=== btn_gesture_dec ===
### The metal 2 layer, btn_gesture_dec

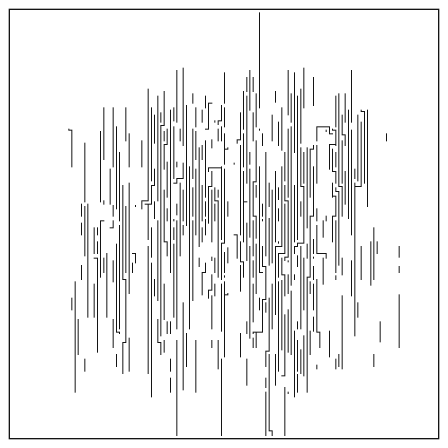

$ cat config.mk
export PLATFORM = sky130hd
export DESIGN_NAME = btn_gesture_dec
export DESIGN_NICKNAME = d
export VERILOG_FILES = /design/src/rtl/btn_gesture_dec.sv
export SDC_FILE = /design/constraint.sdc
export NUM_CORES = 1
export LEC_CHECK = 0
export CAP_MARGIN = 20
export CORE_MARGIN = 5
export CORE_UTILIZATION = 51
export DETAILED_ROUTE_END_ITERATION = 7
export PLACE_DENSITY = 0.75
export SLEW_MARGIN = 15
export SYNTH_ARGS = -nofsm -noshare
export SYNTH_HDL_FRONTEND = slang
export SYNTH_SLANG_ARGS = --single-unit
$ cat constraint.sdc
create_clock -name clk -period 2.4 [get_ports clk]
set_clock_uncertainty 0.2 [all_clocks]
set_input_delay 0.24 -clock clk [delete_from_list [all_inputs] [get_ports clk]]
set_output_delay 0.24 -clock clk [all_outputs]
set_load 0.01 [all_outputs]
$ cat src/rtl/btn_gesture_dec.sv
// btn_gesture_dec: classifies debounced button press/release pulses into short press, long press
// and double click gestures, timed in tick_ce sample ticks. Latency: every output is registered and
// appears one clk after its deciding event. There is no backpressure; each output is a 1-clk pulse.
//
// Ports:
//   clk, rst           - system clock, synchronous active-high reset
//   en                 - decoder enable; low holds the FSM in IDLE and silences outputs
//   tick_ce            - 1-cycle sample enable at CE_HZ
//   press_pulse        - 1-cycle debounced press event
//   release_pulse      - 1-cycle debounced release event
//   short_pulse        - single short press recognised
//   long_pulse         - hold reached LONG_TICKS
//   double_pulse       - double click recognised
//   repeat_pulse       - auto-repeat while held long (constant 0 unless enabled)
//   state_o            - FSM state, for debug
//
// Optional feature macro: BTN_GESTURE_REPEAT_EN enables auto-repeat in LONG_HELD every REPEAT_TICKS.

module btn_gesture_dec #(
    parameter int CE_HZ     = 1000,
    parameter int LONG_MS   = 800,
    parameter int DCLICK_MS = 250,
    parameter int REPEAT_MS = 200,
    parameter int CNT_W     = 16
) (
    input  logic       clk,
    input  logic       rst,
    input  logic       en,
    input  logic       tick_ce,
    input  logic       press_pulse,
    input  logic       release_pulse,
    output logic       short_pulse,
    output logic       long_pulse,
    output logic       double_pulse,
    output logic       repeat_pulse,
    output logic [2:0] state_o
);

    localparam int LONG_TICKS_I   = LONG_MS * CE_HZ / 1000;
    localparam int DCLICK_TICKS_I = DCLICK_MS * CE_HZ / 1000;
    localparam int REPEAT_TICKS_I = REPEAT_MS * CE_HZ / 1000;

    // Elaboration-time range checks on the derived tick counts.
    if (LONG_TICKS_I < 1 || LONG_TICKS_I >= (1 << CNT_W)) begin : g_bad_long
        $error("btn_gesture_dec: LONG_TICKS out of range");
    end
    if (DCLICK_TICKS_I < 1 || DCLICK_TICKS_I >= (1 << CNT_W)) begin : g_bad_dclick
        $error("btn_gesture_dec: DCLICK_TICKS out of range");
    end
    if (REPEAT_TICKS_I < 1 || REPEAT_TICKS_I >= (1 << CNT_W)) begin : g_bad_repeat
        $error("btn_gesture_dec: REPEAT_TICKS out of range");
    end

    // Thresholds are compared against cnt+1, which needs one extra bit.
    localparam logic [CNT_W:0] LONG_T   = (CNT_W+1)'(LONG_TICKS_I);
    localparam logic [CNT_W:0] DCLICK_T = (CNT_W+1)'(DCLICK_TICKS_I);
`ifdef BTN_GESTURE_REPEAT_EN
    localparam logic [CNT_W:0] REPEAT_T = (CNT_W+1)'(REPEAT_TICKS_I);
`endif

    typedef enum logic [2:0] {
        IDLE      = 3'd0,
        DOWN1     = 3'd1,
        WAIT2     = 3'd2,
        DOWN2     = 3'd3,
        LONG_HELD = 3'd4
    } state_t;

    state_t             state_q, state_d;
    logic [CNT_W-1:0]   cnt_q, cnt_d;
    logic [CNT_W:0]     cnt_inc;
    logic               short_q, short_d;
    logic               long_q, long_d;
    logic               double_q, double_d;
    logic               repeat_q, repeat_d;
    logic               tick_hit_long, tick_hit_dclick;

    assign cnt_inc         = {1'b0, cnt_q} + 1'b1;
    assign tick_hit_long   = tick_ce && (cnt_inc == LONG_T);
    assign tick_hit_dclick = tick_ce && (cnt_inc == DCLICK_T);

    always_comb begin
        state_d  = state_q;
        cnt_d    = cnt_q;
        short_d  = 1'b0;
        long_d   = 1'b0;
        double_d = 1'b0;
        repeat_d = 1'b0;

        // Saturating tick counter; state changes below override this with a clear.
        if (tick_ce && (cnt_q != {CNT_W{1'b1}})) begin
            cnt_d = cnt_inc[CNT_W-1:0];
        end

        // Press/release are tested before the tick thresholds, so an edge landing on a
        // threshold tick wins over the timeout.
        case (state_q)
            IDLE: begin
                if (press_pulse) state_d = DOWN1;
            end
            DOWN1: begin
                if (release_pulse) begin
                    state_d = WAIT2;
                end else if (tick_hit_long) begin
                    long_d  = 1'b1;
                    state_d = LONG_HELD;
                end
            end
            WAIT2: begin
                if (press_pulse) begin
                    state_d = DOWN2;
                end else if (tick_hit_dclick) begin
                    short_d = 1'b1;
                    state_d = IDLE;
                end
            end
            DOWN2: begin
                if (release_pulse) begin
                    double_d = 1'b1;
                    state_d  = IDLE;
                end
            end
            LONG_HELD: begin
                if (release_pulse) begin
                    state_d = IDLE;
                end
`ifdef BTN_GESTURE_REPEAT_EN
                else if (tick_ce && (cnt_inc == REPEAT_T)) begin
                    repeat_d = 1'b1;
                    cnt_d    = '0;
                end
`endif
            end
            default: state_d = IDLE;
        endcase

        if (state_d != state_q) begin
            cnt_d = '0;
        end
    end

    always_ff @(posedge clk) begin
        if (rst || !en) begin
            state_q  <= IDLE;
            cnt_q    <= '0;
            short_q  <= 1'b0;
            long_q   <= 1'b0;
            double_q <= 1'b0;
            repeat_q <= 1'b0;
        end else begin
            state_q  <= state_d;
            cnt_q    <= cnt_d;
            short_q  <= short_d;
            long_q   <= long_d;
            double_q <= double_d;
            repeat_q <= repeat_d;
        end
    end

    assign short_pulse  = short_q;
    assign long_pulse   = long_q;
    assign double_pulse = double_q;
    assign repeat_pulse = repeat_q;
    assign state_o      = state_q;

endmodule

=== blob_centroid ===
`config.mk`:
```
export PLATFORM = sky130hd
export DESIGN_NAME = blob_centroid
export DESIGN_NICKNAME = d
export VERILOG_FILES = /design/src/rtl/blob_pkg.sv /design/src/rtl/seq_divider.sv /design/src/rtl/blob_centroid.sv
export SDC_FILE = /design/constraint.sdc
export NUM_CORES = 1
export LEC_CHECK = 0
export ABC_AREA = 1
export CAP_MARGIN = 10
export CORE_AREA = 2 2 179 181
export DETAILED_ROUTE_END_ITERATION = 16
export DIE_AREA = 0 0 181 183
export PLACE_DENSITY = 0.83
export SLEW_MARGIN = 20
export SYNTH_ARGS = -nofsm -noshare
export SYNTH_HDL_FRONTEND = slang
export SYNTH_SLANG_ARGS = --single-unit
```
`constraint.sdc`:
```
create_clock -name clk_in -period 5.5 [get_ports clk_in]
set_clock_uncertainty 0.2 [all_clocks]
set_input_delay 0.825 -clock clk_in [delete_from_list [all_inputs] [get_ports clk_in]]
set_output_delay 0.825 -clock clk_in [all_outputs]
set_load 0.05 [all_outputs]
```
`src/rtl/blob_pkg.sv`:
```
// Shared widths, constants, FSM state type and radius helper for the blob statistics stage.
package blob_pkg;

  localparam int unsigned COUNT_W = 17;
  localparam int unsigned SUM_W   = 25;
  localparam int unsigned COORD_W = 9;

  localparam logic [COORD_W-1:0] NO_BLOB = 9'h1FF;

  typedef enum logic [1:0] {ACCUM, DIVIDE, PUBLISH} state_t;

  // Half the mean of the box width and height, saturated to 8 bits.
  function automatic logic [7:0] calc_radius(input logic [COORD_W-1:0] min_x,
                                             input logic [COORD_W-1:0] max_x,
                                             input logic [COORD_W-1:0] min_y,
                                             input logic [COORD_W-1:0] max_y);
    logic [10:0] span;
    logic [10:0] quarter;
    span    = {2'b00, max_x - min_x} + {2'b00, max_y - min_y} + 11'd2;
    quarter = span >> 2;
    return (quarter > 11'd255) ? 8'hFF : quarter[7:0];
  endfunction

endpackage

```
`src/rtl/seq_divider.sv`:
```
// Restoring unsigned divider, one quotient bit per cycle; done_out pulses DIVIDEND_W cycles
// after start_in is sampled.
module seq_divider #(
  parameter int unsigned DIVIDEND_W = 25,
  parameter int unsigned DIVISOR_W  = 17,
  parameter int unsigned QUOTIENT_W = 9
) (
  input  logic                  clk_in,
  input  logic                  rst_in,
  input  logic                  start_in,
  input  logic [DIVIDEND_W-1:0] dividend_in,
  input  logic [DIVISOR_W-1:0]  divisor_in,
  output logic [QUOTIENT_W-1:0] quotient_out,
  output logic                  done_out
);

  localparam int unsigned STEP_W = $clog2(DIVIDEND_W + 1);

  logic [DIVIDEND_W-1:0] quo_q;
  logic [DIVISOR_W-1:0]  rem_q;
  logic [DIVISOR_W-1:0]  div_q;
  logic [STEP_W-1:0]     steps_q;
  logic                  running_q;
  logic                  done_q;

  logic [DIVISOR_W:0]    shifted;
  logic [DIVISOR_W+1:0]  diff;
  logic                  fits;

  always_comb begin
    shifted = {rem_q, quo_q[DIVIDEND_W-1]};
    diff    = {1'b0, shifted} - {2'b00, div_q};
    fits    = ~diff[DIVISOR_W+1];
  end

  always_ff @(posedge clk_in) begin
    if (rst_in) begin
      quo_q     <= '0;
      rem_q     <= '0;
      div_q     <= '0;
      steps_q   <= '0;
      running_q <= 1'b0;
      done_q    <= 1'b0;
    end else begin
      done_q <= 1'b0;
      if (start_in) begin
        quo_q     <= dividend_in;
        rem_q     <= '0;
        div_q     <= divisor_in;
        steps_q   <= STEP_W'(DIVIDEND_W);
        running_q <= 1'b1;
      end else if (running_q) begin
        quo_q   <= {quo_q[DIVIDEND_W-2:0], fits};
        // A failed trial leaves shifted < divisor, so its top bit is always zero.
        rem_q   <= fits ? diff[DIVISOR_W-1:0] : shifted[DIVISOR_W-1:0];
        steps_q <= steps_q - STEP_W'(1);
        if (steps_q == STEP_W'(1)) begin
          running_q <= 1'b0;
          done_q    <= 1'b1;
        end
      end
    end
  end

  assign quotient_out = quo_q[QUOTIENT_W-1:0];
  assign done_out     = done_q;

endmodule

```
`src/rtl/blob_centroid.sv`:
```
// Per-frame blob statistics: accumulates matching pixels, then divides out the centroid and
// publishes centre, radius and count with a one-cycle valid strobe.
module blob_centroid
  import blob_pkg::*;
#(
  parameter int unsigned FRAME_W    = 320,
  parameter int unsigned FRAME_H    = 240,
  parameter int unsigned MIN_PIXELS = 16
) (
  input  logic               clk_in,
  input  logic               rst_in,
  input  logic [10:0]        hcount_in,
  input  logic [9:0]         vcount_in,
  input  logic               match_in,
  input  logic               frame_end_in,
  output logic [COORD_W-1:0] x_center_out,
  output logic [COORD_W-1:0] y_center_out,
  output logic [7:0]         radius_out,
  output logic [COUNT_W-1:0] pixel_count_out,
  output logic               found_out,
  output logic               valid_out,
  output logic               busy_out,
  output logic               overrun_out
);

  state_t state_q;

  logic [COUNT_W-1:0] count_q, count_upd;
  logic [SUM_W-1:0]   sum_x_q, sum_x_upd, sum_y_q, sum_y_upd;
  logic [COORD_W-1:0] min_x_q, min_x_upd, max_x_q, max_x_upd;
  logic [COORD_W-1:0] min_y_q, min_y_upd, max_y_q, max_y_upd;

  logic [COUNT_W-1:0] snap_count_q;
  logic [7:0]         snap_radius_q;

  logic               hit;
  logic [COORD_W-1:0] px, py;
  logic               start;
  logic [COUNT_W-1:0] divisor;
  logic [COORD_W-1:0] quo_x, quo_y;
  logic               done_x, done_y;

  always_comb begin
    hit = match_in && (hcount_in < 11'(FRAME_W)) && (vcount_in < 10'(FRAME_H));
    px  = hcount_in[COORD_W-1:0];
    py  = vcount_in[COORD_W-1:0];

    count_upd = count_q;
    sum_x_upd = sum_x_q;
    sum_y_upd = sum_y_q;
    min_x_upd = min_x_q;
    max_x_upd = max_x_q;
    min_y_upd = min_y_q;
    max_y_upd = max_y_q;
    if (hit) begin
      count_upd = count_q + COUNT_W'(1);
      sum_x_upd = sum_x_q + {{(SUM_W-COORD_W){1'b0}}, px};
      sum_y_upd = sum_y_q + {{(SUM_W-COORD_W){1'b0}}, py};
      if (px < min_x_q) min_x_upd = px;
      if (px > max_x_q) max_x_upd = px;
      if (py < min_y_q) min_y_upd = py;
      if (py > max_y_q) max_y_upd = py;
    end

    // Dividers load the totals including this cycle's pixel, at the same edge as the snapshot.
    start   = frame_end_in && (state_q == ACCUM);
    divisor = (count_upd == '0) ? COUNT_W'(1) : count_upd;
  end

  seq_divider #(
    .DIVIDEND_W(SUM_W),
    .DIVISOR_W (COUNT_W),
    .QUOTIENT_W(COORD_W)
  ) u_div_x (
    .clk_in      (clk_in),
    .rst_in      (rst_in),
    .start_in    (start),
    .dividend_in (sum_x_upd),
    .divisor_in  (divisor),
    .quotient_out(quo_x),
    .done_out    (done_x)
  );

  seq_divider #(
    .DIVIDEND_W(SUM_W),
    .DIVISOR_W (COUNT_W),
    .QUOTIENT_W(COORD_W)
  ) u_div_y (
    .clk_in      (clk_in),
    .rst_in      (rst_in),
    .start_in    (start),
    .dividend_in (sum_y_upd),
    .divisor_in  (divisor),
    .quotient_out(quo_y),
    .done_out    (done_y)
  );

  // Accumulators run in every state; a frame end always restarts them empty.
  always_ff @(posedge clk_in) begin
    if (rst_in || frame_end_in) begin
      count_q <= '0;
      sum_x_q <= '0;
      sum_y_q <= '0;
      min_x_q <= '1;
      max_x_q <= '0;
      min_y_q <= '1;
      max_y_q <= '0;
    end else begin
      count_q <= count_upd;
      sum_x_q <= sum_x_upd;
      sum_y_q <= sum_y_upd;
      min_x_q <= min_x_upd;
      max_x_q <= max_x_upd;
      min_y_q <= min_y_upd;
      max_y_q <= max_y_upd;
    end
  end

  always_ff @(posedge clk_in) begin
    if (rst_in) begin
      state_q         <= ACCUM;
      snap_count_q    <= '0;
      snap_radius_q   <= '0;
      x_center_out    <= NO_BLOB;
      y_center_out    <= NO_BLOB;
      radius_out      <= '0;
      pixel_count_out <= '0;
      found_out       <= 1'b0;
      valid_out       <= 1'b0;
      overrun_out     <= 1'b0;
    end else begin
      valid_out   <= 1'b0;
      overrun_out <= 1'b0;
      unique case (state_q)
        ACCUM: begin
          if (frame_end_in) begin
            snap_count_q  <= count_upd;
            snap_radius_q <= calc_radius(min_x_upd, max_x_upd, min_y_upd, max_y_upd);
            state_q       <= DIVIDE;
          end
        end
        DIVIDE: begin
          if (frame_end_in) overrun_out <= 1'b1;
          if (done_x && done_y) begin
            pixel_count_out <= snap_count_q;
            valid_out       <= 1'b1;
            state_q         <= PUBLISH;
            if (snap_count_q >= COUNT_W'(MIN_PIXELS)) begin
              found_out    <= 1'b1;
              x_center_out <= quo_x;
              y_center_out <= quo_y;
              radius_out   <= snap_radius_q;
            end else begin
              found_out    <= 1'b0;
              x_center_out <= NO_BLOB;
              y_center_out <= NO_BLOB;
              radius_out   <= '0;
            end
          end
        end
        PUBLISH: begin
          if (frame_end_in) overrun_out <= 1'b1;
          state_q <= ACCUM;
        end
        default: state_q <= ACCUM;
      endcase
    end
  end

  assign busy_out = (state_q == DIVIDE);

endmodule

```
=== blk_match_scheduler ===
## src/rtl/blk_match_scheduler.sv

```systemverilog
// Raster-order block request sequencer for the block matcher. It throttles on
// outstanding matcher results and on free row slots in the downstream xor buffer.
module blk_match_scheduler #(
  parameter int FRAME_W         = 240,
  parameter int FRAME_H         = 240,
  parameter int BLK_W           = 16,
  parameter int BLK_H           = 16,
  parameter int BUF_ROWS        = 6,
  parameter int MAX_OUTSTANDING = 4,
  localparam int COLS = FRAME_W / BLK_W,
  localparam int ROWS = FRAME_H / BLK_H,
  localparam int CW   = (COLS > 1) ? $clog2(COLS) : 1,
  localparam int RW   = (ROWS > 1) ? $clog2(ROWS) : 1,
  localparam int KW   = $clog2(BUF_ROWS + 1)
) (
  input  logic          clk,
  input  logic          reset,
  input  logic          frame_start,
  input  logic          req_ready,
  input  logic          result_valid,
  input  logic          row_released,
  output logic          req_valid,
  output logic [CW-1:0] req_blk_col,
  output logic [RW-1:0] req_blk_row,
  output logic          busy,
  output logic          frame_done,
  output logic [KW-1:0] credits,
  output logic          err_result,
  output logic          err_credit
);

  localparam int OW = $clog2(MAX_OUTSTANDING + 1);
  localparam logic [OW-1:0] MAX_O    = OW'(MAX_OUTSTANDING);
  localparam logic [KW-1:0] FULL     = KW'(BUF_ROWS);
  localparam logic [CW-1:0] COL_LAST = CW'(COLS - 1);
  localparam logic [RW-1:0] ROW_LAST = RW'(ROWS - 1);

  typedef enum logic [1:0] {IDLE, ISSUE, DRAIN, DONE} state_t;

  state_t        state_q, state_d;
  logic [CW-1:0] col_q, col_d;
  logic [RW-1:0] row_q, row_d;
  logic          row_open_q, row_open_d;
  logic [OW-1:0] outstanding_q, outstanding_d;
  logic [KW-1:0] credits_q, credits_d;
  logic          err_result_q, err_result_d;
  logic          err_credit_q, err_credit_d;
  logic          hs, consume, last_blk;

  // All outputs decode registered state only, so no input reaches them combinationally.
  assign req_valid   = (state_q == ISSUE) && (outstanding_q < MAX_O) &&
                       (row_open_q || (credits_q != '0));
  assign req_blk_col = col_q;
  assign req_blk_row = row_q;
  assign busy        = (state_q == ISSUE) || (state_q == DRAIN);
  assign frame_done  = (state_q == DONE);
  assign credits     = credits_q;
  assign err_result  = err_result_q;
  assign err_credit  = err_credit_q;

  assign hs       = req_valid && req_ready;
  assign consume  = hs && !row_open_q;
  assign last_blk = (col_q == COL_LAST) && (row_q == ROW_LAST);

  always_comb begin
    state_d       = state_q;
    col_d         = col_q;
    row_d         = row_q;
    row_open_d    = row_open_q;
    outstanding_d = outstanding_q;
    credits_d     = credits_q;
    err_result_d  = err_result_q;
    err_credit_d  = err_credit_q;

    case (state_q)
      IDLE: if (frame_start) begin
        state_d    = ISSUE;
        col_d      = '0;
        row_d      = '0;
        row_open_d = 1'b0;
      end
      ISSUE: if (hs && last_blk) state_d = DRAIN;
      // Registered count is used, so a final result racing the last issue still spends a cycle here.
      DRAIN: if (outstanding_q == '0) state_d = DONE;
      DONE:  state_d = IDLE;
      default: state_d = IDLE;
    endcase

    if (hs) begin
      row_open_d = 1'b1;
      if (col_q == COL_LAST) begin
        col_d      = '0;
        row_d      = row_q + RW'(1);
        row_open_d = 1'b0;
      end else begin
        col_d = col_q + CW'(1);
      end
    end

    case ({hs, result_valid})
      2'b10: outstanding_d = outstanding_q + OW'(1);
      2'b01: begin
        if (outstanding_q == '0) err_result_d = 1'b1;
        else                     outstanding_d = outstanding_q - OW'(1);
      end
      default: ;
    endcase

    // A release can never push the count above the slot total.
    case ({consume, row_released})
      2'b10: credits_d = credits_q - KW'(1);
      2'b01: begin
        if (credits_q == FULL) err_credit_d = 1'b1;
        else                   credits_d = credits_q + KW'(1);
      end
      default: ;
    endcase
  end

  always_ff @(posedge clk) begin
    if (reset) begin
      state_q       <= IDLE;
      col_q         <= '0;
      row_q         <= '0;
      row_open_q    <= 1'b0;
      outstanding_q <= '0;
      credits_q     <= FULL;
      err_result_q  <= 1'b0;
      err_credit_q  <= 1'b0;
    end else begin
      state_q       <= state_d;
      col_q         <= col_d;
      row_q         <= row_d;
      row_open_q    <= row_open_d;
      outstanding_q <= outstanding_d;
      credits_q     <= credits_d;
      err_result_q  <= err_result_d;
      err_credit_q  <= err_credit_d;
    end
  end

endmodule

```

## config.mk

```make
export PLATFORM = sky130hd
export DESIGN_NAME = blk_match_scheduler
export DESIGN_NICKNAME = d
export VERILOG_FILES = /design/src/rtl/blk_match_scheduler.sv
export SDC_FILE = /design/constraint.sdc
export NUM_CORES = 1
export LEC_CHECK = 0
export ABC_AREA = 1
export CAP_MARGIN = 20
export CORE_MARGIN = 2
export CORE_UTILIZATION = 51
export CTS_BUF_LIST = sky130_fd_sc_hd__clkbuf_16
export CTS_CLUSTER_DIAMETER = 60
export DETAILED_ROUTE_END_ITERATION = 6
export GPL_ROUTABILITY_DRIVEN = 0
export HOLD_SLACK_MARGIN = 0.02
export PLACE_DENSITY = 0.84
export SLEW_MARGIN = 15
export SYNTH_ARGS = -nofsm -noshare
export SYNTH_HDL_FRONTEND = slang
export SYNTH_SLANG_ARGS = --single-unit
```

## constraint.sdc

```tcl
create_clock -name clk -period 2.1 [get_ports clk]
set_input_delay 0.42 -clock clk [delete_from_list [all_inputs] [get_ports clk]]
set_output_delay 0.42 -clock clk [all_outputs]
set_load 0.005 [all_outputs]
```

### The metal 1 layer, btn_gesture_dec

Cells faint in the background.
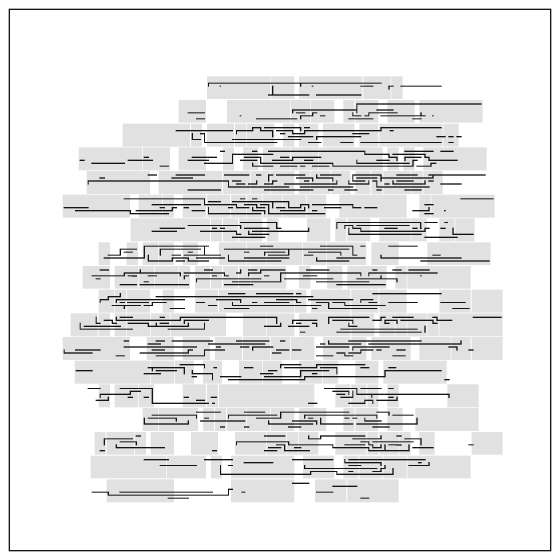
wire length on this layer: 1500 um
share of all routed wire: 41%
main direction: horizontal
longest straight run: 19.8 um

About 'The metal 2 layer' of btn_gesture_dec:
nets with wire on the layer: 187
share of all routed wire: 50%

==> impl_metrics.env, btn_gesture_dec <==
# flow metrics
export IMPL_cts_tree="done"
export IMPL_start_kind="flip-flop"
export IMPL_grt_pass1_vias=1290
export IMPL_status="finished clean"
export IMPL_p_switching_mw=0.1439
export IMPL_min_to="cnt_q[15]$_SDFFE_PP0P_"
export IMPL_clock_buffers=3
export IMPL_path_max_fanout=7
export IMPL_top_area_cell="dfxtp_1"
export IMPL_avgSynthCellArea_sq_um=8.049
export IMPL_diodes=0
export IMPL_stdcell_area_sq_mm=0.001815
export IMPL_routedWlPerCell_um=15.95
export IMPL_common_cells="nor2_1, dfxtp_1, xnor2_1, nand2_1, nor3_1"
export IMPL_r2r_start="cnt_q[0]$_SDFFE_PP0P_"
export IMPL_vias=1362
export IMPL_core_area_sq_mm=0.002522
export IMPL_slew_viol_final=0
export IMPL_ys_flops=22
export IMPL_synthCells=171
export IMPL_power_leakage_nw=0.6327
export IMPL_crit_family="simple AND/OR/NAND/NOR gates"
export IMPL_synthToLayoutAreaGrowth_pct=31.91
export IMPL_yosys_area_top_type_share_pct=32.00
export IMPL_grt_pass1_wl_mm=5.671
export IMPL_p_sw_share_pct=20.52
export IMPL_num_rows=18
export IMPL_finalSetupViolCount=0
export IMPL_slowest_stage="or3_4"
export IMPL_pwr_share_clk_pct=40.8
export IMPL_track_usage_pct=19.89
export IMPL_highest_layer="met4"
export IMPL_numCtsBuffers=3
export IMPL_synth_cell_types=44
export IMPL_yosys_cells=171
==> btn_gesture_dec: logic make-up (layout without fill, tap and decap cells) <==
group | after synthesis | count (layout) | synth area share [%]
buffers and inverters | 16 | 46 | 5.545
flip-flops | 22 | 22 | 32.00
AND-OR/OR-AND | 25 | 25 | 12.91
multiplexers | 1 | 1 | 0.7273
adder cells (fa/ha/maj) | 3 | 3 | 2.728
other | 1 | 1 | 0.2725
XOR/XNOR | 20 | 20 | 12.73
AND/OR/NAND/NOR | 83 | 83 | 33.09
==> btn_gesture_dec: power by group through the flow <==
stage               Clock, mW  Sequential [mW]  Combinational [mW]
finish                  0.286            0.369              0.0462
global route            0.314            0.369              0.0491
CTS                     0.291            0.370              0.0426
detailed placement          0            0.378              0.0422
global placement            0            0.378              0.0418
floorplan                   0            0.377              0.0210
==> btn_gesture_dec: timing repair <==
action / 4_1_cts / 5_1_grt
pin swaps: 2 / 6
hold buffers: 0 / 0
setup buffers: 0 / 4
resized: 3 / 15
setup endpoints to repair: 13 / 15
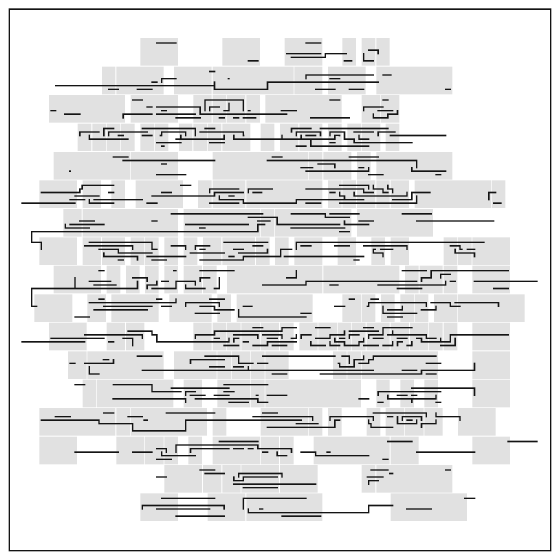
*The metal 1 layer, blk_match_scheduler*
Cells faint in the background.
main direction: horizontal
wire length on this layer: 1140 um
share of all routed wire: 47%
longest straight run: 22.1 um

==> impl_metrics.env, blk_match_scheduler <==
# flow metrics
export IMPL_worst_path_buf_inv=4
export IMPL_stdcell_area_sq_mm=0.001504
export IMPL_route_met2_wl_mm=1.198
export IMPL_status="finished clean"
export IMPL_total_power_mw=1.839
export IMPL_worst_path_stages=7
export IMPL_grt_pass1_wl_mm=3.981
export IMPL_max_stage_delay_ns=0.48
export IMPL_routedWlPerCell_um=11.47
export IMPL_slew_viol_final=0
export IMPL_core_area_sq_mm=0.002170
export IMPL_h_tree_depth=1
export IMPL_drv_cap=0
export IMPL_endpoint="req_valid"
export IMPL_wl_met1_mm=1.140
export IMPL_place_area_sq_mm=0.001411
export IMPL_clock_path_buffers=2
export IMPL_syn_cell_area_sq_mm=0.001156
export IMPL_num_rows=17
export IMPL_crit_start="state_q[1]$_SDFFE_PP0P_"
export IMPL_holdPathStages=1
export IMPL_dieHeight_um=51.61
==> blk_match_scheduler: stage by stage <==
step / hold WS (ns) / cells
finish: 0.4621 / 212
global route: 0.4997 / 212
CTS: 0.4677 / 212
detailed placement: 0.4555 / 208
global placement: 0.4507 / 208
floorplan: 0.4525 / 158
==> blk_match_scheduler: cells by family after synthesis <==
family | synth area share [%]
AOI/OAI and AO/OA | 10.39
xor gates and xnor gates | 0.7577
adders and majority gates | 13.20
buffers and inverters | 8.224
DFF | 32.90
and+or+nand+nor | 34.52
==> blk_match_scheduler: area by class of cell <==
type / instances / share of cell area [%]
Timing Repair Buffer: 23 / 14.98
Clock buffer: 3 / 4.992
Sequential cell: 19 / 25.37
Inverter: 24 / 5.990
Multi-Input combinational cell: 114 / 46.09
Clock inverter: 1 / 0.2496
Tap cell: 28 / 2.329
==> blk_match_scheduler: sequential cells by signal, indices dropped and copies added (netlist names) <==
signal / count
credits: 3
err_credit: 1
err_result: 1
outstanding_q: 3
req_blk_col: 4
req_blk_row: 4
row_open_q: 1
state_q: 2
==> blk_match_scheduler: report_power, final <==
part | switching, mW | internal, mW
combinational | 0.482 | 0.410
sequential | 0.105 | 0.460
clock | 0.129 | 0.253
total | 0.716 | 1.12
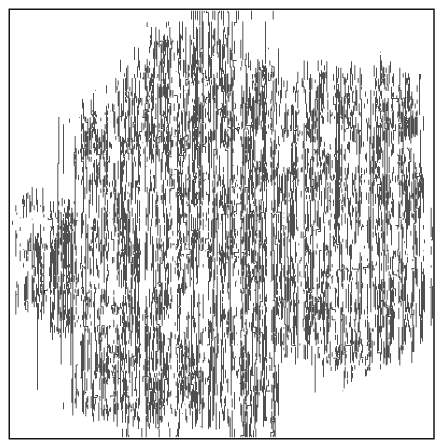
*The metal 2 layer, blob_centroid*
share of all routed wire: 51%
wire length on this layer: 21.8 mm
nets with wire on the layer: 2164

==> impl_metrics.env, blob_centroid <==
# flow metrics
export IMPL_drc=0
export IMPL_syn_cell_area_sq_mm=0.01640
export IMPL_hp_class="reg2reg"
export IMPL_ctsResizeCount=1
export IMPL_crit_family="AND-OR/OR-AND gates"
export IMPL_ant_nets=0
export IMPL_insertion_delay_ns=0.58
export IMPL_synthArstFlopShare_pct=0
export IMPL_initial_core_util_pct=52.51
export IMPL_synthCells=2293
export IMPL_crit_start="hcount_in[6]"
export IMPL_logic_area_sq_mm=0.009155
export IMPL_finalCritPeriodShare_pct=95.57
export IMPL_numPlacedInstances=2800
export IMPL_min_to="u_div_y.rem_q[16]$_SDFFE_PP0P_"
export IMPL_status="finished clean"
export IMPL_clkTransAtPathRegs_ns=0.07
-- blob_centroid: power by group --
| part | internal [mW] | total, mW | switching [mW] |
|---|---|---|---|
| Combinational | 1.38 | 3.59 | 2.21 |
| Sequential | 2.25 | 2.36 | 0.112 |
| Clock | 1.32 | 2.24 | 0.920 |
| Total | 4.95 | 8.19 | 3.25 |
-- blob_centroid: flip-flops by register name, summed over array words and instances, names as in the netlist, 2 cells and up, named ones only --
signal	count
y_center_out	9
u_div_y.rem_q	17
u_div_y.steps_q	5
max_x_q	8
pixel_count_out	17
u_div_y.quo_q	25
count_q	17
u_div_x.steps_q	5
snap_count_q	17
state_q	2
min_y_q	9
x_center_out	9
u_div_x.quo_q	25
u_div_x.rem_q	17
u_div_y.div_q	17
radius_out	8
max_y_q	9
snap_radius_q	8
min_x_q	9
sum_x_q	25
sum_y_q	25
-- blob_centroid: cell families after synthesis --
| group | after synthesis |
|---|---|
| xor+xnor | 83 |
| simple gates | 894 |
| flops | 291 |
| buf+inv | 395 |
| fa+ha+maj | 132 |
| compound gates | 495 |
| mux | 3 |

==> gallery <==
Local utilization.
picture 1
Bar = 20 um. The die is cut into 10 by 10 equal tiles; dark blue is low, red is high, 0 to 100% covered.
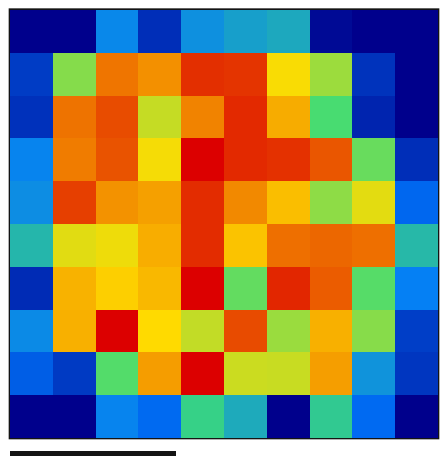
picture 2
Bar = 20 um. The die is cut into 6 by 6 equal tiles; dark blue is low, red is high, 0 to 100% covered.
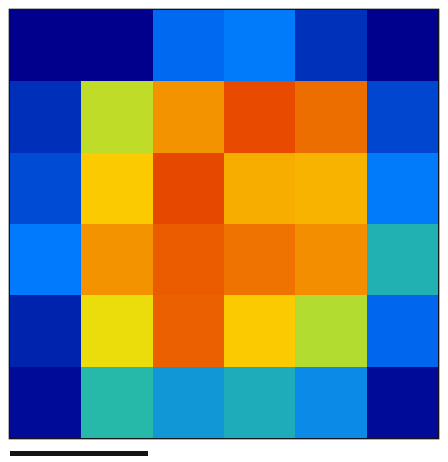
picture 3
Bar = 50 um. The die is cut into 18 by 18 equal tiles; dark blue is low, red is high, 0 to 100% covered.
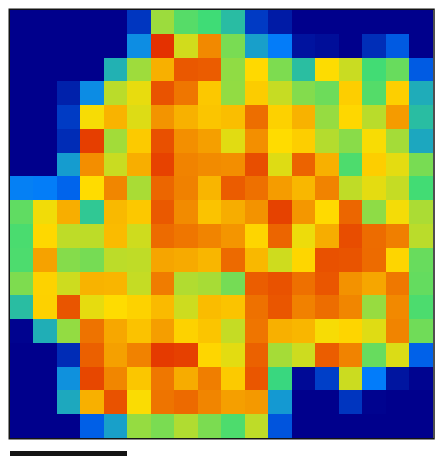
Of these, largest die: picture 3
btn_gesture_dec -> picture 2
blk_match_scheduler -> picture 1
blob_centroid -> picture 3

Key to picture 2:
tiles over 75% full: 36%
densest ninth of the die: centre
nearly empty tiles: 8.3%


=== ball_state ===
**src/rtl/pong_pkg.sv**
```systemverilog
//==============================================================================
// pong_pkg: action encodings, ball state enum and score limits for the pong playfield.
// Rev 1.0
//==============================================================================
`default_nettype none

package pong_pkg;

   localparam logic [1:0] ACT_NONE  = 2'b00;
   localparam logic [1:0] ACT_RIGHT = 2'b01;
   localparam logic [1:0] ACT_LEFT  = 2'b10;

   typedef enum logic [1:0] {
      IDLE = 2'd0,
      MOVE = 2'd1,
      MISS = 2'd2
   } ball_st_t;

   localparam logic [3:0] MISS_MAX = 4'd15;

   // Horizontal direction implied by a spin code; codes other than left/right keep dflt.
   function automatic logic spin_dir(input logic [1:0] spin, input logic dflt);
      logic d;
      d = dflt;
      if (spin == ACT_RIGHT) d = 1'b1;
      else if (spin == ACT_LEFT) d = 1'b0;
      return d;
   endfunction

endpackage

`default_nettype wire

```
**src/rtl/ball_axis.sv**
```systemverilog
//==============================================================================
// ball_axis: single-axis +/-1 stepper that reflects off 0 and max.
// Rev 1.0
//==============================================================================
`default_nettype none

module ball_axis #(
   parameter int W = 3
) (
   input  logic [W-1:0] pos,
   input  logic         dir,
   input  logic [W-1:0] max,
   output logic [W-1:0] npos,
   output logic         ndir
);

   localparam logic [W-1:0] ONE = {{(W-1){1'b0}}, 1'b1};

   always_comb begin
      npos = pos;
      ndir = dir;
      if (!dir && pos == '0) begin
         ndir = 1'b1;
         npos = ONE;
      end else if (dir && pos == max) begin
         ndir = 1'b0;
         npos = max - ONE;
      end else if (dir) begin
         npos = pos + ONE;
      end else begin
         npos = pos - ONE;
      end
   end

endmodule

`default_nettype wire

```
**src/rtl/ball_state.sv**
```systemverilog
//==============================================================================
// ball_state: pong ball engine - diagonal motion, wall reflection, paddle bounce, miss count.
// Rev 1.0
//==============================================================================
`default_nettype none

module ball_state
   import pong_pkg::*;
#(
   parameter int BIT_WIDTH = 3,
   parameter int ROW_BITS  = 3,
   parameter int SIZE      = 2,
   parameter int START_X   = 3
) (
   input  logic                 clk,
   input  logic                 rst,
   input  logic                 en,
   input  logic                 serve,
   input  logic                 step,
   input  logic [BIT_WIDTH-1:0] paddle_left,
   input  logic [1:0]           action,
   output logic [BIT_WIDTH-1:0] ball_x,
   output logic [ROW_BITS-1:0]  ball_y,
   output logic                 dir_x,
   output logic                 dir_y,
   output logic                 hit,
   output logic                 miss,
   output logic [3:0]           misses,
   output logic                 busy
);

   localparam logic [BIT_WIDTH-1:0] X_MAX      = {BIT_WIDTH{1'b1}};
   localparam logic [BIT_WIDTH-1:0] X_START    = BIT_WIDTH'(START_X);
   localparam logic [ROW_BITS-1:0]  ROW_LAST   = {ROW_BITS{1'b1}};
   localparam logic [ROW_BITS-1:0]  ROW_APPR   = ROW_LAST - ROW_BITS'(1);
   localparam logic [ROW_BITS-1:0]  ROW_BOUNCE = ROW_LAST - ROW_BITS'(2);
   localparam logic [BIT_WIDTH:0]   PAD_SPAN   = (BIT_WIDTH+1)'(SIZE - 1);

   ball_st_t               state, state_n;
   logic [1:0]             spin, spin_n;
   logic [BIT_WIDTH-1:0]   x_n;
   logic [ROW_BITS-1:0]    y_n;
   logic                   dx_n, dy_n, hit_n, miss_n;
   logic [3:0]             misses_n;

   logic [BIT_WIDTH-1:0]   ax_pos;
   logic                   ax_dir;
   logic [ROW_BITS-1:0]    ay_pos;
   logic                   ay_dir;
   logic [BIT_WIDTH:0]     pad_lo, pad_hi, nx_ext;
   logic                   on_paddle;

   ball_axis #(.W(BIT_WIDTH)) u_axis_x (
      .pos  (ball_x),
      .dir  (dir_x),
      .max  (X_MAX),
      .npos (ax_pos),
      .ndir (ax_dir)
   );

   ball_axis #(.W(ROW_BITS)) u_axis_y (
      .pos  (ball_y),
      .dir  (dir_y),
      .max  (ROW_LAST),
      .npos (ay_pos),
      .ndir (ay_dir)
   );

   // Range compare one bit wider so paddle_left+SIZE-1 cannot wrap past the last column.
   assign pad_lo    = {1'b0, paddle_left};
   assign pad_hi    = pad_lo + PAD_SPAN;
   assign nx_ext    = {1'b0, ax_pos};
   assign on_paddle = (nx_ext >= pad_lo) && (nx_ext <= pad_hi);

   always_comb begin
      state_n  = state;
      spin_n   = spin;
      x_n      = ball_x;
      y_n      = ball_y;
      dx_n     = dir_x;
      dy_n     = dir_y;
      hit_n    = 1'b0;
      miss_n   = 1'b0;
      misses_n = misses;

      // A step in flight consumes the spin; a same-cycle action re-arms it.
      if (en && step && state == MOVE)
         spin_n = action;
      else if (action != ACT_NONE)
         spin_n = action;

      if (!en) begin
         state_n = IDLE;
         x_n     = X_START;
         y_n     = '0;
         dx_n    = 1'b1;
         dy_n    = 1'b1;
      end else begin
         case (state)
            IDLE: begin
               if (serve) begin
                  state_n = MOVE;
                  dy_n    = 1'b1;
                  dx_n    = spin_dir(spin, 1'b1);
               end
            end
            MOVE: begin
               if (step) begin
                  x_n  = ax_pos;
                  dx_n = ax_dir;
                  if (dir_y && ball_y == ROW_APPR) begin
                     if (on_paddle) begin
                        y_n   = ROW_BOUNCE;
                        dy_n  = 1'b0;
                        hit_n = 1'b1;
                        dx_n  = spin_dir(spin, ax_dir);
                     end else begin
                        y_n      = ROW_LAST;
                        miss_n   = 1'b1;
                        state_n  = MISS;
                        if (misses != MISS_MAX)
                           misses_n = misses + 4'd1;
                     end
                  end else begin
                     y_n  = ay_pos;
                     dy_n = ay_dir;
                  end
               end
            end
            MISS: begin
               if (step) begin
                  state_n = IDLE;
                  x_n     = X_START;
                  y_n     = '0;
                  dx_n    = 1'b1;
                  dy_n    = 1'b1;
               end
            end
            default: begin
               state_n = IDLE;
               x_n     = X_START;
               y_n     = '0;
               dx_n    = 1'b1;
               dy_n    = 1'b1;
            end
         endcase
      end
   end

   always_ff @(posedge clk or posedge rst) begin
      if (rst) begin
         state  <= IDLE;
         spin   <= ACT_NONE;
         ball_x <= X_START;
         ball_y <= '0;
         dir_x  <= 1'b1;
         dir_y  <= 1'b1;
         hit    <= 1'b0;
         miss   <= 1'b0;
         misses <= 4'd0;
      end else begin
         state  <= state_n;
         spin   <= spin_n;
         ball_x <= x_n;
         ball_y <= y_n;
         dir_x  <= dx_n;
         dir_y  <= dy_n;
         hit    <= hit_n;
         miss   <= miss_n;
         misses <= misses_n;
      end
   end

   assign busy = (state == MOVE) || (state == MISS);

endmodule

`default_nettype wire

```
**config.mk**
```make
export PLATFORM = sky130hd
export DESIGN_NAME = ball_state
export DESIGN_NICKNAME = d
export VERILOG_FILES = /design/src/rtl/pong_pkg.sv /design/src/rtl/ball_axis.sv /design/src/rtl/ball_state.sv
export SDC_FILE = /design/constraint.sdc
export NUM_CORES = 1
export LEC_CHECK = 0
export CORE_UTILIZATION = 55
export DETAILED_ROUTE_END_ITERATION = 8
export PLACE_DENSITY = 0.86
export RECOVER_POWER = 25
export SYNTH_ARGS = -nofsm -noshare
export SYNTH_HDL_FRONTEND = slang
export SYNTH_SLANG_ARGS = --single-unit
```
**constraint.sdc**
```tcl
create_clock -name clk -period 8.7 [get_ports clk]
set_input_delay 1.74 -clock clk [delete_from_list [all_inputs] [get_ports clk]]
set_output_delay 1.74 -clock clk [all_outputs]
set_load 0.02 [all_outputs]
```
=== mem_load_store_unit_flat ===
===== src/rtl/mem_load_store_unit_if.sv =====
// mem_load_store_unit_if
// Bundles the core-side request/response handshake and the memory port of
// the load/store unit.
//   core request : req_valid, req_ready, req_write, req_size, req_signed,
//                  req_addr, req_wdata
//   core response: resp_valid, resp_fault, resp_rdata
//   memory port  : mem_addr, mem_w_en, mem_w_data, mem_r_data (the read
//                  window is combinational from mem_addr)
// Modports:
//   slave  - the load/store unit itself
//   master - the environment around it (core plus memory)

interface mem_load_store_unit_if;
  logic        req_valid;
  logic        req_ready;
  logic        req_write;
  logic [1:0]  req_size;
  logic        req_signed;
  logic [31:0] req_addr;
  logic [31:0] req_wdata;
  logic        resp_valid;
  logic        resp_fault;
  logic [31:0] resp_rdata;
  logic [31:0] mem_addr;
  logic        mem_w_en;
  logic [31:0] mem_w_data;
  logic [31:0] mem_r_data;

  modport slave (
    input  req_valid, req_write, req_size, req_signed, req_addr, req_wdata,
    input  mem_r_data,
    output req_ready, resp_valid, resp_fault, resp_rdata,
    output mem_addr, mem_w_en, mem_w_data
  );

  modport master (
    output req_valid, req_write, req_size, req_signed, req_addr, req_wdata,
    output mem_r_data,
    input  req_ready, resp_valid, resp_fault, resp_rdata,
    input  mem_addr, mem_w_en, mem_w_data
  );
endinterface


===== src/rtl/mem_load_store_unit.sv =====
// mem_load_store_unit
// CPU-side initiator for a byte-addressed, little-endian 32-bit memory port.
// It accepts one load/store at a time, checks size/alignment/address range,
// and performs byte, halfword or word accesses. Sub-word stores use a
// read-modify-write of the 4-byte window starting at the request address.
//
// Ports:
//   clk  - system clock, all state updates on the rising edge
//   rst  - asynchronous active-high reset
//   bus  - mem_load_store_unit_if.slave (request, response and memory port)
//
// Parameters:
//   ADDR_LIMIT - highest valid byte address
//   ROM_END    - highest ROM byte address (only with LSU_ROM_WP_EN)
//
// Optional feature, macro LSU_ROM_WP_EN: when defined, any store whose first
// byte address is <= ROM_END is rejected with a fault and no memory cycle.

module mem_load_store_unit #(
  parameter logic [31:0] ADDR_LIMIT = 32'h0003FFFF,
  parameter logic [31:0] ROM_END    = 32'h0001FFFF
) (
  input  logic                  clk,
  input  logic                  rst,
  mem_load_store_unit_if.slave  bus
);

`ifdef LSU_ROM_WP_EN
  localparam logic WP_EN = 1'b1;
`else
  localparam logic WP_EN = 1'b0;
`endif

  typedef enum logic [2:0] {
    IDLE   = 3'd0,
    LOAD   = 3'd1,
    RMW_RD = 3'd2,
    WRITE  = 3'd3,
    RESP   = 3'd4
  } state_t;

  state_t      state_r;
  state_t      state_nxt_s;
  logic        accept_s;
  logic        fault_s;
  logic [1:0]  size_r;
  logic        signed_r;

  logic [31:0] mem_addr_r;
  logic [31:0] mem_addr_nxt_s;
  logic        mem_w_en_r;
  logic        mem_w_en_nxt_s;
  logic [31:0] mem_w_data_r;
  logic [31:0] mem_w_data_nxt_s;
  logic        resp_valid_r;
  logic        resp_valid_nxt_s;
  logic        resp_fault_r;
  logic        resp_fault_nxt_s;
  logic [31:0] resp_rdata_r;
  logic [31:0] resp_rdata_nxt_s;

  // Access legality. Sums are 33 bits wide so a wrap past 0xFFFFFFFF is
  // seen as out of range. Sub-word stores touch a full 4-byte window
  // during the read-modify-write, so that window must be in range too.
  function automatic logic check_fault(input logic        write,
                                       input logic [1:0]  size,
                                       input logic [31:0] addr);
    logic [32:0] last_v;
    logic [32:0] win_v;
    logic        f_v;
    last_v = {1'b0, addr};
    win_v  = {1'b0, addr} + 33'd3;
    case (size)
      2'b00: begin
        last_v = {1'b0, addr};
        f_v    = write & (win_v > {1'b0, ADDR_LIMIT});
      end
      2'b01: begin
        last_v = {1'b0, addr} + 33'd1;
        f_v    = addr[0] | (write & (win_v > {1'b0, ADDR_LIMIT}));
      end
      2'b10: begin
        last_v = {1'b0, addr} + 33'd3;
        f_v    = (addr[1:0] != 2'b00);
      end
      default: begin
        f_v = 1'b1;
      end
    endcase
    if (last_v > {1'b0, ADDR_LIMIT}) begin
      f_v = 1'b1;
    end else begin
      f_v = f_v;
    end
    if (WP_EN && write && (addr <= ROM_END)) begin
      f_v = 1'b1;
    end else begin
      f_v = f_v;
    end
    return f_v;
  endfunction

  // Pick the loaded lane out of the read window and extend it.
  function automatic logic [31:0] load_extend(input logic [1:0]  size,
                                              input logic        sgn,
                                              input logic [31:0] raw);
    case (size)
      2'b00:   return {{24{sgn & raw[7]}}, raw[7:0]};
      2'b01:   return {{16{sgn & raw[15]}}, raw[15:0]};
      default: return raw;
    endcase
  endfunction

  // Replace the low lane(s) of the read window; upper bytes are rewritten.
  function automatic logic [31:0] rmw_merge(input logic [1:0]  size,
                                            input logic [31:0] old,
                                            input logic [31:0] wdata);
    case (size)
      2'b00:   return {old[31:8], wdata[7:0]};
      2'b01:   return {old[31:16], wdata[15:0]};
      default: return wdata;
    endcase
  endfunction

  assign bus.req_ready  = (state_r == IDLE);
  assign accept_s       = (state_r == IDLE) & bus.req_valid;
  assign fault_s        = check_fault(bus.req_write, bus.req_size, bus.req_addr);

  assign bus.mem_addr   = mem_addr_r;
  assign bus.mem_w_en   = mem_w_en_r;
  assign bus.mem_w_data = mem_w_data_r;
  assign bus.resp_valid = resp_valid_r;
  assign bus.resp_fault = resp_fault_r;
  assign bus.resp_rdata = resp_rdata_r;

  // FSM state register.
  always_ff @(posedge clk or posedge rst) begin
    if (rst) begin
      state_r <= IDLE;
    end else begin
      state_r <= state_nxt_s;
    end
  end

  // FSM next-state logic.
  always_comb begin
    state_nxt_s = IDLE;
    case (state_r)
      IDLE: begin
        if (!accept_s) begin
          state_nxt_s = IDLE;
        end else if (fault_s) begin
          state_nxt_s = RESP;
        end else if (!bus.req_write) begin
          state_nxt_s = LOAD;
        end else if (bus.req_size == 2'b10) begin
          state_nxt_s = WRITE;
        end else begin
          state_nxt_s = RMW_RD;
        end
      end
      LOAD:    state_nxt_s = RESP;
      RMW_RD:  state_nxt_s = WRITE;
      WRITE:   state_nxt_s = RESP;
      RESP:    state_nxt_s = IDLE;
      default: state_nxt_s = IDLE;
    endcase
  end

  // FSM output logic: next values of the registered outputs. Strobes look
  // ahead at the next state so they are high exactly while in that state.
  always_comb begin
    mem_addr_nxt_s   = mem_addr_r;
    mem_w_data_nxt_s = mem_w_data_r;
    mem_w_en_nxt_s   = (state_nxt_s == WRITE);
    resp_valid_nxt_s = (state_nxt_s == RESP);
    resp_fault_nxt_s = 1'b0;
    resp_rdata_nxt_s = 32'h0000_0000;
    case (state_r)
      IDLE: begin
        resp_fault_nxt_s = accept_s & fault_s;
        if (accept_s && !fault_s) begin
          mem_addr_nxt_s   = bus.req_addr;
          mem_w_data_nxt_s = bus.req_wdata;
        end else begin
          mem_addr_nxt_s   = mem_addr_r;
          mem_w_data_nxt_s = mem_w_data_r;
        end
      end
      LOAD: begin
        resp_rdata_nxt_s = load_extend(size_r, signed_r, bus.mem_r_data);
      end
      RMW_RD: begin
        // mem_w_data_r still holds the right-aligned store data here.
        mem_w_data_nxt_s = rmw_merge(size_r, bus.mem_r_data, mem_w_data_r);
      end
      default: begin
        resp_fault_nxt_s = 1'b0;
      end
    endcase
  end

  // Registered outputs; async reset drops mem_w_en without a clock.
  always_ff @(posedge clk or posedge rst) begin
    if (rst) begin
      mem_addr_r   <= 32'h0000_0000;
      mem_w_en_r   <= 1'b0;
      mem_w_data_r <= 32'h0000_0000;
      resp_valid_r <= 1'b0;
      resp_fault_r <= 1'b0;
      resp_rdata_r <= 32'h0000_0000;
    end else begin
      mem_addr_r   <= mem_addr_nxt_s;
      mem_w_en_r   <= mem_w_en_nxt_s;
      mem_w_data_r <= mem_w_data_nxt_s;
      resp_valid_r <= resp_valid_nxt_s;
      resp_fault_r <= resp_fault_nxt_s;
      resp_rdata_r <= resp_rdata_nxt_s;
    end
  end

  // Request fields needed after the accept cycle.
  always_ff @(posedge clk or posedge rst) begin
    if (rst) begin
      size_r   <= 2'b00;
      signed_r <= 1'b0;
    end else if (accept_s) begin
      size_r   <= bus.req_size;
      signed_r <= bus.req_signed;
    end
  end

endmodule


===== src/flat_wrapper.sv =====
// flat-port wrapper written by rule: the top's interface ports become plain ports
module mem_load_store_unit_flat 
#(
  parameter logic [31:0] ADDR_LIMIT = 32'h0003FFFF,
  parameter logic [31:0] ROM_END    = 32'h0001FFFF
)
  (clk, rst, bus_req_valid, bus_req_write, bus_req_size, bus_req_signed, bus_req_addr, bus_req_wdata, bus_mem_r_data, bus_req_ready, bus_resp_valid, bus_resp_fault, bus_resp_rdata, bus_mem_addr, bus_mem_w_en, bus_mem_w_data);
  mem_load_store_unit_if bus_i ();
  input  logic clk;
  input  logic rst;
  input wire logic [$bits(bus_i.req_valid)-1:0] bus_req_valid;
  input wire logic [$bits(bus_i.req_write)-1:0] bus_req_write;
  input wire logic [$bits(bus_i.req_size)-1:0] bus_req_size;
  input wire logic [$bits(bus_i.req_signed)-1:0] bus_req_signed;
  input wire logic [$bits(bus_i.req_addr)-1:0] bus_req_addr;
  input wire logic [$bits(bus_i.req_wdata)-1:0] bus_req_wdata;
  input wire logic [$bits(bus_i.mem_r_data)-1:0] bus_mem_r_data;
  output wire logic [$bits(bus_i.req_ready)-1:0] bus_req_ready;
  output wire logic [$bits(bus_i.resp_valid)-1:0] bus_resp_valid;
  output wire logic [$bits(bus_i.resp_fault)-1:0] bus_resp_fault;
  output wire logic [$bits(bus_i.resp_rdata)-1:0] bus_resp_rdata;
  output wire logic [$bits(bus_i.mem_addr)-1:0] bus_mem_addr;
  output wire logic [$bits(bus_i.mem_w_en)-1:0] bus_mem_w_en;
  output wire logic [$bits(bus_i.mem_w_data)-1:0] bus_mem_w_data;
  assign bus_i.req_valid = bus_req_valid;
  assign bus_i.req_write = bus_req_write;
  assign bus_i.req_size = bus_req_size;
  assign bus_i.req_signed = bus_req_signed;
  assign bus_i.req_addr = bus_req_addr;
  assign bus_i.req_wdata = bus_req_wdata;
  assign bus_i.mem_r_data = bus_mem_r_data;
  assign bus_req_ready = bus_i.req_ready;
  assign bus_resp_valid = bus_i.resp_valid;
  assign bus_resp_fault = bus_i.resp_fault;
  assign bus_resp_rdata = bus_i.resp_rdata;
  assign bus_mem_addr = bus_i.mem_addr;
  assign bus_mem_w_en = bus_i.mem_w_en;
  assign bus_mem_w_data = bus_i.mem_w_data;
  mem_load_store_unit #(.ADDR_LIMIT(ADDR_LIMIT), .ROM_END(ROM_END)) u_core (.clk(clk), .rst(rst), .bus(bus_i));
endmodule

===== config.mk =====
export PLATFORM = sky130hd
export DESIGN_NAME = mem_load_store_unit_flat
export DESIGN_NICKNAME = d
export VERILOG_FILES = /design/src/rtl/mem_load_store_unit_if.sv /design/src/rtl/mem_load_store_unit.sv /design/src/flat_wrapper.sv
export SDC_FILE = /design/constraint.sdc
export NUM_CORES = 1
export LEC_CHECK = 0
export CAP_MARGIN = 20
export CELL_PAD_IN_SITES_DETAIL_PLACEMENT = 1
export CELL_PAD_IN_SITES_GLOBAL_PLACEMENT = 1
export CORE_UTILIZATION = 31
export CTS_CLUSTER_SIZE = 16
export DETAILED_ROUTE_END_ITERATION = 8
export PLACE_DENSITY = 0.79
export SETUP_SLACK_MARGIN = 0.02
export SYNTH_ARGS = -nofsm -noshare
export SYNTH_HDL_FRONTEND = slang
export SYNTH_SLANG_ARGS = --single-unit

===== constraint.sdc =====
create_clock -name clk -period 3.29 [get_ports clk]
set_input_delay 0.329 -clock clk [delete_from_list [all_inputs] [get_ports clk]]
set_output_delay 0.329 -clock clk [all_outputs]
set_load 0.01 [all_outputs]


==> notes/layouts.md <==
Pictures saved along the way, in no particular order.

Local utilization.
shot_01.png
Bar = 50 um. The die is cut into 14 by 14 equal tiles; dark blue is low, red is high, 0 to 100% covered.
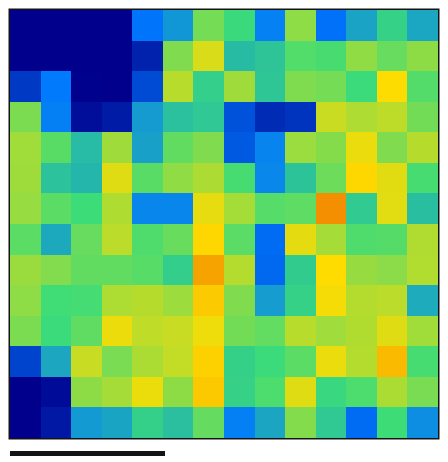
shot_02.png
Bar = 20 um. The die is cut into 10 by 10 equal tiles; dark blue is low, red is high, 0 to 100% covered.
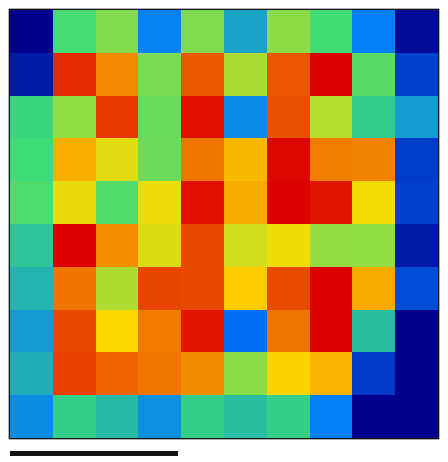
- shot_02.png = ball_state
- shot_01.png = mem_load_store_unit_flat

Key to shot_02.png:
fullest tile: 100%
densest ninth of the die: centre
tiles over 75% full: 40%
nearly empty tiles: 6.0%

### The metal 4 layer, mem_load_store_unit_flat

Cells faint in the background.
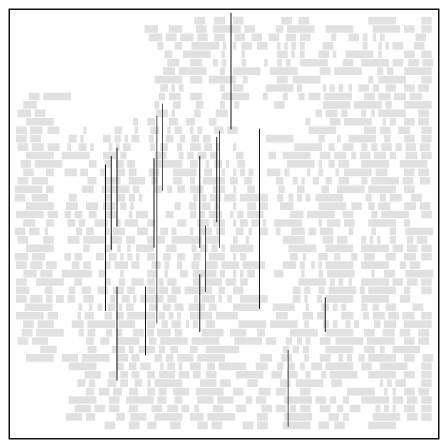
share of all routed wire: 2.3%
main direction: vertical

==> impl_metrics.env, mem_load_store_unit_flat <==
# flow metrics
export IMPL_crit_start="bus_req_addr[14]"
export IMPL_drc=0
export IMPL_numClockSinks=105
export IMPL_synth_mux_area_fraction_pct=8.809
export IMPL_synthArstFlopShare_pct=100.0
export IMPL_status="finished with violations"
export IMPL_io_pins=203
export IMPL_edf_count=0
export IMPL_tightest_slew_ns=0.9629
export IMPL_first_pass_iters=4
export IMPL_p_int_mw=2.643
export IMPL_met1_usage_pct=28.91
export IMPL_reg2reg_depth=8
export IMPL_avgSynthCellArea_sq_um=10.08
export IMPL_setup_ws_ns=-0.003097
export IMPL_min_to="u_core.bus.mem_addr[3]$_DFFE_PP0P_"
export IMPL_port_buffers=202
export IMPL_worst_path_buf_inv=7
export IMPL_violations="negative setup slack"
export IMPL_slowest_stage="clkdlybuf4s50_1"
export IMPL_dieHeight_um=138.1
export IMPL_p_seq_share_pct=41.8
export IMPL_adder_share_pct=1.526
export IMPL_p_switching_mw=1.079
export IMPL_max_freq_mhz=303.7
export IMPL_r2r_end="u_core.bus.mem_w_data[18]$_DFFE_PP0P_"
export IMPL_ant_nets=0
export IMPL_topCellsByArea="dfrtp_1, o221a_1, mux2_4"
export IMPL_place_area_sq_mm=0.008857
export IMPL_grt_util_met2_pct=44.95
export IMPL_hpwl_mm=17.99
export IMPL_synth_cell_types=62
export IMPL_grt_met3_usage_pct=5.542
export IMPL_grt_pass1_vias=6575
export IMPL_via_per_inst=5.341
export IMPL_drive_gt1_share_pct=26.88
export IMPL_warnings=31
export IMPL_yosys_cells=569
export IMPL_finalSetupViolCount=1
export IMPL_vias=5918
export IMPL_place_congestion=0.9078
export IMPL_synthCells=569
==> mem_load_store_unit_flat: synth_stat cells (8+ instances only) <==
library cell / n
a21oi_1: 36
and2_1: 14
buf_2: 8
clkbuf_1: 29
dfrtp_1: 105
inv_1: 31
mux2_1: 17
mux2_4: 16
nand2_1: 34
nand3_1: 17
nand4_1: 17
nor2_1: 26
nor3_1: 11
o21ai_0: 31
o221a_1: 23
or2_2: 11
or3_1: 30
xnor2_1: 8
==> mem_load_store_unit_flat: registers in the layout, summed over array words and instances (netlist names) <==
signal                 count
u_core.bus.resp_fault      1
u_core.bus.mem_addr       32
u_core.state_r             3
u_core.bus.resp_rdata     32
u_core.signed_r            1
u_core.bus.mem_w_data     32
u_core.size_r              2
u_core.bus.mem_w_en        1
u_core.bus.resp_valid      1
==> mem_load_store_unit_flat: area by class of cell <==
type                    count  area, sq um
fillers                  1954         8444
flip-flops and latches    105         2628
multi-input cells         392         3040
inverters                  31        118.9
diodes                      1        2.502
clock buffers              10        229.0
repair buffers            334         3202
well taps                 229        286.5
clock inverters             6        73.82
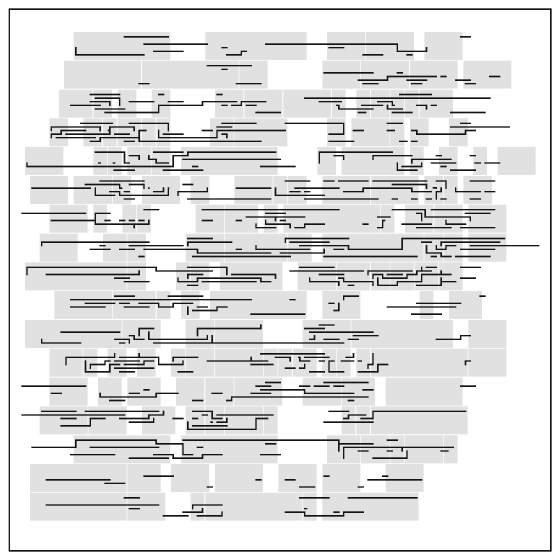
*The metal 1 layer, ball_state*
Cells faint in the background.
nets with wire on the layer: 173
main direction: horizontal
final WL: 2.681 mm
Vias: 1112
M1 GR Usage: 27.24%

==> impl_metrics.env, ball_state <==
# flow metrics
export IMPL_status="finished clean"
export IMPL_dieWidth_um=50.99
export IMPL_ff2ff_setup_slack_ns=5.18
export IMPL_core_area_sq_mm=0.002233
export IMPL_reg2reg_depth=11
export IMPL_drive_gt1_share_pct=12.12
export IMPL_r2r_start="dir_x$_DFFE_PP1P_"
export IMPL_wl_met1_mm=1.217
export IMPL_h_tree_depth=1
export IMPL_grt_met3_usage_pct=2.679
export IMPL_synth_mux_area_fraction_pct=1.896
export IMPL_ys_top_logic_family="AND-OR/OR-AND gates"
export IMPL_cp_common_cell="ha_1"
export IMPL_first_pass_iters=4
export IMPL_numCtsBuffers=3
export IMPL_p_clk_mw=0.0526
export IMPL_initial_core_util_pct=59.10
export IMPL_num_rows=17
## ball_state: metrics by stage
| stage | instance area (sq um) | hold slack, ns | std cells |
|---|---|---|---|
| global route | 1604 | 0.5482 | 193 |
| CTS | 1604 | 0.5068 | 193 |
| finish | 1604 | 0.5145 | 193 |
| global placement | 1568 | 0.4796 | 189 |
| detailed placement | 1568 | 0.4879 | 189 |
| floorplan | 1320 | 0.4753 | 141 |
## ball_state: area by class of cell
cell class                 count  area [sq um]
multi-input combinational    103         777.0
fill                         171         629.4
sequential                    18         455.4
timing repair buffer          24         240.2
inverter                      16         60.06
clock buffer                   4         36.28
tap                           28         35.03
## ball_state: state kept, by name (all words and copies together), names as in the netlist
name and cells:
dir_x 1, dir_y 1, ball_y 3, hit 1
state 2, miss 1, ball_x 3, spin 2
misses 4
## ball_state: worst reg2reg max path: stages, from the launching register on
cell and delay [ns]:
dfstp_2 0.64, inv_1 0.09, fa_1 0.45, xnor2_1 0.19, nor2_1 0.06, a211oi_1 0.46
ha_1 0.35, a21oi_1 0.16, nand2_1 0.08, a32oi_2 0.48, nor3_2 0.13, mux2_4 0.32

=== pipeline_hazard_ctrl ===
**src/rtl/pipeline_hazard_ctrl.sv**
```systemverilog
// pipeline_hazard_ctrl: central stall/flush sequencer for the 5-stage LC-3b pipeline.
// It produces latch enables and bubble strobes for IF/ID, ID/EX, EX/MEM and MEM/WB,
// plus the PC enable and redirect. It also tracks the two-access LDI/STI sequence,
// holds a branch redirect while a fetch is still outstanding, and counts cycles in
// which the PC did not load.
module pipeline_hazard_ctrl #(
    parameter int CNT_WIDTH = 16
) (
    input  logic                 clk,
    input  logic                 reset,
    input  logic                 imem_req,
    input  logic                 imem_resp,
    input  logic                 dmem_req,
    input  logic                 dmem_resp,
    input  logic                 mem_indirect,
    input  logic                 br_taken_mem,
    input  logic [15:0]          br_target,
    input  logic                 ex_is_load,
    input  logic [2:0]           ex_dest,
    input  logic [2:0]           id_src1,
    input  logic [2:0]           id_src2,
    input  logic                 id_use1,
    input  logic                 id_use2,
    output logic                 load_pc,
    output logic                 pc_redirect,
    output logic [15:0]          redirect_target,
    output logic                 load_if_id,
    output logic                 load_id_ex,
    output logic                 load_ex_mem,
    output logic                 load_mem_wb,
    output logic                 bubble_if_id,
    output logic                 bubble_id_ex,
    output logic                 bubble_ex_mem,
    output logic                 bubble_mem_wb,
    output logic                 mem_phase2,
    output logic [CNT_WIDTH-1:0] stall_cycles
);

    typedef enum logic {M_IDLE = 1'b0, M_IND2 = 1'b1} mem_state_e;

    mem_state_e           state_q, state_d;
    logic                 redirect_pending_q, redirect_pending_d;
    logic [15:0]          redirect_target_q, redirect_target_d;
    logic [CNT_WIDTH-1:0] stall_cycles_q, stall_cycles_d;

    logic dstall, istall, luse;

    // Hazard detection terms. The first access of an LDI/STI always stalls even
    // when it completes, because the second access still has to follow.
    always_comb begin
        dstall = dmem_req & (~dmem_resp | ((state_q == M_IDLE) & mem_indirect));
        istall = imem_req & ~imem_resp;
        luse   = ex_is_load & ((id_use1 & (id_src1 == ex_dest)) |
                               (id_use2 & (id_src2 == ex_dest)));
    end

    // MEM-stage indirect-access FSM next state.
    always_comb begin
        state_d = state_q;
        case (state_q)
            M_IDLE: if (dmem_req & mem_indirect & dmem_resp) state_d = M_IND2;
            M_IND2: if (dmem_resp) state_d = M_IDLE;
            default: state_d = M_IDLE;
        endcase
    end

    // Prioritised latch control; a stalled data access dominates everything.
    always_comb begin
        load_pc            = 1'b1;
        load_if_id         = 1'b1;
        load_id_ex         = 1'b1;
        load_ex_mem        = 1'b1;
        load_mem_wb        = 1'b1;
        bubble_if_id       = 1'b0;
        bubble_id_ex       = 1'b0;
        bubble_ex_mem      = 1'b0;
        bubble_mem_wb      = 1'b0;
        pc_redirect        = 1'b0;
        redirect_target    = redirect_target_q;
        redirect_pending_d = redirect_pending_q;
        redirect_target_d  = redirect_target_q;
        if (reset) begin
            bubble_if_id  = 1'b1;
            bubble_id_ex  = 1'b1;
            bubble_ex_mem = 1'b1;
            bubble_mem_wb = 1'b1;
        end else if (dstall) begin
            load_pc       = 1'b0;
            load_if_id    = 1'b0;
            load_id_ex    = 1'b0;
            load_ex_mem   = 1'b0;
            bubble_mem_wb = 1'b1;
        end else if (br_taken_mem & istall) begin
            // Squash the wrong path now; redirect once the fetch returns.
            load_pc            = 1'b0;
            load_if_id         = 1'b0;
            bubble_id_ex       = 1'b1;
            bubble_ex_mem      = 1'b1;
            redirect_pending_d = 1'b1;
            redirect_target_d  = br_target;
        end else if (br_taken_mem) begin
            bubble_if_id       = 1'b1;
            bubble_id_ex       = 1'b1;
            bubble_ex_mem      = 1'b1;
            pc_redirect        = 1'b1;
            redirect_target    = br_target;
            redirect_pending_d = 1'b0;
        end else if (istall) begin
            load_pc      = 1'b0;
            load_if_id   = 1'b0;
            bubble_id_ex = 1'b1;
        end else if (redirect_pending_q & imem_resp) begin
            bubble_if_id       = 1'b1;
            pc_redirect        = 1'b1;
            redirect_pending_d = 1'b0;
        end else if (luse) begin
            load_pc      = 1'b0;
            load_if_id   = 1'b0;
            bubble_id_ex = 1'b1;
        end
    end

    // Saturating count of cycles in which the PC held.
    always_comb begin
        stall_cycles_d = stall_cycles_q;
        if (!load_pc && (stall_cycles_q != {CNT_WIDTH{1'b1}}))
            stall_cycles_d = stall_cycles_q + {{(CNT_WIDTH-1){1'b0}}, 1'b1};
    end

    // State registers with synchronous reset.
    always_ff @(posedge clk) begin
        if (reset) begin
            state_q            <= M_IDLE;
            redirect_pending_q <= 1'b0;
            redirect_target_q  <= 16'h0000;
            stall_cycles_q     <= '0;
        end else begin
            state_q            <= state_d;
            redirect_pending_q <= redirect_pending_d;
            redirect_target_q  <= redirect_target_d;
            stall_cycles_q     <= stall_cycles_d;
        end
    end

    assign mem_phase2   = (state_q == M_IND2);
    assign stall_cycles = stall_cycles_q;

endmodule

```
**config.mk**
```make
export PLATFORM = sky130hd
export DESIGN_NAME = pipeline_hazard_ctrl
export DESIGN_NICKNAME = d
export VERILOG_FILES = /design/src/rtl/pipeline_hazard_ctrl.sv
export SDC_FILE = /design/constraint.sdc
export NUM_CORES = 1
export LEC_CHECK = 0
export ABC_AREA = 1
export ABC_CLOCK_PERIOD_IN_PS = 3100
export CAP_MARGIN = 20
export CORE_AREA = 2 2 79 96
export CTS_CLUSTER_SIZE = 30
export DETAILED_ROUTE_END_ITERATION = 7
export DIE_AREA = 0 0 81 98
export PLACE_DENSITY = 0.55
export SLEW_MARGIN = 15
export SYNTH_ARGS = -nofsm -noshare
export SYNTH_HDL_FRONTEND = slang
export SYNTH_SLANG_ARGS = --single-unit
```
**constraint.sdc**
```tcl
create_clock -name clk -period 3.1 [get_ports clk]
set_input_delay 0.465 -clock clk [delete_from_list [all_inputs] [get_ports clk]]
set_output_delay 0.465 -clock clk [all_outputs]
set_load 0.03 [all_outputs]
```
=== ob_mk_cnt_req_flat ===
<file path="config.mk">
export PLATFORM = sky130hd
export DESIGN_NAME = ob_mk_cnt_req_flat
export DESIGN_NICKNAME = d
export VERILOG_FILES = /design/src/rtl/ob_pkg.sv /design/src/rtl/ob_mk_cnt_req_if.sv /design/src/rtl/ob_mk_cnt_req.sv /design/src/flat_wrapper.sv
export SDC_FILE = /design/constraint.sdc
export NUM_CORES = 1
export LEC_CHECK = 0
export CORE_UTILIZATION = 45
export DETAILED_ROUTE_END_ITERATION = 7
export DONT_BUFFER_PORTS = 1
export MAX_ROUTING_LAYER = met4
export RECOVER_POWER = 100
export SKIP_LAST_GASP = 1
export SYNTH_ARGS = -nofsm -noshare
export SYNTH_HDL_FRONTEND = slang
export SYNTH_SLANG_ARGS = --single-unit
</file>
<file path="constraint.sdc">
create_clock -name clk -period 5 [get_ports clk]
set_input_delay 1 -clock clk [delete_from_list [all_inputs] [get_ports clk]]
set_output_delay 1 -clock clk [all_outputs]
set_load 0.01 [all_outputs]
</file>
<file path="src/rtl/ob_pkg.sv">
// Shared order-book quantity and tag types for the count request path.
package ob_pkg;

    localparam int QUANTITY_W = 16;
    localparam int ACCUM_W    = 24;
    localparam int UID_W      = 8;

    typedef logic [QUANTITY_W-1:0] quantity_t;
    typedef logic [ACCUM_W-1:0]    accum_quantity_t;
    typedef logic [UID_W-1:0]      uid_t;

    // Zero-extends a goal so it compares against an accumulated count.
    function automatic accum_quantity_t widen_quantity(input quantity_t q);
        return accum_quantity_t'(q);
    endfunction

endpackage

</file>
<file path="src/rtl/ob_mk_cnt_req_if.sv">
// Query/response handshake plus the count-engine side-band for ob_mk_cnt_req.
interface ob_mk_cnt_req_if;
    import ob_pkg::*;

    logic            req_vld;
    logic            req_rdy;
    quantity_t       req_quantity;
    uid_t            req_uid;
    logic            rsp_vld;
    logic            rsp_rdy;
    accum_quantity_t rsp_quantity;
    logic            rsp_ok;
    logic            rsp_err;
    uid_t            rsp_uid;
    logic            cnt_cmd_vld;
    logic            cnt_busy;
    accum_quantity_t cnt_rsp_quantity;

    modport slave (
        input  req_vld, req_quantity, req_uid, rsp_rdy, cnt_busy, cnt_rsp_quantity,
        output req_rdy, rsp_vld, rsp_quantity, rsp_ok, rsp_err, rsp_uid, cnt_cmd_vld
    );

    modport master (
        output req_vld, req_quantity, req_uid, rsp_rdy, cnt_busy, cnt_rsp_quantity,
        input  req_rdy, rsp_vld, rsp_quantity, rsp_ok, rsp_err, rsp_uid, cnt_cmd_vld
    );

endinterface

</file>
<file path="src/rtl/ob_mk_cnt_req.sv">
// Issues one count command per query, waits for the engine, and reports count >= goal.
// Optional wait timeout with drain is enabled by defining OB_MK_CNT_REQ_TIMEOUT_EN.
module ob_mk_cnt_req
    import ob_pkg::*;
#(
    parameter int unsigned TIMEOUT_N = 64
) (
    input  logic           clk,
    input  logic           rst,
    ob_mk_cnt_req_if.slave bus
);

    typedef enum logic [2:0] {IDLE, ISSUE, WAIT, RESP, DRAIN} state_t;

    state_t          r_state;
    state_t          w_state_next;
    quantity_t       r_goal;
    uid_t            r_uid;
    accum_quantity_t r_rsp_quantity;
    logic            r_rsp_ok;
    logic            w_req_rdy;
    logic            w_accept;
    logic            w_capture;

    generate
        if (TIMEOUT_N < 1) begin : g_bad_timeout
            $error("ob_mk_cnt_req: TIMEOUT_N must be at least 1");
        end
    endgenerate

`ifdef OB_MK_CNT_REQ_TIMEOUT_EN
    localparam int unsigned WAIT_W = $clog2(TIMEOUT_N + 1);

    logic [WAIT_W-1:0] r_wait_cnt;
    logic              r_rsp_err;
    logic              w_timeout;
`endif

    // A still-busy engine in IDLE means a previous command has not drained yet.
    assign w_req_rdy = (r_state == IDLE) && !bus.cnt_busy && !rst;
    assign w_accept  = bus.req_vld && w_req_rdy;

    always_comb begin
        w_state_next = r_state;
        w_capture    = 1'b0;
`ifdef OB_MK_CNT_REQ_TIMEOUT_EN
        w_timeout    = 1'b0;
`endif
        case (r_state)
            IDLE:  if (w_accept) w_state_next = ISSUE;
            ISSUE: w_state_next = WAIT;
            WAIT: begin
                if (!bus.cnt_busy) begin
                    w_capture    = 1'b1;
                    w_state_next = RESP;
                end
`ifdef OB_MK_CNT_REQ_TIMEOUT_EN
                else if (r_wait_cnt == WAIT_W'(TIMEOUT_N - 1)) begin
                    w_timeout    = 1'b1;
                    w_state_next = RESP;
                end
`endif
            end
            RESP: begin
                if (bus.rsp_rdy) begin
`ifdef OB_MK_CNT_REQ_TIMEOUT_EN
                    w_state_next = r_rsp_err ? DRAIN : IDLE;
`else
                    w_state_next = IDLE;
`endif
                end
            end
            DRAIN:   if (!bus.cnt_busy) w_state_next = IDLE;
            default: w_state_next = IDLE;
        endcase
    end

    always_ff @(posedge clk or posedge rst) begin
        if (rst) begin
            r_state        <= IDLE;
            r_goal         <= '0;
            r_uid          <= '0;
            r_rsp_quantity <= '0;
            r_rsp_ok       <= 1'b0;
        end else begin
            r_state <= w_state_next;
            if (w_accept) begin
                r_goal <= bus.req_quantity;
                r_uid  <= bus.req_uid;
            end
            if (w_capture) begin
                r_rsp_quantity <= bus.cnt_rsp_quantity;
                r_rsp_ok       <= (widen_quantity(r_goal) <= bus.cnt_rsp_quantity);
            end
`ifdef OB_MK_CNT_REQ_TIMEOUT_EN
            if (w_timeout) begin
                r_rsp_quantity <= '0;
                r_rsp_ok       <= 1'b0;
            end
`endif
        end
    end

`ifdef OB_MK_CNT_REQ_TIMEOUT_EN
    always_ff @(posedge clk or posedge rst) begin
        if (rst) begin
            r_wait_cnt <= '0;
            r_rsp_err  <= 1'b0;
        end else begin
            if (r_state == ISSUE) begin
                r_wait_cnt <= '0;
            end else if (r_state == WAIT) begin
                r_wait_cnt <= r_wait_cnt + WAIT_W'(1);
            end
            if (w_capture) begin
                r_rsp_err <= 1'b0;
            end else if (w_timeout) begin
                r_rsp_err <= 1'b1;
            end
        end
    end

    assign bus.rsp_err = r_rsp_err;
`else
    assign bus.rsp_err = 1'b0;
`endif

    // Command pulse decodes purely from state so it never loops through cnt_busy.
    assign bus.req_rdy      = w_req_rdy;
    assign bus.cnt_cmd_vld  = (r_state == ISSUE);
    assign bus.rsp_vld      = (r_state == RESP);
    assign bus.rsp_quantity = r_rsp_quantity;
    assign bus.rsp_ok       = r_rsp_ok;
    assign bus.rsp_uid      = r_uid;

endmodule

</file>
<file path="src/flat_wrapper.sv">
// flat-port wrapper written by rule: the top's interface ports become plain ports
module ob_mk_cnt_req_flat import ob_pkg::*;
#(
    parameter int unsigned TIMEOUT_N = 64
)
  (clk, rst, bus_req_vld, bus_req_quantity, bus_req_uid, bus_rsp_rdy, bus_cnt_busy, bus_cnt_rsp_quantity, bus_req_rdy, bus_rsp_vld, bus_rsp_quantity, bus_rsp_ok, bus_rsp_err, bus_rsp_uid, bus_cnt_cmd_vld);
  ob_mk_cnt_req_if bus_i ();
  input  logic clk;
  input  logic rst;
  input wire logic [$bits(bus_i.req_vld)-1:0] bus_req_vld;
  input wire logic [$bits(bus_i.req_quantity)-1:0] bus_req_quantity;
  input wire logic [$bits(bus_i.req_uid)-1:0] bus_req_uid;
  input wire logic [$bits(bus_i.rsp_rdy)-1:0] bus_rsp_rdy;
  input wire logic [$bits(bus_i.cnt_busy)-1:0] bus_cnt_busy;
  input wire logic [$bits(bus_i.cnt_rsp_quantity)-1:0] bus_cnt_rsp_quantity;
  output wire logic [$bits(bus_i.req_rdy)-1:0] bus_req_rdy;
  output wire logic [$bits(bus_i.rsp_vld)-1:0] bus_rsp_vld;
  output wire logic [$bits(bus_i.rsp_quantity)-1:0] bus_rsp_quantity;
  output wire logic [$bits(bus_i.rsp_ok)-1:0] bus_rsp_ok;
  output wire logic [$bits(bus_i.rsp_err)-1:0] bus_rsp_err;
  output wire logic [$bits(bus_i.rsp_uid)-1:0] bus_rsp_uid;
  output wire logic [$bits(bus_i.cnt_cmd_vld)-1:0] bus_cnt_cmd_vld;
  assign bus_i.req_vld = bus_req_vld;
  assign bus_i.req_quantity = bus_req_quantity;
  assign bus_i.req_uid = bus_req_uid;
  assign bus_i.rsp_rdy = bus_rsp_rdy;
  assign bus_i.cnt_busy = bus_cnt_busy;
  assign bus_i.cnt_rsp_quantity = bus_cnt_rsp_quantity;
  assign bus_req_rdy = bus_i.req_rdy;
  assign bus_rsp_vld = bus_i.rsp_vld;
  assign bus_rsp_quantity = bus_i.rsp_quantity;
  assign bus_rsp_ok = bus_i.rsp_ok;
  assign bus_rsp_err = bus_i.rsp_err;
  assign bus_rsp_uid = bus_i.rsp_uid;
  assign bus_cnt_cmd_vld = bus_i.cnt_cmd_vld;
  ob_mk_cnt_req #(.TIMEOUT_N(TIMEOUT_N)) u_core (.clk(clk), .rst(rst), .bus(bus_i));
endmodule
</file>
=== uart_data_sender ===
===== src/rtl/uart_sender_pkg.sv =====
// Shared types and helpers for the UART data sender: FSM state encoding,
// ASCII constants and the nibble-to-hex-character conversion.
package uart_sender_pkg;

  typedef enum logic [1:0] {
    IDLE,
    ARM,
    WAIT_HI,
    WAIT_LO
  } state_e;

  localparam logic [7:0] ASCII_0  = 8'h30;
  localparam logic [7:0] ASCII_A  = 8'h41;
  localparam logic [7:0] ASCII_CR = 8'h0D;
  localparam logic [7:0] ASCII_LF = 8'h0A;

  // Uppercase hex digit for one nibble: 0-9 -> '0'..'9', A-F -> 'A'..'F'.
  function automatic logic [7:0] nibble_to_ascii(input logic [3:0] nib);
    if (nib < 4'd10) begin
      return ASCII_0 + {4'h0, nib};
    end
    return ASCII_A + {4'h0, nib - 4'd10};
  endfunction

endpackage


===== src/rtl/sender_tick_gen.sv =====
// Free-running period counter producing a one-cycle tick every PERIOD
// clocks. Used only when UART_SENDER_AUTO_EN is defined.
module sender_tick_gen #(
  parameter int unsigned PERIOD = 100
) (
  input  logic clk,
  input  logic rst,
  output logic tick_o
);

  // A period below 2 cannot be counted meaningfully; clamp it.
  localparam int unsigned P = (PERIOD < 2) ? 2 : PERIOD;
  localparam int unsigned W = $clog2(P);

  logic [W-1:0] cnt_q;
  logic [W-1:0] cnt_d;

  assign tick_o = (cnt_q == W'(P - 1));

  // Wrap to zero on the tick, otherwise count up.
  always_comb begin
    cnt_d = tick_o ? '0 : cnt_q + 1'b1;
  end

  // Counter register with synchronous reset.
  always_ff @(posedge clk) begin
    if (rst) begin
      cnt_q <= '0;
    end else begin
      cnt_q <= cnt_d;
    end
  end

endmodule


===== src/rtl/uart_data_sender.sv =====
// Converts a captured 16-bit word into a 4-digit uppercase hex ASCII frame
// (optionally followed by CR LF) and streams it into uart_tx through a
// start/busy handshake.
// Optional: define UART_SENDER_AUTO_EN to add a periodic auto-send request.
module uart_data_sender
  import uart_sender_pkg::*;
#(
  parameter int unsigned CRLF_EN        = 1,
  parameter int unsigned CLK_FREQ       = 100_000_000,
  parameter int unsigned AUTO_PERIOD_MS = 1000
) (
  input  logic        clk,
  input  logic        rst,
  input  logic [15:0] send_data,
  input  logic        start,
  input  logic        tx_busy,
  output logic        tx_start,
  output logic [7:0]  tx_data,
  output logic        sender_busy,
  output logic        frame_done
);

  localparam logic [2:0] LAST_IDX = (CRLF_EN != 0) ? 3'd5 : 3'd3;

  state_e      state_q, state_d;
  logic [2:0]  idx_q, idx_d;
  logic [15:0] cap_q, cap_d;
  logic [7:0]  tx_data_q, tx_data_d;
  logic        tx_start_q, tx_start_d;
  logic        busy_q, busy_d;
  logic        done_q, done_d;
  logic [7:0]  cur_byte;
  logic        req;

`ifdef UART_SENDER_AUTO_EN
  localparam int unsigned AUTO_TICKS = CLK_FREQ / 1000 * AUTO_PERIOD_MS;

  logic auto_tick;

  sender_tick_gen #(
    .PERIOD(AUTO_TICKS)
  ) u_tick_gen (
    .clk   (clk),
    .rst   (rst),
    .tick_o(auto_tick)
  );

  assign req = start | auto_tick;
`else
  assign req = start;
`endif

  // Select the frame byte addressed by the current index.
  always_comb begin
    case (idx_q)
      3'd0:    cur_byte = nibble_to_ascii(cap_q[15:12]);
      3'd1:    cur_byte = nibble_to_ascii(cap_q[11:8]);
      3'd2:    cur_byte = nibble_to_ascii(cap_q[7:4]);
      3'd3:    cur_byte = nibble_to_ascii(cap_q[3:0]);
      3'd4:    cur_byte = ASCII_CR;
      default: cur_byte = ASCII_LF;
    endcase
  end

  // Next-state and output decode for the send sequencer.
  always_comb begin
    // NOTE: every signal gets a default before the case so no path leaves it
    // unassigned; a missing default here infers a latch.
    state_d    = state_q;
    idx_d      = idx_q;
    cap_d      = cap_q;
    tx_data_d  = tx_data_q;
    busy_d     = busy_q;
    tx_start_d = 1'b0;
    done_d     = 1'b0;

    case (state_q)
      IDLE: begin
        // The frame_done cycle is still IDLE, but a request there is dropped.
        if (req && !done_q) begin
          cap_d   = send_data;
          idx_d   = 3'd0;
          busy_d  = 1'b1;
          state_d = ARM;
        end
      end
      ARM: begin
        if (!tx_busy) begin
          tx_data_d  = cur_byte;
          tx_start_d = 1'b1;
          state_d    = WAIT_HI;
        end
      end
      WAIT_HI: begin
        if (tx_busy) begin
          state_d = WAIT_LO;
        end
      end
      WAIT_LO: begin
        if (!tx_busy) begin
          if (idx_q == LAST_IDX) begin
            done_d  = 1'b1;
            busy_d  = 1'b0;
            state_d = IDLE;
          end else begin
            idx_d   = idx_q + 3'd1;
            state_d = ARM;
          end
        end
      end
      default: state_d = IDLE;
    endcase
  end

  // State and output registers with synchronous reset.
  always_ff @(posedge clk) begin
    // NOTE: sequential state uses non-blocking assignments so every register
    // samples the pre-edge values, independent of statement order.
    if (rst) begin
      state_q    <= IDLE;
      idx_q      <= 3'd0;
      cap_q      <= 16'h0000;
      tx_data_q  <= 8'h00;
      tx_start_q <= 1'b0;
      busy_q     <= 1'b0;
      done_q     <= 1'b0;
    end else begin
      state_q    <= state_d;
      idx_q      <= idx_d;
      cap_q      <= cap_d;
      tx_data_q  <= tx_data_d;
      tx_start_q <= tx_start_d;
      busy_q     <= busy_d;
      done_q     <= done_d;
    end
  end

  assign tx_start    = tx_start_q;
  assign tx_data     = tx_data_q;
  assign sender_busy = busy_q;
  assign frame_done  = done_q;

endmodule

===== config.mk =====
export PLATFORM = sky130hd
export DESIGN_NAME = uart_data_sender
export DESIGN_NICKNAME = d
export VERILOG_FILES = /design/src/rtl/uart_sender_pkg.sv /design/src/rtl/sender_tick_gen.sv /design/src/rtl/uart_data_sender.sv
export SDC_FILE = /design/constraint.sdc
export NUM_CORES = 1
export LEC_CHECK = 0
export CAP_MARGIN = 30
export CORE_MARGIN = 5
export CORE_UTILIZATION = 45
export DETAILED_ROUTE_END_ITERATION = 16
export GPL_ROUTABILITY_DRIVEN = 0
export PLACE_DENSITY_LB_ADDON = 0.12
export SLEW_MARGIN = 5
export SYNTH_ARGS = -nofsm -noshare
export SYNTH_HDL_FRONTEND = slang
export SYNTH_SLANG_ARGS = --single-unit

===== constraint.sdc =====
create_clock -name clk -period 3.6 [get_ports clk]
set_input_delay 0.72 -clock clk [delete_from_list [all_inputs] [get_ports clk]]
set_output_delay 0.72 -clock clk [all_outputs]
set_load 0.03 [all_outputs]

=== bcd_down_counter_flat ===
<file path="src/rtl/bcd_down_counter_if.sv">
// Count-control and status bundle for the BCD down-counter.
// The slave modport is the counter side. The master modport is the controller side.
interface bcd_down_counter_if #(
  parameter int DIGITS = 2
);
  logic                  x;
  logic                  ld;
  logic [4*DIGITS-1:0]   d;
  logic [4*DIGITS-1:0]   q;
  logic                  zero;
  logic                  bo;
  logic                  busy;
  logic                  err;

  modport master (output x, ld, d, input q, zero, bo, busy, err);
  modport slave  (input x, ld, d, output q, zero, bo, busy, err);
endinterface

</file>
<file path="src/rtl/bcd_down_counter.sv">
// Loadable cascaded BCD down-counter with a one-cycle terminal borrow pulse.
// At terminal count it either stops in DONE or wraps to all nines.
module bcd_down_counter #(
  parameter int DIGITS = 2,
  parameter bit WRAP   = 1'b0
) (
  input  logic                  clk,
  input  logic                  r,
  bcd_down_counter_if.slave     cnt_if
);

  typedef enum logic [1:0] {
    IDLE = 2'd0,
    RUN  = 2'd1,
    DONE = 2'd2
  } state_t;

  localparam int W = 4 * DIGITS;

  state_t         state_q, state_d;
  logic [W-1:0]   q_q, q_d;
  logic           bo_q, bo_d;
  logic           err_q, err_d;

  logic [W-1:0]   dec_val;
  logic           borrow;
  logic           d_valid;
  logic           busy;

  // Ripple the borrow from the LSD. A zero digit becomes nine and passes the borrow on.
  always_comb begin
    dec_val = q_q;
    borrow  = 1'b1;
    for (int i = 0; i < DIGITS; i++) begin
      if (borrow) begin
        if (q_q[4*i +: 4] == 4'd0) begin
          dec_val[4*i +: 4] = 4'd9;
        end else begin
          dec_val[4*i +: 4] = q_q[4*i +: 4] - 4'd1;
          borrow            = 1'b0;
        end
      end
    end
  end

  always_comb begin
    d_valid = 1'b1;
    for (int i = 0; i < DIGITS; i++) begin
      if (cnt_if.d[4*i +: 4] > 4'd9) d_valid = 1'b0;
    end
  end

  always_ff @(posedge clk or posedge r) begin
    if (r) begin
      state_q <= IDLE;
      q_q     <= '0;
      bo_q    <= 1'b0;
      err_q   <= 1'b0;
    end else begin
      state_q <= state_d;
      q_q     <= q_d;
      bo_q    <= bo_d;
      err_q   <= err_d;
    end
  end

  // A load beats a decrement. An invalid load only raises err.
  always_comb begin
    state_d = state_q;
    q_d     = q_q;
    bo_d    = 1'b0;
    err_d   = err_q;
    if (cnt_if.ld) begin
      if (d_valid) begin
        q_d     = cnt_if.d;
        err_d   = 1'b0;
        state_d = (cnt_if.d == '0) ? IDLE : RUN;
      end else begin
        err_d   = 1'b1;
      end
    end else if (state_q == RUN && cnt_if.x) begin
      q_d = dec_val;
      if (dec_val == '0) begin
        bo_d = 1'b1;
        if (!WRAP) state_d = DONE;
      end
    end
  end

  always_comb begin
    busy = (state_q == RUN);
  end

  assign cnt_if.q    = q_q;
  assign cnt_if.zero = (q_q == '0);
  assign cnt_if.bo   = bo_q;
  assign cnt_if.busy = busy;
  assign cnt_if.err  = err_q;

endmodule

</file>
<file path="src/flat_wrapper.sv">
// flat-port wrapper written by rule: the top's interface ports become plain ports
module bcd_down_counter_flat 
#(
  parameter int DIGITS = 2,
  parameter bit WRAP   = 1'b0
)
  (clk, r, cnt_if_x, cnt_if_ld, cnt_if_d, cnt_if_q, cnt_if_zero, cnt_if_bo, cnt_if_busy, cnt_if_err);
  bcd_down_counter_if #(.DIGITS(DIGITS)) cnt_if_i ();
  input  logic clk;
  input  logic r;
  input wire logic [$bits(cnt_if_i.x)-1:0] cnt_if_x;
  input wire logic [$bits(cnt_if_i.ld)-1:0] cnt_if_ld;
  input wire logic [$bits(cnt_if_i.d)-1:0] cnt_if_d;
  output wire logic [$bits(cnt_if_i.q)-1:0] cnt_if_q;
  output wire logic [$bits(cnt_if_i.zero)-1:0] cnt_if_zero;
  output wire logic [$bits(cnt_if_i.bo)-1:0] cnt_if_bo;
  output wire logic [$bits(cnt_if_i.busy)-1:0] cnt_if_busy;
  output wire logic [$bits(cnt_if_i.err)-1:0] cnt_if_err;
  assign cnt_if_i.x = cnt_if_x;
  assign cnt_if_i.ld = cnt_if_ld;
  assign cnt_if_i.d = cnt_if_d;
  assign cnt_if_q = cnt_if_i.q;
  assign cnt_if_zero = cnt_if_i.zero;
  assign cnt_if_bo = cnt_if_i.bo;
  assign cnt_if_busy = cnt_if_i.busy;
  assign cnt_if_err = cnt_if_i.err;
  bcd_down_counter #(.DIGITS(DIGITS), .WRAP(WRAP)) u_core (.clk(clk), .r(r), .cnt_if(cnt_if_i));
endmodule
</file>
<file path="config.mk">
export PLATFORM = sky130hd
export DESIGN_NAME = bcd_down_counter_flat
export DESIGN_NICKNAME = d
export VERILOG_FILES = /design/src/rtl/bcd_down_counter_if.sv /design/src/rtl/bcd_down_counter.sv /design/src/flat_wrapper.sv
export SDC_FILE = /design/constraint.sdc
export NUM_CORES = 1
export LEC_CHECK = 0
export CORE_UTILIZATION = 30
export CTS_CLUSTER_SIZE = 25
export DETAILED_ROUTE_END_ITERATION = 7
export SETUP_SLACK_MARGIN = 0.05
export SLEW_MARGIN = 20
export SYNTH_ARGS = -nofsm -noshare
export SYNTH_HDL_FRONTEND = slang
export SYNTH_SLANG_ARGS = --single-unit
</file>
<file path="constraint.sdc">
create_clock -name clk -period 1.4 [get_ports clk]
set_input_delay 0.21 -clock clk [delete_from_list [all_inputs] [get_ports clk]]
set_output_delay 0.21 -clock clk [all_outputs]
set_load 0.02 [all_outputs]
</file>

==> notes/layouts.md <==
Pictures saved along the way, in no particular order.

Routing congestion map.
Plate I
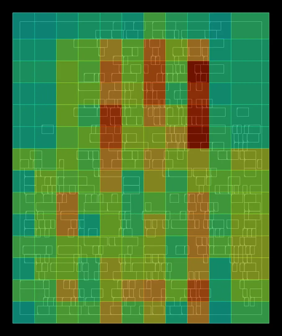
Plate II
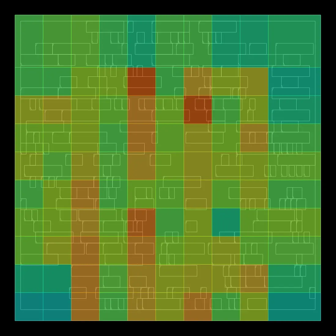
Plate III
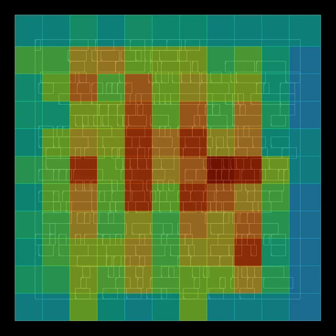
Plate IV
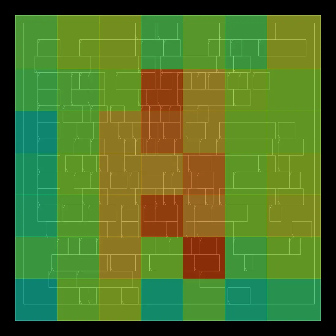
Of these, lowest track usage: Plate I
Plate IV -> bcd_down_counter_flat
Plate II -> ob_mk_cnt_req_flat
Plate III -> uart_data_sender
Plate I -> pipeline_hazard_ctrl

### The metal 1 layer, uart_data_sender

Cells faint in the background.
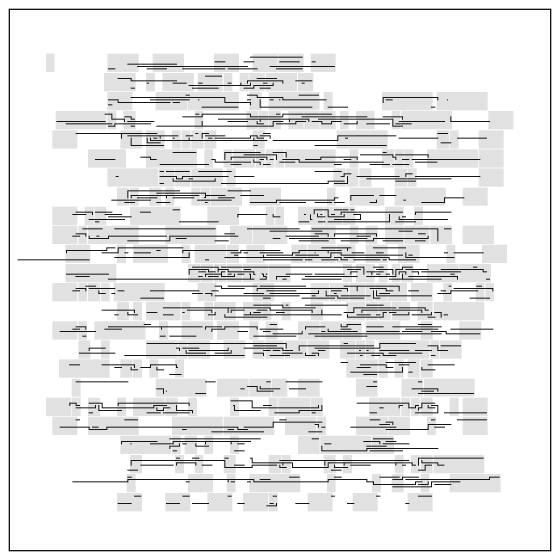
nets with wire on the layer: 289
wire length on this layer: 2340 um
share of all routed wire: 49%
Vias: 1839
M1 GR Usage: 21.46%

==> impl_metrics.env, uart_data_sender <==
# flow metrics
export IMPL_finalCritPeriodShare_pct=62.80
export IMPL_hold_viol_final=0
export IMPL_ys_area_sq_mm=0.002014
export IMPL_edf_count=0
export IMPL_clock_buffers=7
export IMPL_irDropWorstVdd_v=0.0002767
export IMPL_n_all_inverters=16
export IMPL_dieHeight_um=76.91
export IMPL_avgSynthCellArea_sq_um=7.778
export IMPL_whs_ns=0.4662
export IMPL_io_pins=31
export IMPL_fin_skew_ns=0.003214
export IMPL_grt_pass1_vias=1788
export IMPL_synthCells=259
export IMPL_hpwl_mm=3.709
export IMPL_status="finished clean"
export IMPL_yosys_cells=259
export IMPL_signal_buffers=31
export IMPL_syn_num_nets=301
export IMPL_ys_seq_share_pct=30.81
export IMPL_max_stage_delay_ns=0.66
export IMPL_holdPathStages=2
export IMPL_numCtsBuffers=5
export IMPL_largest_reg_flops=16
export IMPL_slew_viol_final=0
export IMPL_logic_area_sq_mm=0.001279
export IMPL_grt_overflow=0
export IMPL_min_to="tx_data[2]$_SDFFE_PP0P_"
export IMPL_r2r_end="tx_data[2]$_SDFFE_PP0P_"
export IMPL_p_comb_share_pct=42.1
export IMPL_cp_arrival_ns=2.40
export IMPL_warnings=37
export IMPL_endpoint="tx_data[2]$_SDFFE_PP0P_"
export IMPL_fillers=423
export IMPL_grt_max_degree=20
export IMPL_final_util_pct=55.55
export IMPL_routedWlPerCell_um=14.11
export IMPL_stdcell_area_sq_mm=0.002419
export IMPL_largest_register="cap_q"
export IMPL_flops=31
export IMPL_slowest_stage="dfxtp_1"
export IMPL_path_max_fanout=16
export IMPL_p_seq_share_pct=36.9
export IMPL_first_pass_iters=7
export IMPL_synth_cell_types=46
export IMPL_layout_top_cell="nand2_1"
export IMPL_drt_wl_total_mm=4.798
-- uart_data_sender: layer usage --
layer	vias up	share of wire, %	GRT usage [%]
met2	53	42	25.21
met3	11	6.8	4.450
met4	0	1.9	6.469
met5	-	0	0
li1	954	-	-
met1	821	49	21.46
-- uart_data_sender: synthesized netlist by cell type (2+ instances only) --
cell type	count	area (sq um)
clkbuf_1	3	11.26
a221oi_1	2	17.52
nand2b_1	2	12.51
nand3_1	6	30.03
o21a_1	2	15.01
nor3b_1	2	15.01
a222oi_1	2	20.02
o211ai_1	2	15.01
o21ai_0	8	40.04
nand4_1	2	12.51
a211oi_1	3	22.52
a21oi_1	28	140.1
inv_1	15	56.30
a22oi_1	4	30.03
nor2_1	17	63.81
nand2_1	54	202.7
a311oi_1	2	17.52
dfxtp_1	31	620.6
a32oi_1	2	17.52
xnor2_1	9	78.83
nor3_1	3	15.01
buf_2	5	25.02
ha_1	22	275.3
nor2b_1	5	31.28
xor2_1	7	61.31
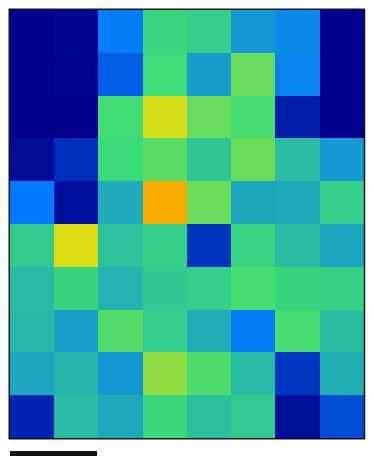
*Local utilization, pipeline_hazard_ctrl*
Bar = 20 um. The die is cut into 8 by 10 equal tiles; dark blue is low, red is high, 0 to 100% covered.
emptiest ninth of the die: upper left
tiles over 75% full: 1.3%
mean over tiles: 35%
nearly empty tiles: 11%
fullest tile: 80%

==> impl_metrics.env, pipeline_hazard_ctrl <==
# flow metrics
export IMPL_cts_hold_fix_buffers=0
export IMPL_drive_gt1_share_pct=15.84
export IMPL_num_rows=34
export IMPL_place_ws_ns=0.2753
export IMPL_cp_cell_sequence="clkdlybuf4s50_1 > inv_1 > o21ai_2 > o21ai_0 > or2_2 > nor2_1 > clkdlybuf4s50_1"
export IMPL_signal_buffers=81
export IMPL_nets=421
export IMPL_status="finished clean"
export IMPL_power_leakage_nw=1.228
export IMPL_n_all_inverters=46
export IMPL_clkTransAtPathRegs_ns=0.07
export IMPL_rsz0062_at_grt="no"
export IMPL_ctsResizeCount=0
export IMPL_bufAreaShareNonClock_pct=25.55
export IMPL_drc=0
export IMPL_min_from="redirect_pending_q$_SDFFE_PP0P_"
export IMPL_layout_top_cell="nand2_1"
export IMPL_hpwl_mm=4.010
pipeline_hazard_ctrl: critical path, delay by kind of cell:
kind	cells	cell delay, ns
compound gates	2	0.26
buf+inv	3	1.23
simple gates	2	0.40
pipeline_hazard_ctrl: metal layers:
metal | GRT usage [%] | share of wire (%)
met2 | 25.24 | 48
met4 | 3.520 | 1.1
met1 | 15.68 | 45
met3 | 3.420 | 5.9
met5 | 0 | 0
pipeline_hazard_ctrl: flip-flops by register name, indices dropped and copies added, names as in the netlist:
register	flops
mem_phase2	1
redirect_pending_q	1
redirect_target_q	16
stall_cycles	16
pipeline_hazard_ctrl: power by group:
group	switching (mW)	internal (mW)
Clock	0.176	0.179
Sequential	0.00706	0.449
Combinational	0.137	0.100
pipeline_hazard_ctrl: cell families (layout without fill, tap and decap cells):
family,count (synthesis),in the layout,synth area share [%]
and+or+nand+nor,128,128,27.87
AOI/OAI and AO/OA,72,72,19.57
buffers and inverters,62,135,12.62
DFF,34,34,33.17
xor gates and xnor gates,14,14,5.975
adders and majority gates,1,1,0.6097
other,1,1,0.1828
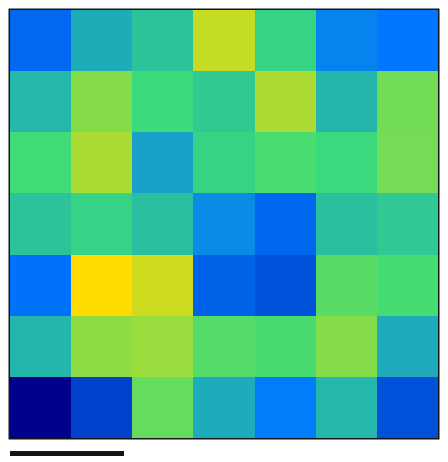
*Local utilization, ob_mk_cnt_req_flat*
Bar = 20 um. The die is cut into 7 by 7 equal tiles; dark blue is low, red is high, 0 to 100% covered.
fullest tile: 75%
nearly empty tiles: 2.0%
mean over tiles: 43%
Finished Core Util: 49.31%
core area: 0.005107 sq mm
Starting Density: 46.89%

==> impl_metrics.env, ob_mk_cnt_req_flat <==
# flow metrics
export IMPL_status="finished with violations"
export IMPL_violations="max-capacitance violations, max-slew violations"
export IMPL_drv_cap=1
export IMPL_r2r_end="u_core.r_state[1]$_DFFE_PP0P_"
export IMPL_fillers=508
export IMPL_holdPathStages=1
export IMPL_cts_tree="done"
export IMPL_irDropWorstVdd_v=0.0002205
export IMPL_topCellsByArea="dfrtp_1, mux2_2, ha_1"
export IMPL_worst_path_buf_inv=3
export IMPL_met1_usage_pct=21.96
export IMPL_avgSynthCellArea_sq_um=10.79
export IMPL_slew_viol_final=52
export IMPL_crit_family="buffers and inverters"
export IMPL_fin_setup_tns_ns=0
export IMPL_h_tree_depth=2
export IMPL_antenna_found_initial=0
export IMPL_vias=1482
export IMPL_top_area_cell="dfrtp_1"
export IMPL_finalSetupViolCount=0
export IMPL_yosys_cells=222
export IMPL_via_per_inst=5.075
export IMPL_top_area_cell_class="flip-flops and latches"
export IMPL_power_leakage_nw=1.231
export IMPL_cp_cell_sequence="inv_1 > ha_1 > nor3b_1 > and2_0 > clkbuf_1 > clkinv_1 > a222oi_1 > mux2_1"
export IMPL_insertion_delay_ns=0.30
export IMPL_logic_area_sq_um=983.4
export IMPL_whs_ns=0.5185
export IMPL_required_ns=5.18
[ob_mk_cnt_req_flat: where the power goes]
part	leakage (nW)	switching (mW)	internal [mW]
Sequential	0.627	0.187	0.616
Combinational	0.563	0.219	0.211
Clock	0.0412	0.133	0.0981
[ob_mk_cnt_req_flat: synthesized netlist by cell type]
library cell	n
inv_2	1
a21o_1	1
nor4_1	3
and2_1	1
dfrtp_1	51
buf_6	1
mux2_1	1
o31ai_1	1
nand2b_1	1
nand2_1	46
nor3b_2	1
nand3_1	1
buf_2	2
buf_4	1
o211ai_1	1
nand4_1	3
mux2_2	23
inv_1	20
nor2b_1	2
buf_1	1
clkbuf_1	5
o21ai_0	18
nor2_1	3
ha_1	20
and4_1	2
a222oi_1	1
a211oi_1	2
conb_1	1
a21oi_1	7
mux2i_1	1
[ob_mk_cnt_req_flat: routing by layer]
layer	up-vias	share of wire (%)
li1	736	-
met1	676	47
met2	62	44
met3	8	7.6
met4	0	1.3
met5	-	0
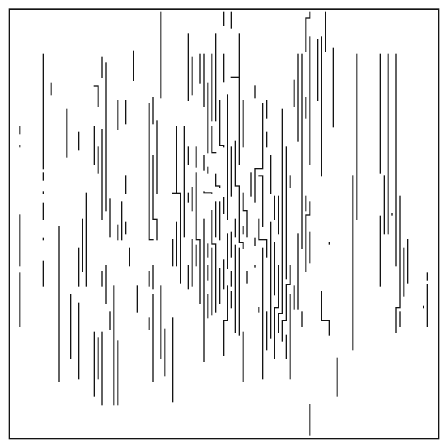
*The metal 2 layer, bcd_down_counter_flat*
share of all routed wire: 49%
wire length on this layer: 1070 um
final WL: 2.203 mm
met2 usage: 31.78%
Vias: 803

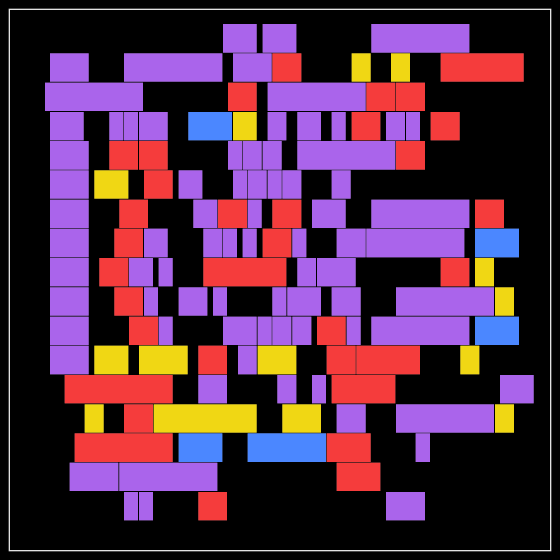
*Cells by drive strength, bcd_down_counter_flat*
| colour | size | cells | share |
|---|---|---|---|
| yellow | drive 2 | 14 | 11% |
| blue | drive 6 and up | 5 | 3.9% |
| purple | drive 1 or less | 77 | 60% |
| red | drive 3 to 4 | 33 | 26% |
finished layout cell area: 0.001249 sq mm
Area Overhead vs Synth: 78.85%

==> impl_metrics.env, bcd_down_counter_flat <==
# flow metrics
export IMPL_status="finished with violations"
export IMPL_violations="negative setup slack"
export IMPL_top_area_cell="dfrtp_1"
export IMPL_first_pass_iters=6
export IMPL_setup_ws_ns=-0.1648
export IMPL_grt_busiest_layer="met2"
export IMPL_start_kind="flip-flop"
export IMPL_slew_headroom_pct=68.12
export IMPL_core_area_sq_mm=0.002212
export IMPL_dieHeight_um=50.24
export IMPL_p_sw_share_pct=40.85
export IMPL_finalSetupViolCount=4
export IMPL_power_leakage_nw=0.5736
export IMPL_numCtsBuffers=3
export IMPL_ys_area_sq_um=698.2
export IMPL_grt_pass1_vias=759
export IMPL_h_tree_depth=1
export IMPL_irDropWorstVdd_v=0.0007178
export IMPL_total_power_mw=1.523
export IMPL_p_int_mw=0.9008
export IMPL_edf_count=0
export IMPL_final_util_pct=56.45
export IMPL_ant_nets=0
export IMPL_r2r_end="u_core.cnt_if.bo$_DFF_PP0_"
export IMPL_slowest_stage="dfrtp_1"
export IMPL_largest_reg_flops=8
export IMPL_place_ws_ns=-0.3369
export IMPL_syn_cell_area_sq_um=698.2
==> bcd_down_counter_flat: worst max-delay path, delay by kind of cell, from the launching register on <==
family,cells,cell delay (ns)
and+or+nand+nor,3,0.54
DFF,1,0.41
buffers and inverters,1,0.12
==> bcd_down_counter_flat: power groups by stage <==
stage	sequential [mW]	clock [mW]	combinational, mW
floorplan	0.613	0	0.239
global route	0.497	0.242	0.876
global placement	0.482	0	0.763
CTS	0.484	0.224	0.783
finish	0.485	0.215	0.823
detailed placement	0.489	0	0.767
==> bcd_down_counter_flat: kinds of logic after synthesis <==
group                  count (synthesis)  synth area share [%]
AND/OR/NAND/NOR                       46                 36.20
buffers and inverters                  5                 3.942
AND-OR/OR-AND                         17                 16.85
flip-flops                            12                 43.01
==> bcd_down_counter_flat: area by class of cell <==
cell class	count	area, sq um
fill	217	963.4
multi-input combinational	63	469.2
timing repair buffer	49	412.9
sequential	12	301.5
tap	28	35.03
clock buffer	3	22.52
inverter	2	7.507
==> bcd_down_counter_flat: synthesized netlist by cell type, drive strengths merged (2+ instances only) <==
cell    count
nand2      13
a21oi       2
o211ai      2
o21ai       5
nor4        3
nand3b      3
buf         3
nor3        5
dfrtp      12
nand3       7
inv         2
nor2       10


==> gallery <==
Routing congestion map.
panel A
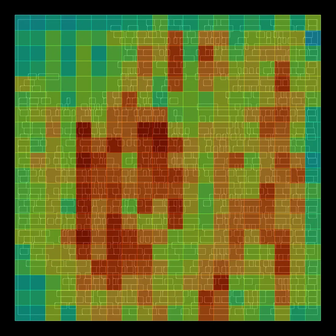
panel B
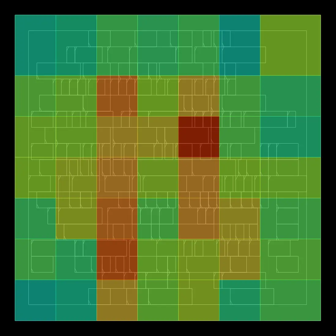
panel C
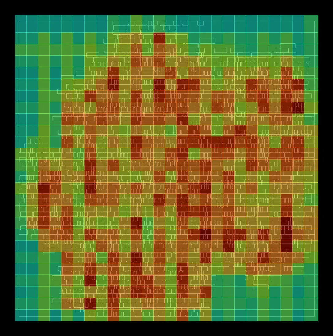
panel D
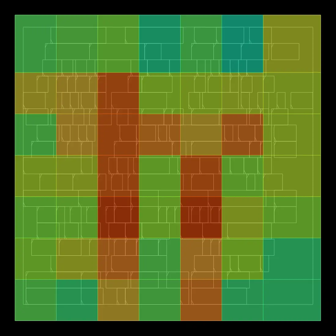
panel E
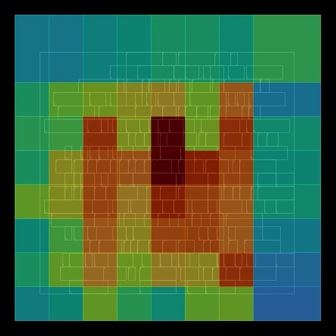
blob_centroid: panel C
blk_match_scheduler: panel B
ball_state: panel D
mem_load_store_unit_flat: panel A
btn_gesture_dec: panel E
The one with the least wire per cell is panel B.
The one with the lowest utilization is panel A.


==> notes/layouts.md <==
Pictures saved along the way, in no particular order.

The metal 1 layer.
Cells faint in the background.
image #1
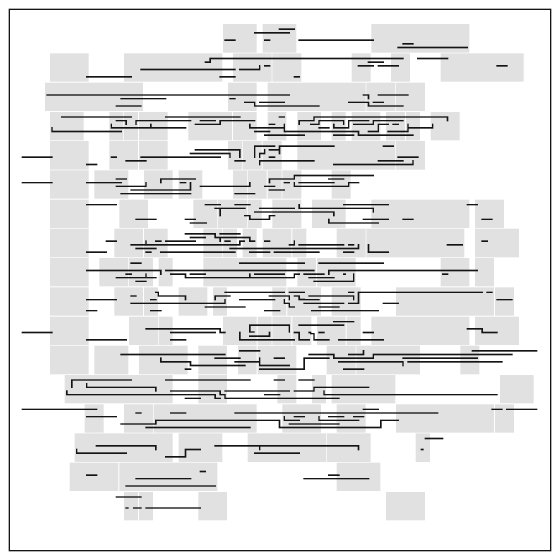
image #2
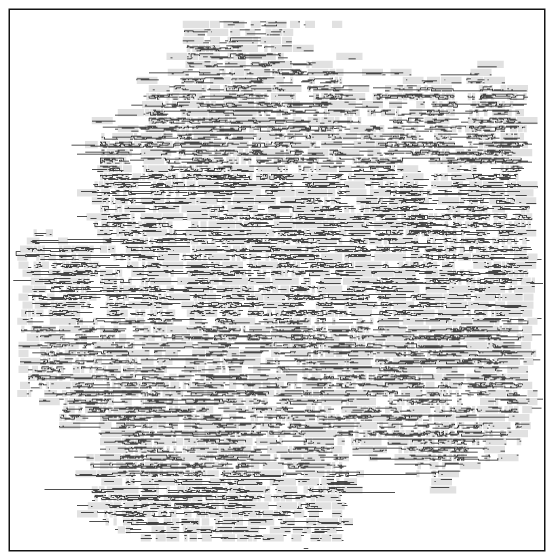
image #3
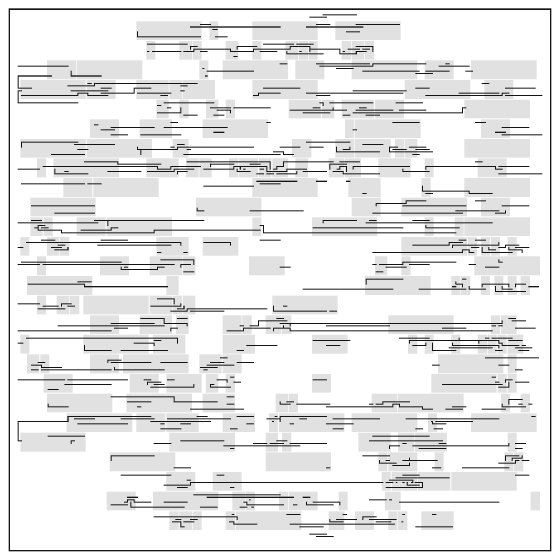
image #4
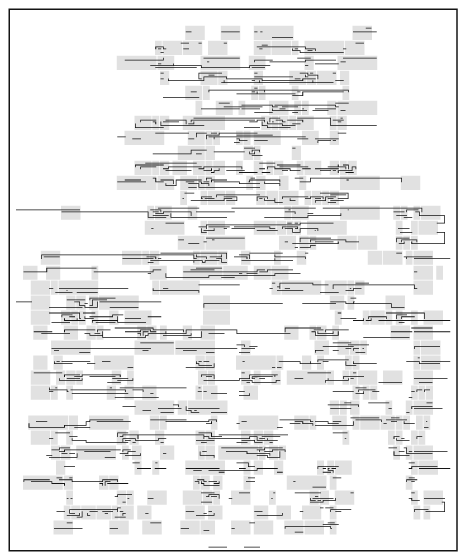
image #5
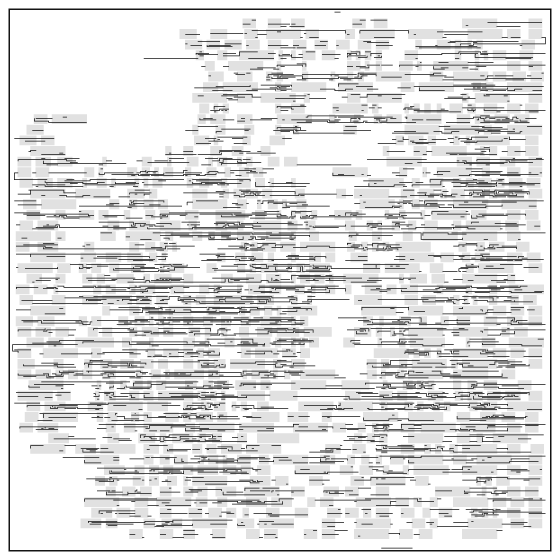
| from | picture |
|---|---|
| bcd_down_counter_flat | image #1 |
| pipeline_hazard_ctrl | image #4 |
| blob_centroid | image #2 |
| ob_mk_cnt_req_flat | image #3 |
| mem_load_store_unit_flat | image #5 |

Key to image #2:
share of all routed wire: 42%
main direction: horizontal
nets with wire on the layer: 2487

Power figures rest on the tool's default switching activity, not on a simulated workload.
